######## axi_reg_bank ########
==> config.mk <==
export PLATFORM = sky130hd
export DESIGN_NAME = axi_reg_bank
export DESIGN_NICKNAME = d
export VERILOG_FILES = /design/src/rtl/axi_reg_bank.sv
export SDC_FILE = /design/constraint.sdc
export NUM_CORES = 1
export LEC_CHECK = 0
export ABC_AREA = 1
export CAP_MARGIN = 30
export CORE_AREA = 8 8 334 336
export CTS_CLUSTER_DIAMETER = 50
export CTS_CLUSTER_SIZE = 14
export DETAILED_ROUTE_END_ITERATION = 10
export DIE_AREA = 0 0 342 344
export HOLD_SLACK_MARGIN = 0.03
export PLACE_DENSITY_LB_ADDON = 0.12
export SKIP_CTS_REPAIR_TIMING = 1
export SYNTH_ARGS = -nofsm -noshare
export SYNTH_HDL_FRONTEND = slang
export SYNTH_SLANG_ARGS = --single-unit
==> constraint.sdc <==
create_clock -name axi_clk -period 2.2 [get_ports axi_clk]
set_clock_uncertainty 0.15 [all_clocks]
set_input_delay 0.44 -clock axi_clk [delete_from_list [all_inputs] [get_ports axi_clk]]
set_output_delay 0.44 -clock axi_clk [all_outputs]
set_load 0.02 [all_outputs]
==> src/rtl/axi_reg_bank.sv <==
// Register bank on the 14-bit req/ack register bus. Each register is RW, RO (hardware status) or
// W1C (sticky event). The bank adds byte strobes, error responses, write pulses and an irq.
module axi_reg_bank #(
    parameter logic [6:0]   BASE_ADDRESS = 7'h10,
    parameter int unsigned  NUM_REGS     = 8,
    parameter logic [127:0] RO_MASK      = 128'h0C0,
    parameter logic [127:0] W1C_MASK     = 128'h020,
    parameter logic [31:0]  RESET_VALUE  = 32'h0
) (
    input  logic                     axi_clk,
    input  logic                     axi_rstn,
    input  logic                     axi_wreq,
    input  logic [13:0]              axi_waddr,
    input  logic [31:0]              axi_wdata,
    input  logic [3:0]               axi_wstrb,
    output logic                     axi_wack,
    output logic                     axi_werr,
    input  logic                     axi_rreq,
    input  logic [13:0]              axi_raddr,
    output logic [31:0]              axi_rdata,
    output logic                     axi_rack,
    output logic                     axi_rerr,
    input  logic [NUM_REGS*32-1:0]   hw_status,
    input  logic [NUM_REGS*32-1:0]   hw_set,
    output logic [NUM_REGS*32-1:0]   reg_out,
    output logic [NUM_REGS-1:0]      reg_wr_pulse,
    output logic                     irq
);

    logic [NUM_REGS-1:0][31:0] regs_q, regs_d;

    logic        wack_q, wack_d;
    logic        werr_q, werr_d;
    logic        rack_q, rack_d;
    logic        rerr_q, rerr_d;
    logic [31:0] rdata_q, rdata_d;
    logic        irq_q, irq_d;

    logic [NUM_REGS-1:0] wr_pulse_q, wr_pulse_d;

    // ------------------------------------------------------------------
    // Write decode
    // ------------------------------------------------------------------
    logic        w_sel;
    logic [6:0]  w_off;
    logic        w_in_range;
    logic        w_ro;
    logic        w_ok;
    logic [31:0] w_byte_mask;

    assign w_sel       = axi_wreq && (axi_waddr[13:7] == BASE_ADDRESS);
    assign w_off       = axi_waddr[6:0];
    assign w_in_range  = ({1'b0, w_off} < 8'(NUM_REGS));
    assign w_ro        = w_in_range && RO_MASK[w_off];
    assign w_ok        = w_sel && w_in_range && !w_ro;
    assign w_byte_mask = {{8{axi_wstrb[3]}}, {8{axi_wstrb[2]}},
                          {8{axi_wstrb[1]}}, {8{axi_wstrb[0]}}};

    // ------------------------------------------------------------------
    // Read decode
    // ------------------------------------------------------------------
    logic       r_sel;
    logic [6:0] r_off;
    logic       r_in_range;

    assign r_sel      = axi_rreq && (axi_raddr[13:7] == BASE_ADDRESS);
    assign r_off      = axi_raddr[6:0];
    assign r_in_range = ({1'b0, r_off} < 8'(NUM_REGS));

    // ------------------------------------------------------------------
    // Register next state
    // ------------------------------------------------------------------
    always_comb begin
        regs_d = regs_q;
        for (int i = 0; i < int'(NUM_REGS); i++) begin
            if (RO_MASK[i]) begin
                regs_d[i] = 32'h0;
            end else if (W1C_MASK[i]) begin
                // Hardware set is OR-ed in after the clear so a same-cycle set wins.
                if (w_ok && (w_off == 7'(i))) begin
                    regs_d[i] = regs_q[i] & ~(axi_wdata & w_byte_mask);
                end
                regs_d[i] = regs_d[i] | hw_set[32*i +: 32];
            end else if (w_ok && (w_off == 7'(i))) begin
                regs_d[i] = (regs_q[i] & ~w_byte_mask) | (axi_wdata & w_byte_mask);
            end
        end
    end

    // ------------------------------------------------------------------
    // Response and pulse next state
    // ------------------------------------------------------------------
    always_comb begin
        wack_d     = w_sel;
        werr_d     = w_sel && (!w_in_range || w_ro);
        wr_pulse_d = '0;
        for (int i = 0; i < int'(NUM_REGS); i++) begin
            if (w_ok && (w_off == 7'(i))) begin
                wr_pulse_d[i] = 1'b1;
            end
        end
    end

    always_comb begin
        rack_d  = r_sel;
        rerr_d  = r_sel && !r_in_range;
        rdata_d = 32'h0;
        for (int i = 0; i < int'(NUM_REGS); i++) begin
            if (r_sel && (r_off == 7'(i))) begin
                rdata_d = RO_MASK[i] ? hw_status[32*i +: 32] : regs_q[i];
            end
        end
    end

    // irq follows the stored W1C bits, so it lags a storage change by one cycle.
    always_comb begin
        irq_d = 1'b0;
        for (int i = 0; i < int'(NUM_REGS); i++) begin
            if (W1C_MASK[i] && !RO_MASK[i] && (regs_q[i] != 32'h0)) begin
                irq_d = 1'b1;
            end
        end
    end

    // ------------------------------------------------------------------
    // State
    // ------------------------------------------------------------------
    always_ff @(posedge axi_clk or negedge axi_rstn) begin
        if (!axi_rstn) begin
            for (int i = 0; i < int'(NUM_REGS); i++) begin
                regs_q[i] <= (RO_MASK[i] || W1C_MASK[i]) ? 32'h0 : RESET_VALUE;
            end
        end else begin
            regs_q <= regs_d;
        end
    end

    always_ff @(posedge axi_clk or negedge axi_rstn) begin
        if (!axi_rstn) begin
            wack_q     <= 1'b0;
            werr_q     <= 1'b0;
            rack_q     <= 1'b0;
            rerr_q     <= 1'b0;
            rdata_q    <= 32'h0;
            irq_q      <= 1'b0;
            wr_pulse_q <= '0;
        end else begin
            wack_q     <= wack_d;
            werr_q     <= werr_d;
            rack_q     <= rack_d;
            rerr_q     <= rerr_d;
            rdata_q    <= rdata_d;
            irq_q      <= irq_d;
            wr_pulse_q <= wr_pulse_d;
        end
    end

    // Slices of hw_status/hw_set for register kinds that ignore them are intentionally dropped.
    logic unused_hw_inputs;
    assign unused_hw_inputs = ^{hw_status, hw_set};

    assign axi_wack     = wack_q;
    assign axi_werr     = werr_q;
    assign axi_rack     = rack_q;
    assign axi_rerr     = rerr_q;
    assign axi_rdata    = rdata_q;
    assign irq          = irq_q;
    assign reg_wr_pulse = wr_pulse_q;
    assign reg_out      = regs_q;

endmodule

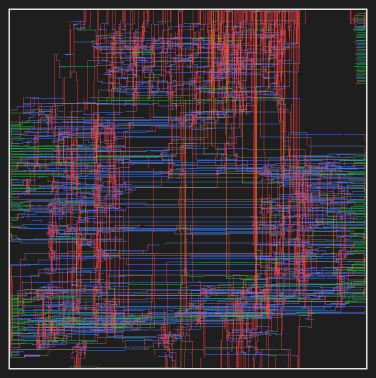
axi_reg_bank: wiring by layer
Red marks met2, wire length 33.1 mm. Green marks met3, wire length 7290 um. Blue marks met1, wire length 41.8 mm. Purple marks met5, wire length 13.8 um. Orange marks met4, wire length 2180 um.
final wirelength: 84.32 mm
Vias: 12570
gr usage total: 0.1322
WL/cell: 23.71 um

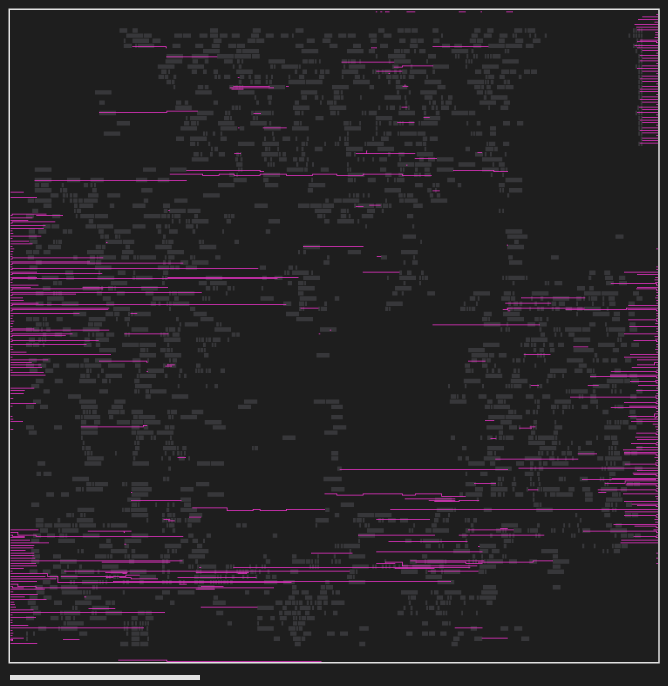
axi_reg_bank: the metal 3 layer
The bar under the picture is 100 um long.
The layer holds 8.6% of the routed length. 353 nets have wire on it. The longest straight run is 178 um. The wires run mostly horizontal.

==> flow_summary.json <==
{
  "p_clk_mw": 8.64,
  "crit_cells": 18,
  "hold_viol_final": 0,
  "area.growth.synth_to_final_pct": 82.58,
  "post-place-ws_ns": -0.9754,
  "fp-row-count": 120,
  "min_to": "reg_out[166]",
  "hold_class": "in -> reg",
  "crit_chain": "clkdlybuf4s50_1 -> nor2_2 -> nand2_2 -> buf_6 -> nor2_2 -> nand3_4 -> clkinv_4 -> buf_12 -> buf_12 -> buf_12 -> buf_4 -> nand2_1 -> nand3_2 -> a21oi_2 -> buf_4 -> nand3_2 -> nand2_1 -> nand2_1",
  "grt_use_met3": 0.04695,
  "placed_cells": 3399,
  "period_minus_slack_ns": 2.180,
  "warnings": 444,
  "seq_cells": 237,
  "power_leader": "the clock network",
  "yosysUniqueCellTypes": 38,
  "outcome": "finished, final reports clean",
  "grt_max_degree": 49,
  "worstPathArrival_ns": 2.55,
  "slowest_stage": "clkdlybuf4s50_1"
}
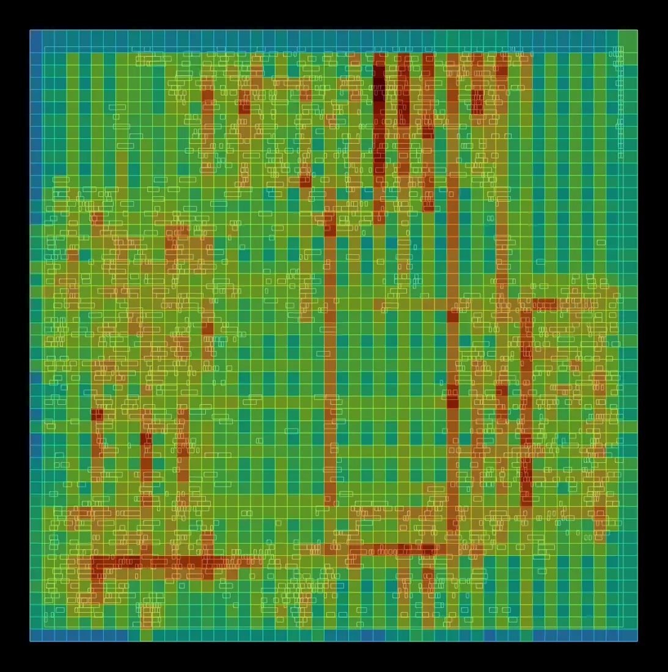
axi_reg_bank: routing congestion
grt peak-use layer: met1
GR Util met2: 0.1749

[synth_stat cells (16+ instances only)]
master,number
buf_2,16
o21ai_1,61
o21ai_2,122
nand3_4,19
a21oi_1,69
nor2_1,129
nand2_1,466
buf_6,23
nand3_1,98
clkbuf_1,20
dfrtp_1,237
inv_1,114
buf_4,64
[logic make-up (layout without fill, tap and decap cells)]
family	count (synthesis)	after routing	synth area share
AND-OR/OR-AND	266	266	0.1450
buffers and inverters	253	817	0.1122
flip-flops	237	237	0.4702
other	1	72	0.0002973
AND/OR/NAND/NOR	759	761	0.2722

######## encoding_decoder_pipe ########
<file path="config.mk">
export PLATFORM = sky130hd
export DESIGN_NAME = encoding_decoder_pipe
export DESIGN_NICKNAME = d
export VERILOG_FILES = /design/src/rtl/encoding_decoder_pipe_pkg.sv /design/src/rtl/encoding_decoder_pipe_code_check_decode.sv /design/src/rtl/encoding_decoder_pipe.sv
export SDC_FILE = /design/constraint.sdc
export NUM_CORES = 1
export LEC_CHECK = 0
export ABC_AREA = 1
export CAP_MARGIN = 20
export CORE_MARGIN = 2
export CORE_UTILIZATION = 50
export DETAILED_ROUTE_END_ITERATION = 10
export PLACE_DENSITY = 0.89
export SYNTH_ARGS = -nofsm -noshare
export SYNTH_HDL_FRONTEND = slang
export SYNTH_SLANG_ARGS = --single-unit
</file>
<file path="constraint.sdc">
create_clock -name clk -period 3.12 [get_ports clk]
set_input_delay 0.624 -clock clk [delete_from_list [all_inputs] [get_ports clk]]
set_output_delay 0.624 -clock clk [all_outputs]
set_load 0.01 [all_outputs]
</file>
<file path="src/rtl/encoding_decoder_pipe_pkg.sv">
// Shared code-word widths, pipeline stage structs and the Gray-to-binary helper
// used by the receive-side decoder and its sub-modules.
package encoding_decoder_pipe_pkg;

  localparam int CODE_W = 7;
  localparam int DATA_W = 3;

  typedef logic [CODE_W-1:0] code_t;
  typedef logic [DATA_W-1:0] data_t;

  typedef struct packed {
    logic  vld;
    code_t code;
  } s1_t;

  typedef struct packed {
    logic  vld;
    logic  err;
    data_t data;
  } s2_t;

  function automatic data_t gray_to_bin(input data_t g);
    data_t b;
    b[2] = g[2];
    b[1] = g[2] ^ g[1];
    b[0] = b[1] ^ g[0];
    return b;
  endfunction

endpackage

</file>
<file path="src/rtl/encoding_decoder_pipe_code_check_decode.sv">
// Combinational code-word check and decode, one-hot or Gray selected by USE_GRAY.
// Latency: none (pure logic). Backpressure: not applicable.
// Illegal words decode to value 0 so nothing downstream ever sees a partial decode.
module code_check_decode
  import encoding_decoder_pipe_pkg::*;
#(
  parameter bit USE_GRAY = 1'b0
) (
  input  logic [CODE_W-1:0] code,
  output logic [DATA_W-1:0] value,
  output logic              illegal
);

  generate
    if (USE_GRAY) begin : g_gray
      always_comb begin
        illegal = |code[6:3];
        value   = illegal ? '0 : gray_to_bin(code[2:0]);
      end
    end else begin : g_onehot
      always_comb begin
        illegal = ($countones(code) > 1);
        value   = '0;
        for (int i = 0; i < CODE_W; i++) begin
          if (code[i]) value = data_t'(i + 1);
        end
        if (illegal) value = '0;
      end
    end
  endgenerate

endmodule

</file>
<file path="src/rtl/encoding_decoder_pipe.sv">
// Receive-side decoder: 7-bit one-hot/Gray word in, 3-bit value plus illegal flag out.
// Latency: 2 clk from input handshake to output handshake at full rate, 1 word/clk.
// Backpressure: both stages hold while out_valid && !out_ready; in_ready = adv, no skid buffer.
module encoding_decoder_pipe
  import encoding_decoder_pipe_pkg::*;
#(
  parameter bit USE_GRAY = 1'b0,
  parameter int CNT_W    = 8
) (
  input  logic              clk,
  input  logic              rst_n,
  input  logic              in_valid,
  output logic              in_ready,
  input  logic [CODE_W-1:0] in_code,
  output logic              out_valid,
  input  logic              out_ready,
  output logic [DATA_W-1:0] out_data,
  output logic              out_err,
  input  logic              err_clr,
  output logic [CNT_W-1:0]  err_cnt
);

  s1_t   s1_q;
  s2_t   s2_q;
  data_t dec_value;
  logic  dec_illegal;
  logic  adv;
  logic  out_hs;

  assign adv      = !s2_q.vld || out_ready;
  assign in_ready = adv;
  assign out_hs   = s2_q.vld && out_ready;

  code_check_decode #(.USE_GRAY(USE_GRAY)) u_decode (
    .code    (s1_q.code),
    .value   (dec_value),
    .illegal (dec_illegal)
  );

  // Invalid slots carry all-zero payload so no X can leak from an idle in_code.
  always_ff @(posedge clk or negedge rst_n) begin
    if (!rst_n) begin
      s1_q <= '0;
      s2_q <= '0;
    end else if (adv) begin
      s1_q.vld  <= in_valid;
      s1_q.code <= in_valid ? in_code : '0;
      s2_q.vld  <= s1_q.vld;
      s2_q.err  <= s1_q.vld && dec_illegal;
      s2_q.data <= s1_q.vld ? dec_value : '0;
    end
  end

  // Clear takes priority; increment stops at all-ones.
  always_ff @(posedge clk or negedge rst_n) begin
    if (!rst_n) begin
      err_cnt <= '0;
    end else if (err_clr) begin
      err_cnt <= '0;
    end else if (out_hs && s2_q.err && (err_cnt != {CNT_W{1'b1}})) begin
      err_cnt <= err_cnt + 1'b1;
    end
  end

  assign out_valid = s2_q.vld;
  assign out_data  = s2_q.data;
  assign out_err   = s2_q.err;

endmodule
</file>
==> flow_summary.json <==
{
  "min-delay-start": "out_data[1]",
  "drc": 0,
  "drt-vias-per-instance": 5.164,
  "hpwlAfterDp_mm": 2.113,
  "grt_usage": 0.2038,
  "power.leakage_nw": 0.7910,
  "worstSetupStartpointType": "input port",
  "synth.mux.area_fraction": 0,
  "outcome": "finished, final reports clean",
  "swShare": 0.3355,
  "cp_max_fo": 17,
  "syn_inst": 162,
  "xor_share": 0.01353,
  "power.internal_mw": 0.4456,
  "clock_buffer_count": 4,
  "top_cells_by_area": "dfrtp_1, nand2_1, inv_1",
  "yosysUniqueCellTypes": 21,
  "setup-tns-final_ns": 0,
  "hold-path-cell-count": 2,
  "grt_pass1_wl_mm": 4.388,
  "ff_type": "dfrtp_1",
  "fmax_mhz": 378.5,
  "warnings": 28,
  "seq_cells": 21,
  "wl_mm": 2.693,
  "drive_above_1_share": 0.05820,
  "cts-resized-gates": 0,
  "cts_htree_levels": 1,
  "inv_count": 28
}
-- per-layer routing --
metal | part of all wire | GRT usage | vias up | routed length, um
met5 | 0 | 0 | - | 0
met4 | 0.0059 | 0.08130 | 0 | 16
met3 | 0.066 | 0.03763 | 2 | 177
met2 | 0.52 | 0.3790 | 38 | 1408
met1 | 0.40 | 0.2270 | 536 | 1090
li1 | - | - | 555 | -
-- sequential cells by signal (all words and copies together), names as in the netlist --
signal / flops
s1_q: 8
out_data: 3
out_err: 1
err_cnt: 8
out_valid: 1
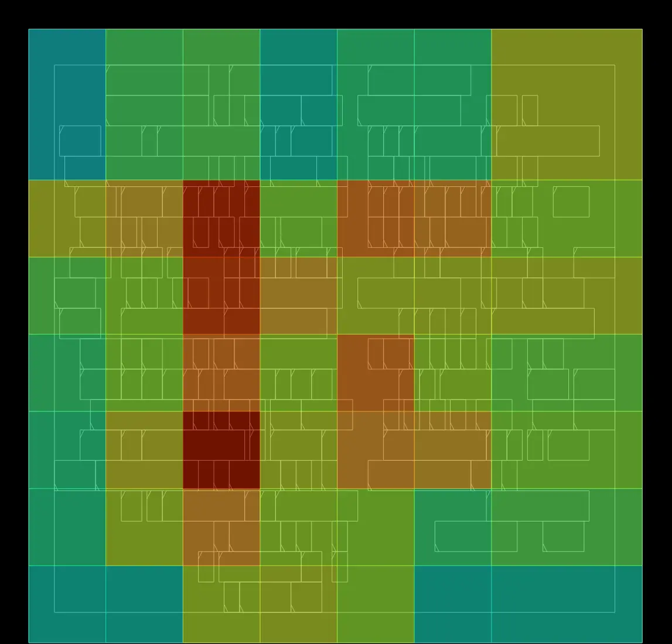
encoding_decoder_pipe: routing congestion
grt peak-use layer: met2
WL/cell: 12.30 um
fin util: 0.6493
met3 Use GR: 0.03763

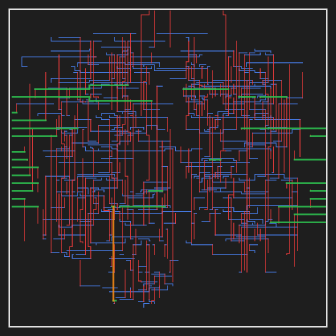
encoding_decoder_pipe: wiring by layer
Orange marks met4, wire length 16.3 um. Green marks met3, wire length 178 um. Blue marks met1, wire length 1090 um. Red marks met2, wire length 1410 um.

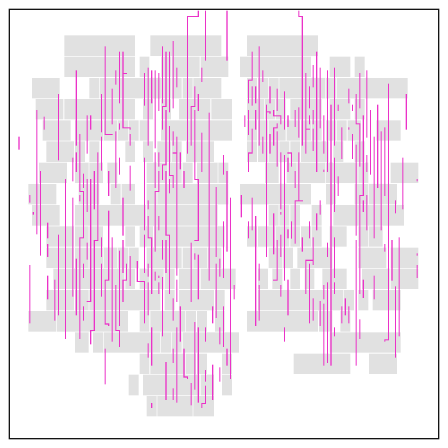
encoding_decoder_pipe: met2 routing
179 nets have wire on it. The layer carries 1410 um of wire.


######## serial_subtractor_flat ########
serial_subtractor_flat, wiring by layer:
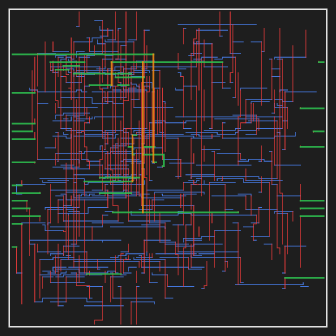
serial_subtractor_flat, the metal 3 layer:
The bar under the picture is 20 um long.
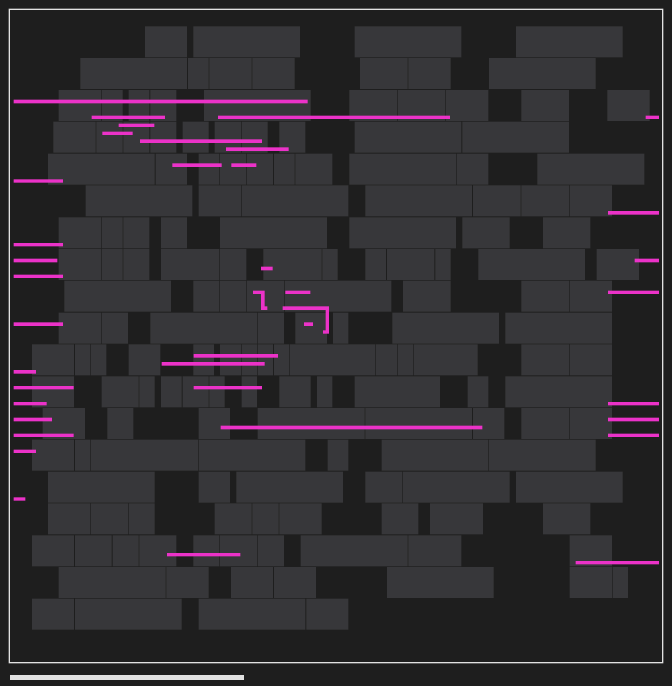
serial_subtractor_flat, met2 routing:
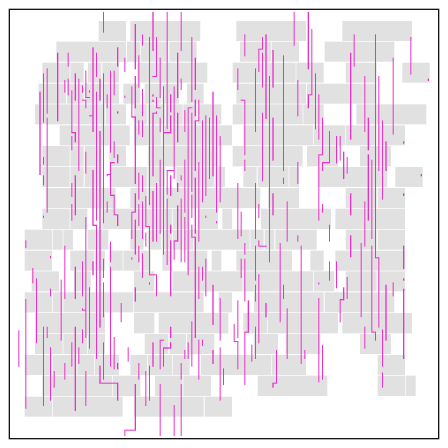
--- config.mk ---
export PLATFORM = sky130hd
export DESIGN_NAME = serial_subtractor_flat
export DESIGN_NICKNAME = d
export VERILOG_FILES = /design/src/rtl/serial_subtractor_pkg.sv /design/src/rtl/serial_subtractor_if.sv /design/src/rtl/serial_subtractor_full_subtractor.sv /design/src/rtl/serial_subtractor.sv /design/src/flat_wrapper.sv
export SDC_FILE = /design/constraint.sdc
export NUM_CORES = 1
export LEC_CHECK = 0
export CORE_UTILIZATION = 57
export CTS_BUF_LIST = sky130_fd_sc_hd__clkbuf_4 sky130_fd_sc_hd__clkbuf_8
export CTS_CLUSTER_DIAMETER = 40
export DETAILED_ROUTE_END_ITERATION = 7
export HOLD_SLACK_MARGIN = 0.06
export MAX_ROUTING_LAYER = met4
export PLACE_DENSITY_LB_ADDON = 0.3
export RECOVER_POWER = 25
export SYNTH_ARGS = -nofsm -noshare
export SYNTH_HDL_FRONTEND = slang
export SYNTH_SLANG_ARGS = --single-unit
export TNS_END_PERCENT = 1
--- constraint.sdc ---
create_clock -name clk -period 3.6 [get_ports clk]
set_clock_uncertainty 0.2 [all_clocks]
set_input_delay 0.54 -clock clk [delete_from_list [all_inputs] [get_ports clk]]
set_output_delay 0.54 -clock clk [all_outputs]
set_load 0.05 [all_outputs]
--- src/rtl/serial_subtractor_pkg.sv ---
// Shared definitions for the bit-serial subtractor: FSM encoding and default width.
package serial_subtractor_pkg;

  typedef enum logic [1:0] {
    IDLE = 2'd0,
    RUN  = 2'd1,
    DONE = 2'd2
  } state_t;

  localparam int DEF_WIDTH = 8;

endpackage

--- src/rtl/serial_subtractor_if.sv ---
// Start/busy/done handshake and operand/result bus between a controller and the serial subtractor.
interface serial_subtractor_if
  import serial_subtractor_pkg::*;
#(
  parameter int WIDTH = DEF_WIDTH
);

  logic             start;
  logic [WIDTH-1:0] a;
  logic [WIDTH-1:0] b;
  logic             bin;
  logic             busy;
  logic             done;
  logic [WIDTH-1:0] diff;
  logic             bout;

  modport master (
    output start, a, b, bin,
    input  busy, done, diff, bout
  );

  modport slave (
    input  start, a, b, bin,
    output busy, done, diff, bout
  );

endinterface

--- src/rtl/serial_subtractor_full_subtractor.sv ---
// One-bit full subtractor cell: diff = a - b - c, bor = borrow out.
module full_subtractor (
  input  logic a,
  input  logic b,
  input  logic c,
  output logic diff,
  output logic bor
);

  assign diff = a ^ b ^ c;
  assign bor  = (~a & b) | (~(a ^ b) & c);

endmodule

--- src/rtl/serial_subtractor.sv ---
// Bit-serial WIDTH-bit subtractor, LSB first, one full_subtractor cell plus a registered borrow.
module serial_subtractor
  import serial_subtractor_pkg::*;
#(
  parameter int WIDTH = DEF_WIDTH
) (
  input  logic              clk,
  input  logic              rst_n,
  serial_subtractor_if.slave bus
);

  localparam int            CW   = $clog2(WIDTH);
  localparam logic [CW-1:0] LAST = CW'(WIDTH - 1);

  state_t           state;
  state_t           state_nx;
  logic [WIDTH-1:0] a_sr;
  logic [WIDTH-1:0] b_sr;
  logic [WIDTH-1:0] diff_sr;
  logic [WIDTH-1:0] diff_q;
  logic             brw;
  logic             bout_q;
  logic [CW-1:0]    cnt;
  logic             cell_diff;
  logic             cell_bor;

  full_subtractor u_fs (
    .a    (a_sr[0]),
    .b    (b_sr[0]),
    .c    (brw),
    .diff (cell_diff),
    .bor  (cell_bor)
  );

  always_comb begin
    state_nx = state;
    case (state)
      IDLE:    if (bus.start) state_nx = RUN;
      RUN:     if (cnt == LAST) state_nx = DONE;
      DONE:    state_nx = IDLE;
      default: state_nx = IDLE;
    endcase
  end

  always_ff @(posedge clk or negedge rst_n) begin
    if (!rst_n) state <= IDLE;
    else        state <= state_nx;
  end

  always_ff @(posedge clk or negedge rst_n) begin
    if (!rst_n) begin
      a_sr    <= '0;
      b_sr    <= '0;
      diff_sr <= '0;
      diff_q  <= '0;
      brw     <= 1'b0;
      bout_q  <= 1'b0;
      cnt     <= '0;
    end else begin
      case (state)
        IDLE: begin
          if (bus.start) begin
            a_sr <= bus.a;
            b_sr <= bus.b;
            brw  <= bus.bin;
            cnt  <= '0;
          end
        end
        RUN: begin
          diff_sr <= {cell_diff, diff_sr[WIDTH-1:1]};
          a_sr    <= {1'b0, a_sr[WIDTH-1:1]};
          b_sr    <= {1'b0, b_sr[WIDTH-1:1]};
          brw     <= cell_bor;
          cnt     <= cnt + 1'b1;
          // Result registers take the final bit directly so they are valid on entry to DONE.
          if (cnt == LAST) begin
            diff_q <= {cell_diff, diff_sr[WIDTH-1:1]};
            bout_q <= cell_bor;
          end
        end
        default: ;
      endcase
    end
  end

  assign bus.busy = (state != IDLE);
  assign bus.done = (state == DONE);
  assign bus.diff = diff_q;
  assign bus.bout = bout_q;

endmodule

--- src/flat_wrapper.sv ---
// flat-port wrapper written by rule: the top's interface ports become plain ports
module serial_subtractor_flat import serial_subtractor_pkg::*;
#(
  parameter int WIDTH = DEF_WIDTH
)
  (clk, rst_n, bus_start, bus_a, bus_b, bus_bin, bus_busy, bus_done, bus_diff, bus_bout);
  serial_subtractor_if #(.WIDTH(WIDTH)) bus_i ();
  input  logic clk;
  input  logic rst_n;
  input wire logic [$bits(bus_i.start)-1:0] bus_start;
  input wire logic [$bits(bus_i.a)-1:0] bus_a;
  input wire logic [$bits(bus_i.b)-1:0] bus_b;
  input wire logic [$bits(bus_i.bin)-1:0] bus_bin;
  output wire logic [$bits(bus_i.busy)-1:0] bus_busy;
  output wire logic [$bits(bus_i.done)-1:0] bus_done;
  output wire logic [$bits(bus_i.diff)-1:0] bus_diff;
  output wire logic [$bits(bus_i.bout)-1:0] bus_bout;
  assign bus_i.start = bus_start;
  assign bus_i.a = bus_a;
  assign bus_i.b = bus_b;
  assign bus_i.bin = bus_bin;
  assign bus_busy = bus_i.busy;
  assign bus_done = bus_i.done;
  assign bus_diff = bus_i.diff;
  assign bus_bout = bus_i.bout;
  serial_subtractor #(.WIDTH(WIDTH)) u_core (.clk(clk), .rst_n(rst_n), .bus(bus_i));
endmodule
==> flow_summary.json <==
{
  "drive_above_1_share": 0.1605,
  "slew_viol_final": 39,
  "violations": "capacitance limit, slew limit",
  "worstReg2RegStart": "u_core.state[0]",
  "num-multi-input-gates": 79,
  "wl_met1_mm": 1.290,
  "place_area_um2": 1936,
  "yosys_area_um2": 1648,
  "outcome": "finished, violations left",
  "maxCapViolCount": 1,
  "routed-wl-met3_um": 204,
  "cts_htree_levels": 2,
  "drtIter0Drc": 54,
  "placed_cells": 185,
  "swShare": 0.3957,
  "clock_buffer_count": 6
}
Notes on 'wiring by layer' of serial_subtractor_flat above:
Orange marks met4, wire length 57.8 um. Red marks met2, wire length 1450 um. Blue marks met1, wire length 1290 um. Green marks met3, wire length 204 um.
WL/cell: 15.56 um
final wirelength: 3.004 mm
gr usage total: 0.2170
Vias: 1178

Notes on 'the metal 3 layer' of serial_subtractor_flat above:
The wires run mostly horizontal. 30 nets have wire on it. The longest straight run is 24.8 um. The layer carries 204 um of wire.

Notes on 'met2 routing' of serial_subtractor_flat above:
The layer carries 1450 um of wire. The layer holds 48% of the routed length. The longest straight run is 29.1 um. 159 nets have wire on it.
GR Util met2: 0.3511

-- Yosys cell counts (2+ instances only) --
library cell	count	area share
a21oi_1	9	0.027
a22o_1	3	0.016
a2bb2oi_1	6	0.032
buf_2	4	0.012
buf_6	3	0.020
dfrtp_1	38	0.58
ha_1	2	0.015
inv_1	4	0.0091
mux2_2	14	0.096
nand2_1	4	0.0091
nand2b_1	2	0.0076
nor2_1	5	0.011
o21ai_0	4	0.012
o22ai_1	22	0.084
-- tightest hold or removal path, stage by stage, from the launching register on --
cell and delay [ns]:
dfrtp_1 0.37, nand2_1 0.05, o21ai_0 0.06

######## div_unit ########
div_unit, wiring by layer:
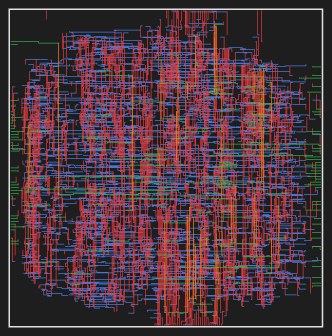
div_unit, clock wires, drivers and flops:
The bar under the picture is 50 um long.
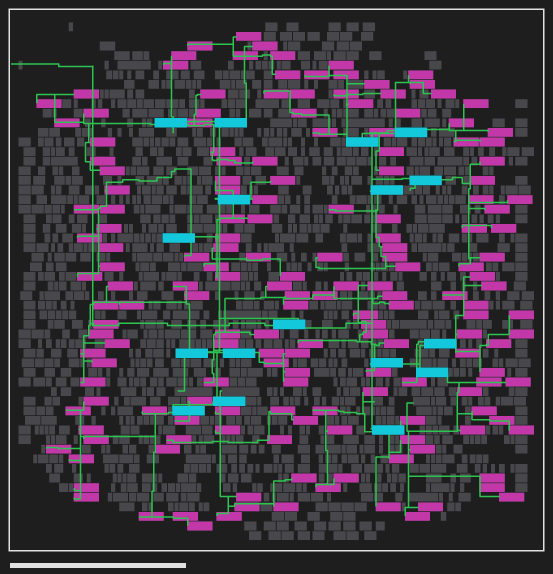
## src/rtl/div_pkg.sv

```systemverilog
// Shared types and constants for the iterative divider and its flag consumers.
package div_pkg;

  typedef enum logic [1:0] {IDLE, RUN, FIX, DONE} div_state_e;

  localparam int DIV_WIDTH = 32;

  // Bit positions inside the {N,Z,C,V,Q} flag vector, common with the ALU
  localparam int FLAG_N = 4;
  localparam int FLAG_Z = 3;
  localparam int FLAG_C = 2;
  localparam int FLAG_V = 1;
  localparam int FLAG_Q = 0;

  localparam logic [DIV_WIDTH-1:0] INT_MIN = 32'h8000_0000;

endpackage

```

## src/rtl/div_step.sv

```systemverilog
// One radix-2 restoring division step: shift in the next dividend bit, trial-subtract.
module div_step
  import div_pkg::*;
#(
  parameter int WIDTH = DIV_WIDTH
) (
  input  logic [WIDTH-1:0] rem,
  input  logic             msb,
  input  logic [WIDTH-1:0] dvs,
  output logic [WIDTH-1:0] rem_nxt,
  output logic             qbit
);

  logic [WIDTH:0] shl;
  logic [WIDTH:0] diff;

  // rem < dvs on entry, so a non-negative diff always fits back in WIDTH bits
  assign shl     = {rem, msb};
  assign diff    = shl - {1'b0, dvs};
  assign qbit    = ~diff[WIDTH];
  assign rem_nxt = qbit ? diff[WIDTH-1:0] : shl[WIDTH-1:0];

endmodule

```

## src/rtl/div_unit.sv

```systemverilog
// Multi-cycle UDIV/SDIV: sign-magnitude front end, WIDTH restoring steps, sign fix-up.
module div_unit
  import div_pkg::*;
#(
  parameter int WIDTH = DIV_WIDTH
) (
  input  logic             clk,
  input  logic             reset,
  input  logic             start,
  input  logic             is_signed,
  input  logic [WIDTH-1:0] a,
  input  logic [WIDTH-1:0] b,
  output logic             busy,
  output logic             done,
  output logic [WIDTH-1:0] quotient,
  output logic [WIDTH-1:0] remainder,
  output logic [4:0]       flags
);

  localparam int CW = $clog2(WIDTH);
  localparam logic [WIDTH-1:0] SMIN = {1'b1, {(WIDTH-1){1'b0}}};

  div_state_e      state;
  logic [CW-1:0]   cnt;
  logic [WIDTH-1:0] rem, dq, dvs;
  logic            sgn, q_neg, r_neg, ovf;

  logic [WIDTH-1:0] a_mag, b_mag, rem_nxt, q_fix, r_fix;
  logic             qbit;

  always_comb begin
    a_mag = (is_signed && a[WIDTH-1]) ? -a : a;
    b_mag = (is_signed && b[WIDTH-1]) ? -b : b;
    q_fix = (sgn && q_neg) ? -dq  : dq;
    r_fix = (sgn && r_neg) ? -rem : rem;
  end

  div_step #(.WIDTH(WIDTH)) u_step (
    .rem     (rem),
    .msb     (dq[WIDTH-1]),
    .dvs     (dvs),
    .rem_nxt (rem_nxt),
    .qbit    (qbit)
  );

  function automatic logic [4:0] mk_flags(input logic [WIDTH-1:0] q, input logic v);
    logic [4:0] f;
    f         = '0;
    f[FLAG_N] = q[WIDTH-1];
    f[FLAG_Z] = (q == '0);
    f[FLAG_C] = 1'b0;
    f[FLAG_V] = v;
    f[FLAG_Q] = 1'b0;
    return f;
  endfunction

  always_ff @(posedge clk) begin
    if (reset) begin
      state     <= IDLE;
      busy      <= 1'b0;
      done      <= 1'b0;
      quotient  <= '0;
      remainder <= '0;
      flags     <= '0;
      cnt       <= '0;
      rem       <= '0;
      dq        <= '0;
      dvs       <= '0;
      sgn       <= 1'b0;
      q_neg     <= 1'b0;
      r_neg     <= 1'b0;
      ovf       <= 1'b0;
    end else begin
      case (state)
        // DONE drops busy, so it accepts a new request exactly like IDLE
        IDLE, DONE: begin
          done  <= 1'b0;
          state <= IDLE;
          if (start) begin
            sgn   <= is_signed;
            q_neg <= a[WIDTH-1] ^ b[WIDTH-1];
            r_neg <= a[WIDTH-1];
            ovf   <= is_signed && (a == SMIN) && (b == '1);
            rem   <= '0;
            dq    <= a_mag;
            dvs   <= b_mag;
            cnt   <= CW'(WIDTH-1);
            if (b == '0) begin
              state     <= DONE;
              done      <= 1'b1;
              quotient  <= '0;
              remainder <= a;
              flags     <= mk_flags('0, 1'b0);
            end else begin
              state <= RUN;
              busy  <= 1'b1;
            end
          end
        end
        RUN: begin
          rem <= rem_nxt;
          dq  <= {dq[WIDTH-2:0], qbit};
          cnt <= cnt - 1'b1;
          if (cnt == '0) state <= FIX;
        end
        FIX: begin
          quotient  <= q_fix;
          remainder <= r_fix;
          flags     <= mk_flags(q_fix, ovf);
          busy      <= 1'b0;
          done      <= 1'b1;
          state     <= DONE;
        end
        default: state <= IDLE;
      endcase
    end
  end

endmodule
```

## config.mk

```make
export PLATFORM = sky130hd
export DESIGN_NAME = div_unit
export DESIGN_NICKNAME = d
export VERILOG_FILES = /design/src/rtl/div_pkg.sv /design/src/rtl/div_step.sv /design/src/rtl/div_unit.sv
export SDC_FILE = /design/constraint.sdc
export NUM_CORES = 1
export LEC_CHECK = 0
export CAP_MARGIN = 20
export CORE_AREA = 2 2 149 151
export DETAILED_ROUTE_END_ITERATION = 10
export DIE_AREA = 0 0 151 153
export GPL_ROUTABILITY_DRIVEN = 0
export PLACE_DENSITY = 0.78
export SLEW_MARGIN = 20
export SYNTH_ARGS = -nofsm -noshare
export SYNTH_HDL_FRONTEND = slang
export SYNTH_SLANG_ARGS = --single-unit
```

## constraint.sdc

```tcl
create_clock -name clk -period 4.5 [get_ports clk]
set_input_delay 0.9 -clock clk [delete_from_list [all_inputs] [get_ports clk]]
set_output_delay 0.9 -clock clk [all_outputs]
set_load 0.01 [all_outputs]
```

==> flow_summary.json <==
{
  "power.internal_mw": 3.755,
  "outcome": "finished, final reports clean",
  "clockBufferDepth": 2,
  "lay_top_count": "nand2_1",
  "seq_power_share": 0.328,
  "area.growth.synth_to_final_pct": 18.29,
  "utilization": 0.6399,
  "cts.sinks": 175,
  "r2r_cells": 14,
  "maxCapViolCount": 0,
  "ff_type": "dfxtp_1",
  "p_total_mw": 6.270,
  "critPathKind": "reg -> reg",
  "antenna_cells": 0,
  "seqCellArea_um2": 3503,
  "setup-tns-final_ns": 0,
  "crit_chain": "inv_1 -> ha_1 -> fa_1 -> nand2b_1 -> a21oi_1 -> o21ai_1 -> o31a_1 -> o21ba_2 -> o21a_1 -> o311ai_4 -> buf_12 -> nor2_1 -> a21oi_1 -> a22o_1",
  "crit_start": "dq[31]",
  "ys_seq_share": 0.3014,
  "worstSetupStartpointType": "flip-flop",
  "cp_num_buf_inv": 2,
  "hpwlAfterDp_mm": 23.35,
  "critPathTopFamily": "AND-OR/OR-AND gates",
  "top_logic_kind": "simple AND/OR/NAND/NOR gates"
}
About 'wiring by layer' of div_unit:
Red marks met2, wire length 15200 um. Blue marks met1, wire length 13200 um. Green marks met3, wire length 1610 um. Orange marks met4, wire length 1180 um.
WL/cell: 16.23 um
gr usage total: 0.2684
Vias: 11310

About 'clock wires, drivers and flops' of div_unit:
Magenta marks flip-flops, count 175. Green marks clock wires, length 2170 um. Cyan marks cells driving clock nets, count 17.
Position of the flops: spread over the die.

[flip-flops by register name, summed over array words and instances, names as in the netlist, 2 cells and up]
signal     count
dq            32
dvs           32
rem           32
remainder     32
quotient      31
cnt            5
flags          3
state          2
[per-layer routing]
metal | up-vias | routed length [um] | global-route usage | share of wire
li1 | 5635 | - | - | -
met1 | 5208 | 13190 | 0.3274 | 0.42
met2 | 391 | 15160 | 0.4634 | 0.49
met3 | 78 | 1614 | 0.03761 | 0.052
met4 | 0 | 1183 | 0.1246 | 0.038
met5 | - | 0 | 0 | 0

######## dip_input_conditioner ########
`src/rtl/dip_pkg.sv`:
```
// Shared sizes and the per-button auto-repeat state encoding for the DIP/button conditioner.
package dip_pkg;
  localparam int NUM_BTN  = 5;
  localparam int SW_WIDTH = 16;

  typedef enum logic [1:0] {
    IDLE   = 2'd0,
    HELD   = 2'd1,
    REPEAT = 2'd2
  } btn_state_t;
endpackage

```
`src/rtl/debounce_bit.sv`:
```
// Frame-strobed candidate/counter debouncer: the level follows the sampled word once it has
// been seen DEB_FRAMES strobes in a row, with a one-cycle pulse when the level actually changes.
module debounce_bit #(
  parameter int DEB_FRAMES = 4,
  parameter int WIDTH      = 1
) (
  input  logic             i_clk,
  input  logic             i_rst,
  input  logic             i_strobe,
  input  logic [WIDTH-1:0] i_sample,
  output logic [WIDTH-1:0] o_level,
  output logic             o_changed
);
  localparam int CW = $clog2(DEB_FRAMES + 1);
  localparam logic [CW-1:0] CNT_MAX = CW'(DEB_FRAMES);

  logic [WIDTH-1:0] cand_q, cand_d;
  logic [CW-1:0]    cnt_q, cnt_d;

  always_comb begin
    cand_d = cand_q;
    cnt_d  = cnt_q;
    if (i_sample == cand_q) begin
      if (cnt_q != CNT_MAX) cnt_d = cnt_q + CW'(1);
    end else begin
      cand_d = i_sample;
      cnt_d  = CW'(1);
    end
  end

  // Level and pulse register together so they become visible in the cycle after the strobe
  always_ff @(posedge i_clk) begin
    if (i_rst) begin
      cand_q    <= '0;
      cnt_q     <= '0;
      o_level   <= '0;
      o_changed <= 1'b0;
    end else begin
      o_changed <= 1'b0;
      if (i_strobe) begin
        cand_q <= cand_d;
        cnt_q  <= cnt_d;
        if (cnt_d == CNT_MAX && cand_d != o_level) begin
          o_level   <= cand_d;
          o_changed <= 1'b1;
        end
      end
    end
  end
endmodule

```
`src/rtl/dip_input_conditioner.sv`:
```
// Debounces the frame-rate switch word and push buttons; derives press/release edges and
// per-button auto-repeat pulses from the debounced button levels.
module dip_input_conditioner
  import dip_pkg::*;
#(
  parameter int                 SW_FRAMES     = 4,
  parameter int                 BTN_FRAMES    = 3,
  parameter int                 HOLD_FRAMES   = 200,
  parameter int                 REPEAT_FRAMES = 40,
  parameter logic [NUM_BTN-1:0] REPEAT_MASK   = 5'h1F
) (
  input  logic                i_clk,
  input  logic                i_rst,
  input  logic                i_frameStrobe,
  input  logic [SW_WIDTH-1:0] i_data,
  input  logic [NUM_BTN-1:0]  i_pushB,
  output logic [SW_WIDTH-1:0] o_switches,
  output logic                o_swChanged,
  output logic [NUM_BTN-1:0]  o_btnLevel,
  output logic [NUM_BTN-1:0]  o_btnPress,
  output logic [NUM_BTN-1:0]  o_btnRelease,
  output logic [NUM_BTN-1:0]  o_btnRepeat
);
  localparam int HW     = $clog2(HOLD_FRAMES + 1);
  localparam int RELOAD = (REPEAT_FRAMES >= HOLD_FRAMES) ? 0 : HOLD_FRAMES - REPEAT_FRAMES;
  localparam logic [HW-1:0] HOLD_V   = HW'(HOLD_FRAMES);
  localparam logic [HW-1:0] RELOAD_V = HW'(RELOAD);

  logic [NUM_BTN-1:0] btn_chg;
  logic [NUM_BTN-1:0] rpt_q;

  debounce_bit #(.DEB_FRAMES(SW_FRAMES), .WIDTH(SW_WIDTH)) u_sw_deb (
    .i_clk    (i_clk),
    .i_rst    (i_rst),
    .i_strobe (i_frameStrobe),
    .i_sample (i_data),
    .o_level  (o_switches),
    .o_changed(o_swChanged)
  );

  assign o_btnPress   = btn_chg & o_btnLevel;
  assign o_btnRelease = btn_chg & ~o_btnLevel;
  // A repeat fired on the strobe that also releases the button is dropped here
  assign o_btnRepeat  = rpt_q & o_btnLevel;

  for (genvar g = 0; g < NUM_BTN; g++) begin : g_btn
    btn_state_t    state_q, state_d;
    logic [HW-1:0] hold_q, hold_inc;
    logic          fire, rpt_r;

    debounce_bit #(.DEB_FRAMES(BTN_FRAMES), .WIDTH(1)) u_btn_deb (
      .i_clk    (i_clk),
      .i_rst    (i_rst),
      .i_strobe (i_frameStrobe),
      .i_sample (i_pushB[g]),
      .o_level  (o_btnLevel[g]),
      .o_changed(btn_chg[g])
    );

    assign hold_inc = hold_q + HW'(1);
    assign fire     = REPEAT_MASK[g] && i_frameStrobe && o_btnLevel[g] && (hold_inc >= HOLD_V);
    assign rpt_q[g] = rpt_r;

    always_comb begin
      state_d = state_q;
      unique case (state_q)
        IDLE:    if (o_btnLevel[g]) state_d = HELD;
        HELD:    if (!o_btnLevel[g]) state_d = IDLE;
                 else if (fire) state_d = REPEAT;
        REPEAT:  if (!o_btnLevel[g]) state_d = IDLE;
        default: state_d = IDLE;
      endcase
    end

    // Hold counter only runs while the debounced level is high; masked-off buttons saturate at HOLD
    always_ff @(posedge i_clk) begin
      if (i_rst) begin
        state_q <= IDLE;
        hold_q  <= '0;
        rpt_r   <= 1'b0;
      end else begin
        state_q <= state_d;
        rpt_r   <= fire;
        if (!o_btnLevel[g]) hold_q <= '0;
        else if (i_frameStrobe) begin
          if (fire) hold_q <= RELOAD_V;
          else if (hold_q != HOLD_V) hold_q <= hold_inc;
        end
      end
    end
  end
endmodule

```
`config.mk`:
```
export PLATFORM = sky130hd
export DESIGN_NAME = dip_input_conditioner
export DESIGN_NICKNAME = d
export VERILOG_FILES = /design/src/rtl/dip_pkg.sv /design/src/rtl/debounce_bit.sv /design/src/rtl/dip_input_conditioner.sv
export SDC_FILE = /design/constraint.sdc
export NUM_CORES = 1
export LEC_CHECK = 0
export CAP_MARGIN = 0
export CORE_UTILIZATION = 35
export DETAILED_ROUTE_END_ITERATION = 7
export DONT_BUFFER_PORTS = 1
export GPL_ROUTABILITY_DRIVEN = 0
export PLACE_DENSITY_LB_ADDON = 0.3
export SYNTH_ARGS = -nofsm -noshare
export SYNTH_HDL_FRONTEND = slang
export SYNTH_SLANG_ARGS = --single-unit
```
`constraint.sdc`:
```
create_clock -name i_clk -period 2.3 [get_ports i_clk]
set_input_delay 0.69 -clock i_clk [delete_from_list [all_inputs] [get_ports i_clk]]
set_output_delay 0.69 -clock i_clk [all_outputs]
set_load 0.1 [all_outputs]
```
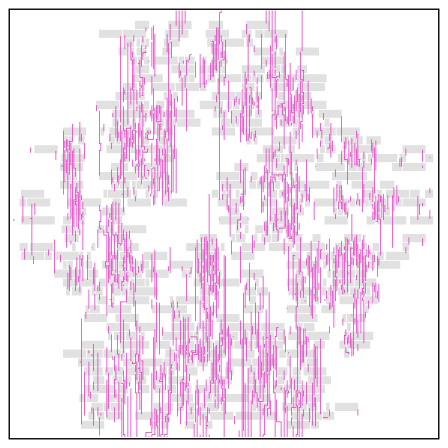
dip_input_conditioner: met2 routing
The layer carries 5960 um of wire. The wires run mostly vertical. The longest straight run is 42.3 um.

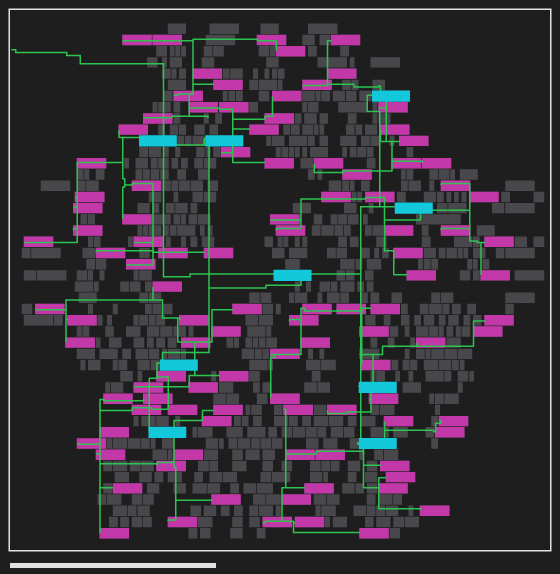
dip_input_conditioner: clock wires, drivers and flops
The bar under the picture is 50 um long.
Green marks clock wires, length 1410 um. Cyan marks cells driving clock nets, count 9. Magenta marks flip-flops, count 106.
There are 10 routed clock nets.
Clock Power Share: 0.420
final clock skew: 0.007420 ns
clock group power: 1.56 mW

==> flow_summary.json <==
{
  "outcome": "finished, final reports clean",
  "clock_latency_ns": 0.35,
  "clockBufferDepth": 2,
  "crit_cells": 8,
  "relSlewSlack": 0.6429,
  "antenna_found_initial": 0,
  "grt_usage": 0.1564,
  "grt_pass1_wl_mm": 21.31,
  "place_area_um2": 6432,
  "drtIter0Drc": 237,
  "worst_pin_slew_ns": 0.5312,
  "cp_max_fo": 8,
  "dominant_cells": "logic gates",
  "final_cell_mix": "dfxtp_1, nor2_1, xor2_1, nand2b_1, mux2i_1",
  "area.growth.synth_to_final_pct": 15.48,
  "wl_met1_mm": 5.750,
  "yosysTopAreaCell": "dfxtp_1",
  "cts_setup_buffers": 0,
  "utilization": 0.4191,
  "rrSetupSlack_ns": 0.21,
  "warnings": 37,
  "drt-vias-per-instance": 5.133,
  "seq_share": 0.3153,
  "synthAoiAreaFrac": 0.1183,
  "xor_share": 0.09167,
  "top_area_frac": 0.3641,
  "comb_area_share": 0.5144
}
## sequential cells by signal, summed over array words and instances (netlist names)
signal and flops:
g_btn.u_btn_deb.o_changed 5, u_sw_deb.cand_q 16, g_btn.hold_q 40, g_btn.u_btn_deb.o_level 5, u_sw_deb.o_level 16, g_btn.u_btn_deb.cnt_q 10
u_sw_deb.cnt_q 3, g_btn.rpt_r 5, u_sw_deb.o_changed 1, g_btn.u_btn_deb.cand_q 5
## power by group
part | switching [mW] | internal [mW]
Combinational | 0.128 | 0.119
Sequential | 0.0343 | 1.88
Clock | 0.683 | 0.875
Total | 0.845 | 2.87

######## alu_seq_ctrl ########
alu_seq_ctrl, clock wires, drivers and flops:
The bar under the picture is 20 um long.
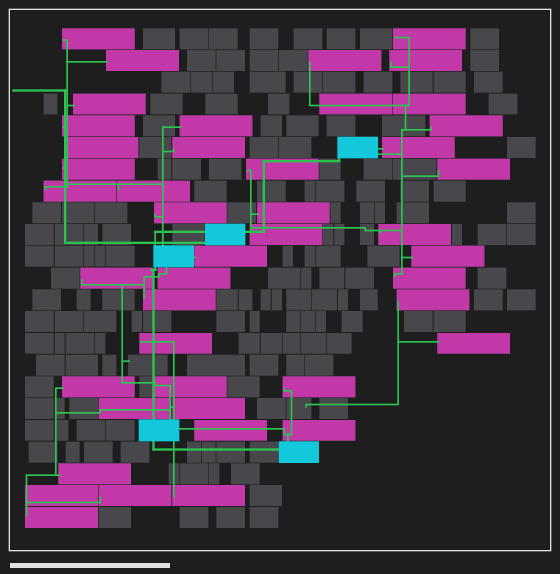
alu_seq_ctrl, the metal 3 layer:
The bar under the picture is 20 um long.
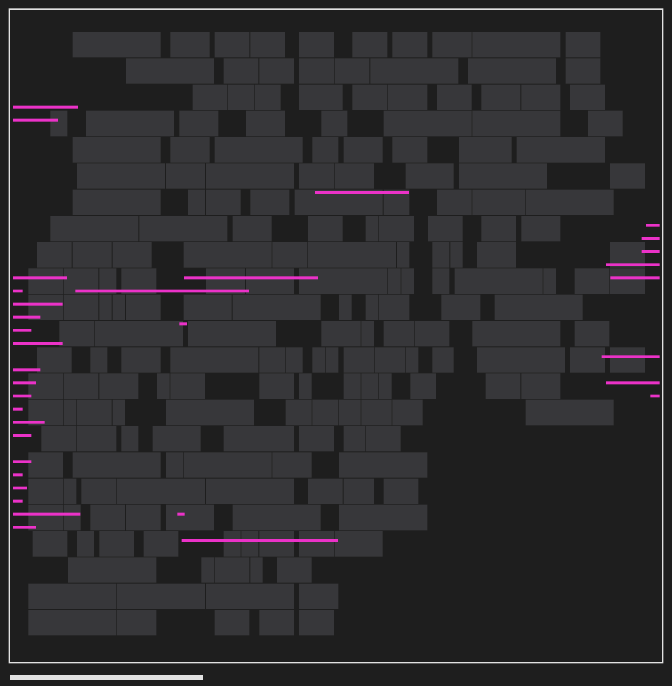
alu_seq_ctrl, wiring by layer:
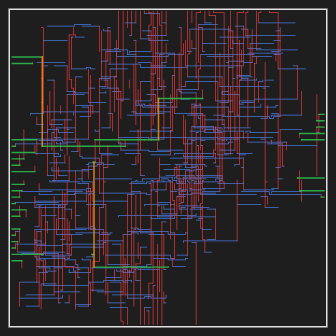
`src/rtl/alu_pkg.sv`:
```
// Shared definitions for the ALU command sequencer.
//   seq_state_t : state encoding of alu_seq_ctrl
//   CMD_TAG     : upper nibble a command byte must carry
//   FUN_*       : ALU function-select codes; the shift group sits at
//                 alu_fun[3:2]=2'b11 with [1:0] picking A>>1, A<<1, B>>1, B<<1
package alu_pkg;

   typedef enum logic [2:0] {
      ST_IDLE,
      ST_GET_A,
      ST_GET_B,
      ST_EXEC,
      ST_WAIT_RES,
      ST_SEND_LO,
      ST_SEND_HI
   } seq_state_t;

   localparam logic [3:0] CMD_TAG = 4'hA;

   localparam logic [3:0] FUN_ADD    = 4'h0;
   localparam logic [3:0] FUN_SUB    = 4'h1;
   localparam logic [3:0] FUN_AND    = 4'h2;
   localparam logic [3:0] FUN_OR     = 4'h3;
   localparam logic [3:0] FUN_XOR    = 4'h4;
   localparam logic [3:0] FUN_MUL    = 4'h5;
   localparam logic [3:0] FUN_CMP_EQ = 4'h8;
   localparam logic [3:0] FUN_CMP_LT = 4'h9;
   localparam logic [3:0] FUN_CMP_GT = 4'hA;

   localparam logic [1:0] FUN_SHIFT_GRP = 2'b11;
   localparam logic [3:0] FUN_SHR_A     = {FUN_SHIFT_GRP, 2'b00};
   localparam logic [3:0] FUN_SHL_A     = {FUN_SHIFT_GRP, 2'b01};
   localparam logic [3:0] FUN_SHR_B     = {FUN_SHIFT_GRP, 2'b10};
   localparam logic [3:0] FUN_SHL_B     = {FUN_SHIFT_GRP, 2'b11};

   // True when the upper nibble of a received byte carries the command tag.
   function automatic logic tag_match(input logic [7:0] b, input logic [3:0] tag);
      return b[7:4] == tag;
   endfunction

endpackage

```
`src/rtl/alu_seq_tx_ser.sv`:
```
// Two-byte TX serializer: loads a 2*DATA_WIDTH result, offers the low byte
// then the high byte on a valid/ready handshake. Its byte registers are the
// result holding register of the sequencer.
// Ports:
//   clk, rst_n  : clock, asynchronous active-low reset
//   load        : capture result and start offering the low byte
//   result      : value to send
//   tx_ready    : transmitter accepts a byte this cycle
//   tx_data     : byte offered (stable while tx_valid)
//   tx_valid    : byte available
//   lo_done     : low byte accepted this cycle
//   hi_done     : high byte accepted this cycle
module alu_seq_tx_ser #(
   parameter int unsigned DATA_WIDTH = 8
) (
   input  logic                      clk,
   input  logic                      rst_n,
   input  logic                      load,
   input  logic [2*DATA_WIDTH-1:0]   result,
   input  logic                      tx_ready,
   output logic [DATA_WIDTH-1:0]     tx_data,
   output logic                      tx_valid,
   output logic                      lo_done,
   output logic                      hi_done
);

   logic [DATA_WIDTH-1:0] hi_byte;
   logic                  sel_hi;
   logic                  accept;

   assign accept  = tx_valid && tx_ready;
   assign lo_done = accept && !sel_hi;
   assign hi_done = accept && sel_hi;

   always_ff @(posedge clk or negedge rst_n) begin
      if (!rst_n) begin
         tx_data  <= '0;
         tx_valid <= 1'b0;
         hi_byte  <= '0;
         sel_hi   <= 1'b0;
      end else if (load) begin
         tx_data  <= result[DATA_WIDTH-1:0];
         hi_byte  <= result[2*DATA_WIDTH-1:DATA_WIDTH];
         tx_valid <= 1'b1;
         sel_hi   <= 1'b0;
      end else if (accept) begin
         if (!sel_hi) begin
            // Low byte taken: switch straight to the high byte, valid stays up.
            tx_data <= hi_byte;
            sel_hi  <= 1'b1;
         end else begin
            tx_valid <= 1'b0;
            sel_hi   <= 1'b0;
         end
      end
   end

endmodule

```
`src/rtl/alu_seq_ctrl.sv`:
```
// Command sequencer between the UART byte streams and the ALU.
// Collects {command, A, B} from RX, pulses alu_en for one cycle, waits for
// alu_out_valid, then returns the result to TX low byte first.
// Optional feature: define ALU_SEQ_CTRL_TIMEOUT_EN to abort a frame (cmd_err
// pulse, back to IDLE) after TIMEOUT_CYC idle cycles in GET_A/GET_B/WAIT_RES.
// Ports:
//   clk, rst_n            : clock, asynchronous active-low reset
//   rx_data, rx_valid     : received byte stream
//   alu_a, alu_b, alu_fun : registered ALU operands and function select
//   alu_en                : one-cycle ALU enable
//   alu_out, alu_out_valid: ALU registered result and its valid flag
//   tx_data, tx_valid, tx_ready : TX byte handshake
//   busy                  : high in every state except IDLE
//   cmd_err               : one-cycle pulse on bad command tag or timeout
module alu_seq_ctrl #(
   parameter int unsigned DATA_WIDTH  = 8,
   parameter logic [3:0]  CMD_TAG     = alu_pkg::CMD_TAG,
   parameter int unsigned RES_LAT     = 1,
   parameter int unsigned TIMEOUT_CYC = 255
) (
   input  logic                      clk,
   input  logic                      rst_n,
   input  logic [DATA_WIDTH-1:0]     rx_data,
   input  logic                      rx_valid,
   output logic [DATA_WIDTH-1:0]     alu_a,
   output logic [DATA_WIDTH-1:0]     alu_b,
   output logic [3:0]                alu_fun,
   output logic                      alu_en,
   input  logic [2*DATA_WIDTH-1:0]   alu_out,
   input  logic                      alu_out_valid,
   output logic [DATA_WIDTH-1:0]     tx_data,
   output logic                      tx_valid,
   input  logic                      tx_ready,
   output logic                      busy,
   output logic                      cmd_err
);

   import alu_pkg::*;

   seq_state_t state;
   logic       ser_load;
   logic       lo_done;
   logic       hi_done;

   // The serializer captures the result in the same cycle the FSM enters SEND_LO.
   assign ser_load = (state == ST_WAIT_RES) && alu_out_valid;

`ifdef ALU_SEQ_CTRL_TIMEOUT_EN
   localparam int unsigned TO_W = ($clog2(TIMEOUT_CYC + 1) > 8) ? $clog2(TIMEOUT_CYC + 1) : 8;

   logic [TO_W-1:0] to_cnt;
   logic            timed;
   logic            to_hit;

   assign timed  = (state == ST_GET_A) || (state == ST_GET_B) || (state == ST_WAIT_RES);
   // to_cnt is zero in the first cycle of a wait and cmd_err is registered,
   // so matching TIMEOUT_CYC-2 lands the pulse TIMEOUT_CYC cycles after the
   // last accepted byte.
   assign to_hit = timed && !rx_valid && (to_cnt == TO_W'(TIMEOUT_CYC - 2));
`endif

   always_ff @(posedge clk or negedge rst_n) begin
      if (!rst_n) begin
         state   <= ST_IDLE;
         alu_a   <= '0;
         alu_b   <= '0;
         alu_fun <= '0;
         alu_en  <= 1'b0;
         busy    <= 1'b0;
         cmd_err <= 1'b0;
`ifdef ALU_SEQ_CTRL_TIMEOUT_EN
         to_cnt  <= '0;
`endif
      end else begin
         alu_en  <= 1'b0;
         cmd_err <= 1'b0;
`ifdef ALU_SEQ_CTRL_TIMEOUT_EN
         // Outside the timed states the counter sits at zero, which doubles
         // as the clear on every state entry.
         if (timed && !rx_valid) to_cnt <= to_cnt + 1'b1;
         else                    to_cnt <= '0;
`endif
         case (state)
            ST_IDLE: begin
               if (rx_valid) begin
                  if (tag_match(rx_data[7:0], CMD_TAG)) begin
                     alu_fun <= rx_data[3:0];
                     state   <= ST_GET_A;
                     busy    <= 1'b1;
                  end else begin
                     cmd_err <= 1'b1;
                  end
               end
            end
            ST_GET_A: begin
               if (rx_valid) begin
                  alu_a <= rx_data;
                  state <= ST_GET_B;
               end
`ifdef ALU_SEQ_CTRL_TIMEOUT_EN
               else if (to_hit) begin
                  cmd_err <= 1'b1;
                  state   <= ST_IDLE;
                  busy    <= 1'b0;
               end
`endif
            end
            ST_GET_B: begin
               if (rx_valid) begin
                  alu_b  <= rx_data;
                  alu_en <= 1'b1;     // registered: high exactly during EXEC
                  state  <= ST_EXEC;
               end
`ifdef ALU_SEQ_CTRL_TIMEOUT_EN
               else if (to_hit) begin
                  cmd_err <= 1'b1;
                  state   <= ST_IDLE;
                  busy    <= 1'b0;
               end
`endif
            end
            ST_EXEC: begin
               state <= ST_WAIT_RES;
            end
            ST_WAIT_RES: begin
               if (alu_out_valid) begin
                  state <= ST_SEND_LO;
               end
`ifdef ALU_SEQ_CTRL_TIMEOUT_EN
               else if (to_hit) begin
                  cmd_err <= 1'b1;
                  state   <= ST_IDLE;
                  busy    <= 1'b0;
               end
`endif
            end
            ST_SEND_LO: begin
               if (lo_done) state <= ST_SEND_HI;
            end
            ST_SEND_HI: begin
               if (hi_done) begin
                  state <= ST_IDLE;
                  busy  <= 1'b0;
               end
            end
            default: begin
               state <= ST_IDLE;
               busy  <= 1'b0;
            end
         endcase
      end
   end

   alu_seq_tx_ser #(
      .DATA_WIDTH (DATA_WIDTH)
   ) u_tx_ser (
      .clk      (clk),
      .rst_n    (rst_n),
      .load     (ser_load),
      .result   (alu_out),
      .tx_ready (tx_ready),
      .tx_data  (tx_data),
      .tx_valid (tx_valid),
      .lo_done  (lo_done),
      .hi_done  (hi_done)
   );

endmodule

```
`config.mk`:
```
export PLATFORM = sky130hd
export DESIGN_NAME = alu_seq_ctrl
export DESIGN_NICKNAME = d
export VERILOG_FILES = /design/src/rtl/alu_pkg.sv /design/src/rtl/alu_seq_tx_ser.sv /design/src/rtl/alu_seq_ctrl.sv
export SDC_FILE = /design/constraint.sdc
export NUM_CORES = 1
export LEC_CHECK = 0
export CAP_MARGIN = 20
export CORE_MARGIN = 1.5
export CORE_UTILIZATION = 45
export CTS_CLUSTER_SIZE = 40
export DETAILED_ROUTE_END_ITERATION = 10
export PLACE_DENSITY = 0.86
export RECOVER_POWER = 100
export SYNTH_ARGS = -nofsm -noshare
export SYNTH_HDL_FRONTEND = slang
export SYNTH_SLANG_ARGS = --single-unit
```
`constraint.sdc`:
```
create_clock -name clk -period 2.1 [get_ports clk]
set_input_delay 0.42 -clock clk [delete_from_list [all_inputs] [get_ports clk]]
set_output_delay 0.42 -clock clk [all_outputs]
set_load 0.05 [all_outputs]
```
==> flow_summary.json <==
{
  "outcome": "finished, final reports clean",
  "die_h_um": 67.52,
  "firstDrtPassIters": 4,
  "p_switching_mw": 2.020,
  "syn_inst": 138,
  "overflow": 0,
  "post-place-ws_ns": -0.04323,
  "cts-hold-fix-buffers": 0,
  "netlist_top_cells_count": "dfrtp_1, mux2_2, nand2_1",
  "drtIter0Drc": 32,
  "grt_setup_unrepaired": "no",
  "cts_setup_buffers": 0,
  "met1_usage": 0.2215,
  "finalCritPeriodShare": 0.9876,
  "cts_tree": "built"
}
Notes on 'clock wires, drivers and flops' of alu_seq_ctrl above:
Green marks clock wires, length 460 um. Cyan marks cells driving clock nets, count 5. Magenta marks flip-flops, count 44.
Position of the flops: spread over the die. There are 6 routed clock nets.
Clock Power Share: 0.126
final clock skew: 0.009526 ns
clk latency late pin: 0.30 ns
clock group power: 0.552 mW

Notes on 'the metal 3 layer' of alu_seq_ctrl above:
29 nets have wire on it. The longest straight run is 17.7 um. The layer holds 3.6% of the routed length.
met3 Use GR: 0.04000
Vias: 1308
final wirelength: 3.816 mm

Notes on 'wiring by layer' of alu_seq_ctrl above:
Green marks met3, wire length 138 um. Red marks met2, wire length 2050 um. Blue marks met1, wire length 1580 um. Orange marks met4, wire length 50.3 um.
gr usage total: 0.1844
WL/cell: 14.85 um

## final cells by class
type                            instances  area share
Sequential cell                        44      0.4205
Multi-Input combinational cell         82      0.2594
Timing Repair Buffer                   70      0.2551
Clock buffer                            6     0.03153
Tap cell                               50     0.02389
Clock inverter                          2    0.005256
Inverter                                3    0.004300
## cells by family after synthesis
| family | count (synthesis) | share of synthesized area |
|---|---|---|
| buf+inv | 12 | 0.03807 |
| mux | 37 | 0.2251 |
| flops | 44 | 0.5878 |
| simple gates | 25 | 0.08216 |
| compound gates | 20 | 0.06681 |

######## pixel_scan_gen_flat ########
$ cat src/rtl/pixel_scan_if.sv
// Control, configuration and position bundle between a pixel consumer and pixel_scan_gen.
interface pixel_scan_if #(
    parameter int unsigned X_MAX = 64,
    parameter int unsigned Y_MAX = 64,
    parameter int unsigned BW    = 3
);
    localparam int unsigned CX = $clog2(X_MAX);
    localparam int unsigned CY = $clog2(Y_MAX);
    localparam int unsigned SX = $clog2(X_MAX + 1);
    localparam int unsigned SY = $clog2(Y_MAX + 1);

    logic          start;
    logic          abort;
    logic          advance;
    logic          serp;
    logic [SX-1:0] max_x;
    logic [SY-1:0] max_y;
    logic [BW-1:0] border;
    logic [CX-1:0] curr_x;
    logic [CY-1:0] curr_y;
    logic          pos_valid;
    logic [1:0]    next_dir;
    logic          end_pos;
    logic          done;
    logic          cfg_err;

    // Consumer side: issues commands and configuration, observes positions.
    modport master (
        output start, abort, advance, serp, max_x, max_y, border,
        input  curr_x, curr_y, pos_valid, next_dir, end_pos, done, cfg_err
    );

    // Generator side.
    modport slave (
        input  start, abort, advance, serp, max_x, max_y, border,
        output curr_x, curr_y, pos_valid, next_dir, end_pos, done, cfg_err
    );
endinterface

$ cat src/rtl/pixel_scan_gen.sv
// Pixel-position generator: walks the image minus a border in raster or serpentine order.
module pixel_scan_gen #(
    parameter int unsigned X_MAX = 64,
    parameter int unsigned Y_MAX = 64,
    parameter int unsigned BW    = 3
) (
    input  logic          clk,
    input  logic          n_rst,
    pixel_scan_if.slave   bus
);
    localparam int unsigned CX = $clog2(X_MAX);
    localparam int unsigned CY = $clog2(Y_MAX);
    localparam int unsigned SX = $clog2(X_MAX + 1);
    localparam int unsigned SY = $clog2(Y_MAX + 1);
    localparam int unsigned XW = SX + 1;
    localparam int unsigned YW = SY + 1;
    localparam int unsigned SW = (XW > YW) ? XW : YW;
    // Wide enough to hold either size and 2*border+1 without wrap.
    localparam int unsigned LW = ((SW > BW + 1) ? SW : BW + 1) + 1;

    typedef enum logic {
        IDLE = 1'b0,
        SCAN = 1'b1
    } state_t;

    state_t        state_q, state_d;
    logic [CX-1:0] x_q, x_d, x_lo_q, x_lo_d, x_hi_q, x_hi_d;
    logic [CY-1:0] y_q, y_d, y_lo_q, y_lo_d, y_hi_q, y_hi_d;
    logic          dir_q, dir_d;
    logic          serp_q, serp_d;
    logic          done_q, done_d;
    logic          cfg_err_q, cfg_err_d;

    logic          in_scan;
    logic          row_end;
    logic          last_pos;
    logic          row_step;
    logic          dir_after;
    logic          cfg_bad;

    // Position classification from registered state; drives next_dir/end_pos.
    assign in_scan   = (state_q == SCAN);
    assign row_end   = dir_q ? (x_q == x_hi_q) : (x_q == x_lo_q);
    assign last_pos  = in_scan && row_end && (y_q == y_hi_q);
    assign row_step  = in_scan && row_end && !last_pos;
    assign dir_after = (row_step && serp_q) ? !dir_q : dir_q;

    // Configuration legality: size limits and a non-empty region on both axes.
    assign cfg_bad = (LW'(bus.max_x) > LW'(X_MAX))
                  || (LW'(bus.max_y) > LW'(Y_MAX))
                  || (LW'(bus.max_x) < ((LW'(bus.border) << 1) + LW'(1)))
                  || (LW'(bus.max_y) < ((LW'(bus.border) << 1) + LW'(1)));

    // Next-state: abort beats start, start beats advance.
    always_comb begin
        state_d   = state_q;
        x_d       = x_q;
        y_d       = y_q;
        dir_d     = dir_q;
        serp_d    = serp_q;
        x_lo_d    = x_lo_q;
        x_hi_d    = x_hi_q;
        y_lo_d    = y_lo_q;
        y_hi_d    = y_hi_q;
        done_d    = 1'b0;
        cfg_err_d = cfg_err_q;

        if (bus.abort) begin
            state_d = IDLE;
        end else if (bus.start) begin
            cfg_err_d = cfg_bad;
            if (cfg_bad) begin
                state_d = IDLE;
            end else begin
                state_d = SCAN;
                x_lo_d  = CX'(bus.border);
                y_lo_d  = CY'(bus.border);
                x_hi_d  = CX'(XW'(bus.max_x) - XW'(1) - XW'(bus.border));
                y_hi_d  = CY'(YW'(bus.max_y) - YW'(1) - YW'(bus.border));
                x_d     = CX'(bus.border);
                y_d     = CY'(bus.border);
                dir_d   = 1'b1;
                serp_d  = bus.serp;
            end
        end else if (in_scan && bus.advance) begin
            if (last_pos) begin
                state_d = IDLE;
                done_d  = 1'b1;
            end else if (row_end) begin
                y_d   = y_q + CY'(1);
                dir_d = dir_after;
                if (!serp_q) begin
                    x_d = x_lo_q;
                end
            end else if (dir_q) begin
                x_d = x_q + CX'(1);
            end else begin
                x_d = x_q - CX'(1);
            end
        end
    end

    // State and output registers.
    always_ff @(posedge clk or negedge n_rst) begin
        if (!n_rst) begin
            state_q   <= IDLE;
            x_q       <= '0;
            y_q       <= '0;
            dir_q     <= 1'b0;
            serp_q    <= 1'b0;
            x_lo_q    <= '0;
            x_hi_q    <= '0;
            y_lo_q    <= '0;
            y_hi_q    <= '0;
            done_q    <= 1'b0;
            cfg_err_q <= 1'b0;
        end else begin
            state_q   <= state_d;
            x_q       <= x_d;
            y_q       <= y_d;
            dir_q     <= dir_d;
            serp_q    <= serp_d;
            x_lo_q    <= x_lo_d;
            x_hi_q    <= x_hi_d;
            y_lo_q    <= y_lo_d;
            y_hi_q    <= y_hi_d;
            done_q    <= done_d;
            cfg_err_q <= cfg_err_d;
        end
    end

    assign bus.curr_x    = x_q;
    assign bus.curr_y    = y_q;
    assign bus.pos_valid = in_scan;
    assign bus.end_pos   = last_pos;
    assign bus.next_dir  = {row_step, in_scan & dir_after};
    assign bus.done      = done_q;
    assign bus.cfg_err   = cfg_err_q;
endmodule

$ cat src/flat_wrapper.sv
// flat-port wrapper written by rule: the top's interface ports become plain ports
module pixel_scan_gen_flat 
#(
    parameter int unsigned X_MAX = 64,
    parameter int unsigned Y_MAX = 64,
    parameter int unsigned BW    = 3
)
  (clk, n_rst, bus_start, bus_abort, bus_advance, bus_serp, bus_max_x, bus_max_y, bus_border, bus_curr_x, bus_curr_y, bus_pos_valid, bus_next_dir, bus_end_pos, bus_done, bus_cfg_err);
  pixel_scan_if #(.X_MAX(X_MAX), .Y_MAX(Y_MAX), .BW(BW)) bus_i ();
  input  logic clk;
  input  logic n_rst;
  input wire logic [$bits(bus_i.start)-1:0] bus_start;
  input wire logic [$bits(bus_i.abort)-1:0] bus_abort;
  input wire logic [$bits(bus_i.advance)-1:0] bus_advance;
  input wire logic [$bits(bus_i.serp)-1:0] bus_serp;
  input wire logic [$bits(bus_i.max_x)-1:0] bus_max_x;
  input wire logic [$bits(bus_i.max_y)-1:0] bus_max_y;
  input wire logic [$bits(bus_i.border)-1:0] bus_border;
  output wire logic [$bits(bus_i.curr_x)-1:0] bus_curr_x;
  output wire logic [$bits(bus_i.curr_y)-1:0] bus_curr_y;
  output wire logic [$bits(bus_i.pos_valid)-1:0] bus_pos_valid;
  output wire logic [$bits(bus_i.next_dir)-1:0] bus_next_dir;
  output wire logic [$bits(bus_i.end_pos)-1:0] bus_end_pos;
  output wire logic [$bits(bus_i.done)-1:0] bus_done;
  output wire logic [$bits(bus_i.cfg_err)-1:0] bus_cfg_err;
  assign bus_i.start = bus_start;
  assign bus_i.abort = bus_abort;
  assign bus_i.advance = bus_advance;
  assign bus_i.serp = bus_serp;
  assign bus_i.max_x = bus_max_x;
  assign bus_i.max_y = bus_max_y;
  assign bus_i.border = bus_border;
  assign bus_curr_x = bus_i.curr_x;
  assign bus_curr_y = bus_i.curr_y;
  assign bus_pos_valid = bus_i.pos_valid;
  assign bus_next_dir = bus_i.next_dir;
  assign bus_end_pos = bus_i.end_pos;
  assign bus_done = bus_i.done;
  assign bus_cfg_err = bus_i.cfg_err;
  pixel_scan_gen #(.X_MAX(X_MAX), .Y_MAX(Y_MAX), .BW(BW)) u_core (.clk(clk), .n_rst(n_rst), .bus(bus_i));
endmodule
$ cat config.mk
export PLATFORM = sky130hd
export DESIGN_NAME = pixel_scan_gen_flat
export DESIGN_NICKNAME = d
export VERILOG_FILES = /design/src/rtl/pixel_scan_if.sv /design/src/rtl/pixel_scan_gen.sv /design/src/flat_wrapper.sv
export SDC_FILE = /design/constraint.sdc
export NUM_CORES = 1
export LEC_CHECK = 0
export CAP_MARGIN = 20
export CORE_MARGIN = 3
export CORE_UTILIZATION = 55
export CTS_BUF_LIST = sky130_fd_sc_hd__clkbuf_8
export CTS_CLUSTER_DIAMETER = 100
export DETAILED_ROUTE_END_ITERATION = 8
export GPL_ROUTABILITY_DRIVEN = 0
export HOLD_SLACK_MARGIN = 0.12
export PLACE_DENSITY_LB_ADDON = 0.12
export SYNTH_ARGS = -nofsm -noshare
export SYNTH_HDL_FRONTEND = slang
export SYNTH_SLANG_ARGS = --single-unit
$ cat constraint.sdc
create_clock -name clk -period 2.56 [get_ports clk]
set_input_delay 0.384 -clock clk [delete_from_list [all_inputs] [get_ports clk]]
set_output_delay 0.384 -clock clk [all_outputs]
set_load 0.01 [all_outputs]
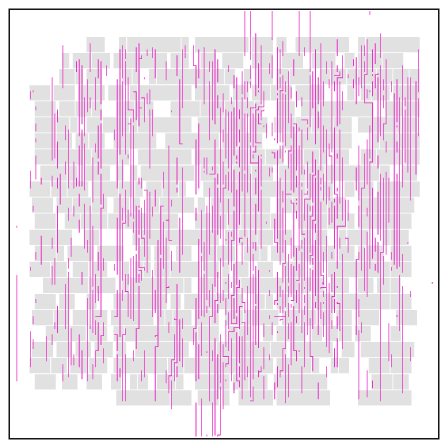
pixel_scan_gen_flat: met2 routing
356 nets have wire on it. The longest straight run is 37.7 um. The layer carries 3350 um of wire. The layer holds 49% of the routed length. The wires run mostly vertical.

==> flow_summary.json <==
{
  "synth.mux.area_fraction": 0.02623,
  "cts_htree_levels": 2,
  "comb_area_share": 0.4645,
  "syn_nets": 307,
  "drive_above_1_share": 0.2674,
  "antenna_cells": 0,
  "stdcell_count": 409,
  "fmax_mhz": 397.3,
  "die_h_um": 72.50,
  "maxCapViolCount": 0,
  "crit_chain": "buf_2 -> or3_4 -> buf_4 -> nand2_1 -> nand2_1 -> nor2_1 -> dlygate4sd2_1",
  "highest_layer": "met4",
  "yosys_area_um2": 2432,
  "grt_pass1_wl_mm": 10.85,
  "worst_pin_slew_ns": 0.4102,
  "ys_cells": 264,
  "avgSynthCellArea_um2": 9.213,
  "slowest_stage": "dfrtp_2",
  "worstSetupStartpointType": "flip-flop",
  "clockBufferDepth": 2,
  "slew_viol_final": 0,
  "inv_count": 13,
  "comb_area_um2": 1604,
  "outcome": "finished, final reports clean",
  "vdd_drop_max_v": 0.0002995,
  "period_minus_slack_ns": 2.517,
  "synth_flop_count": 32
}
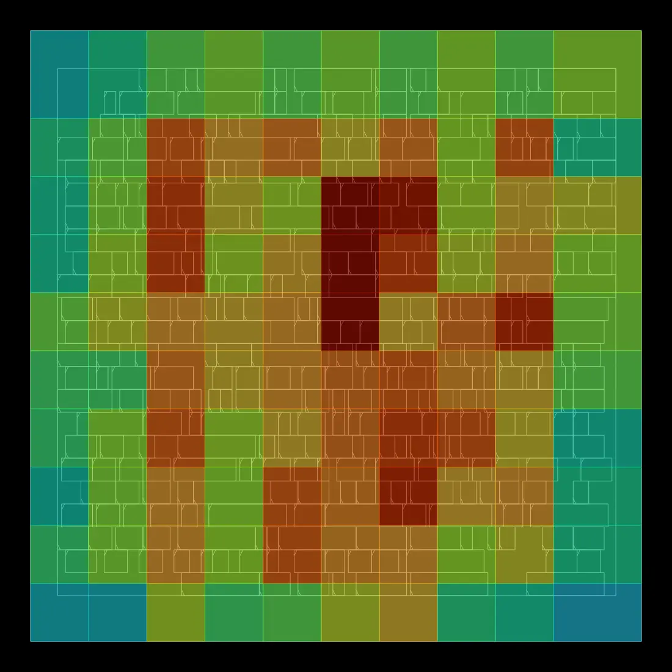
pixel_scan_gen_flat: routing congestion
fin util: 0.8333
grt peak-use layer: met2
gr usage total: 0.2657
met3 Use GR: 0.05540
GR Util met2: 0.4499

[cell usage in the layout (no fill, tap or decap), types with 8 or more instances in the layout]
cell type | netlist | final
nor2_1 | 9 | 9
a21oi_1 | 11 | 9
a21o_1 | 8 | 8
nand2_1 | 41 | 41
inv_1 | 12 | 11
dfrtp_1 | 32 | 31
ha_1 | 17 | 15
buf_4 | 1 | 54
xnor2_1 | 18 | 18
o21ai_0 | 12 | 12
clkdlybuf4s50_1 | 0 | 37


==> layout pictures side by side <==
The metal 3 layer.
shot_01.png
The bar under the picture is 20 um long.
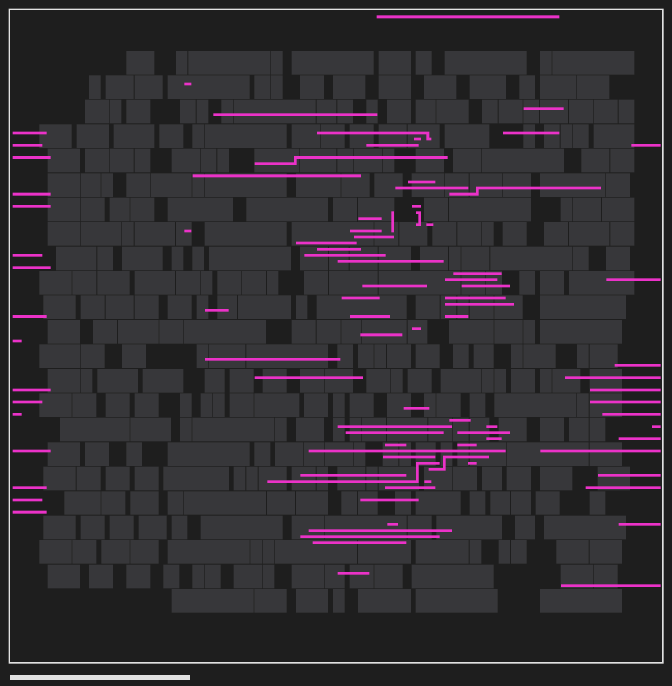
shot_02.png
The bar under the picture is 20 um long.
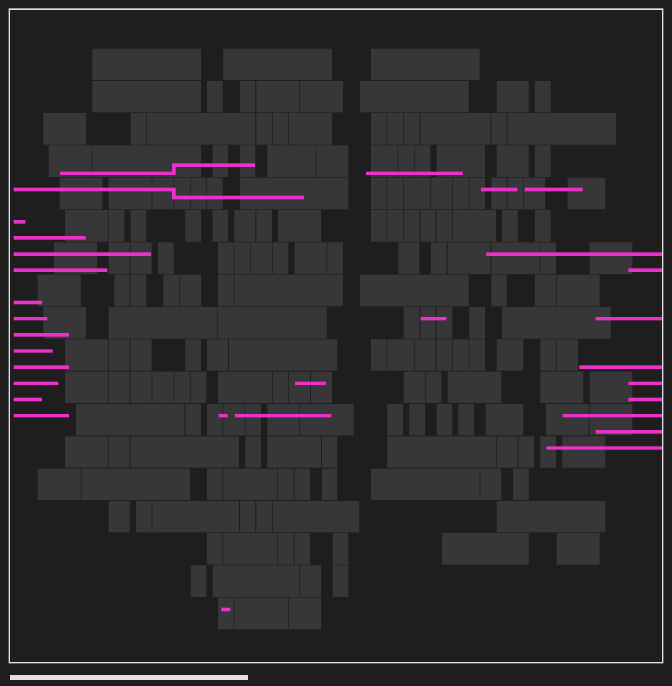
shot_03.png
The bar under the picture is 50 um long.
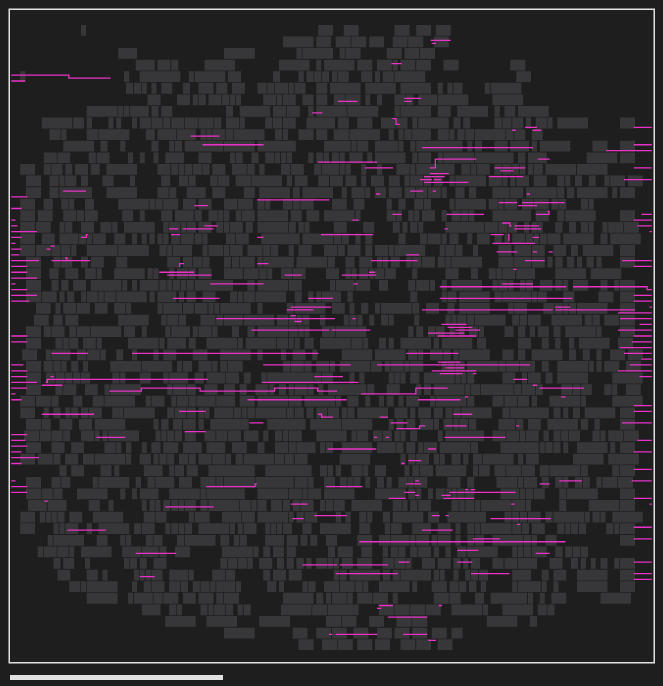
For encoding_decoder_pipe, see shot_02.png.
For div_unit, see shot_03.png.
For pixel_scan_gen_flat, see shot_01.png.


==> gallery <==
Clock wires, drivers and flops.
Plate I
The bar under the picture is 20 um long.
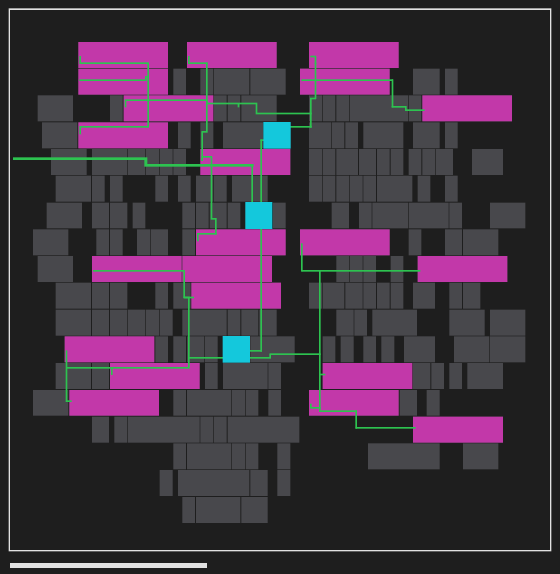
Plate II
The bar under the picture is 100 um long.
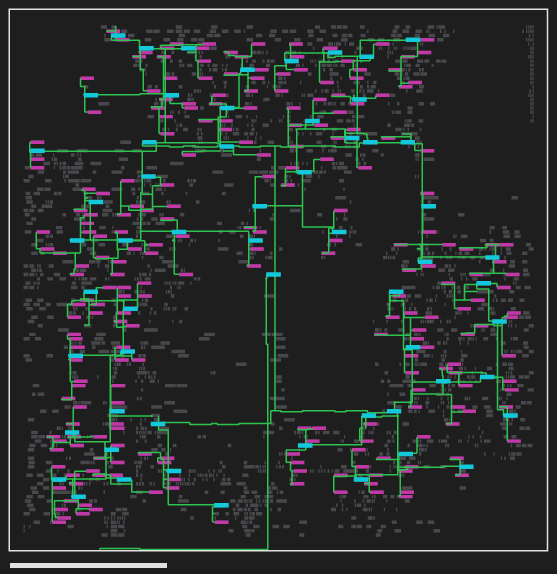
Plate III
The bar under the picture is 20 um long.
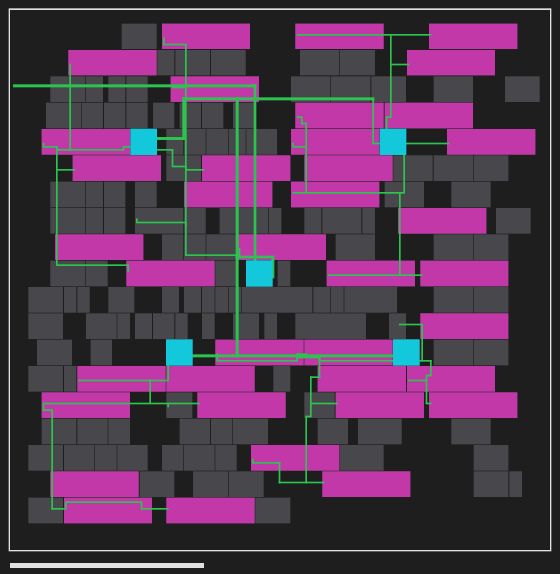
Plate IV
The bar under the picture is 20 um long.
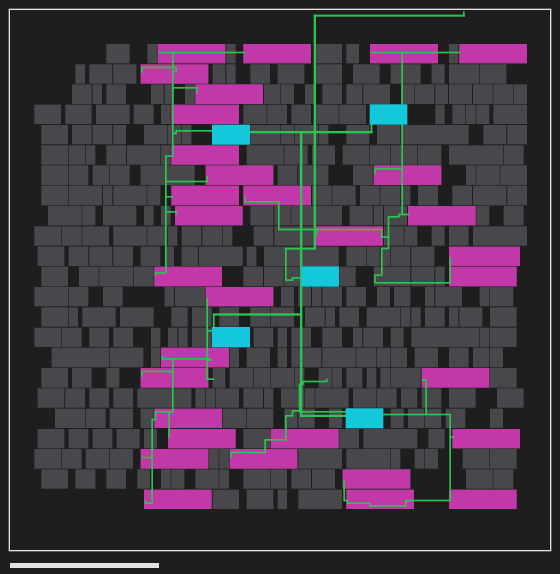
Plate I comes from encoding_decoder_pipe.
Plate II comes from axi_reg_bank.
Plate IV comes from pixel_scan_gen_flat.
Plate III comes from serial_subtractor_flat.
Of these, largest die: Plate II
Of these, most sequential cells: Plate II

No activity file was given, so power comes from the tool's default toggle rates.
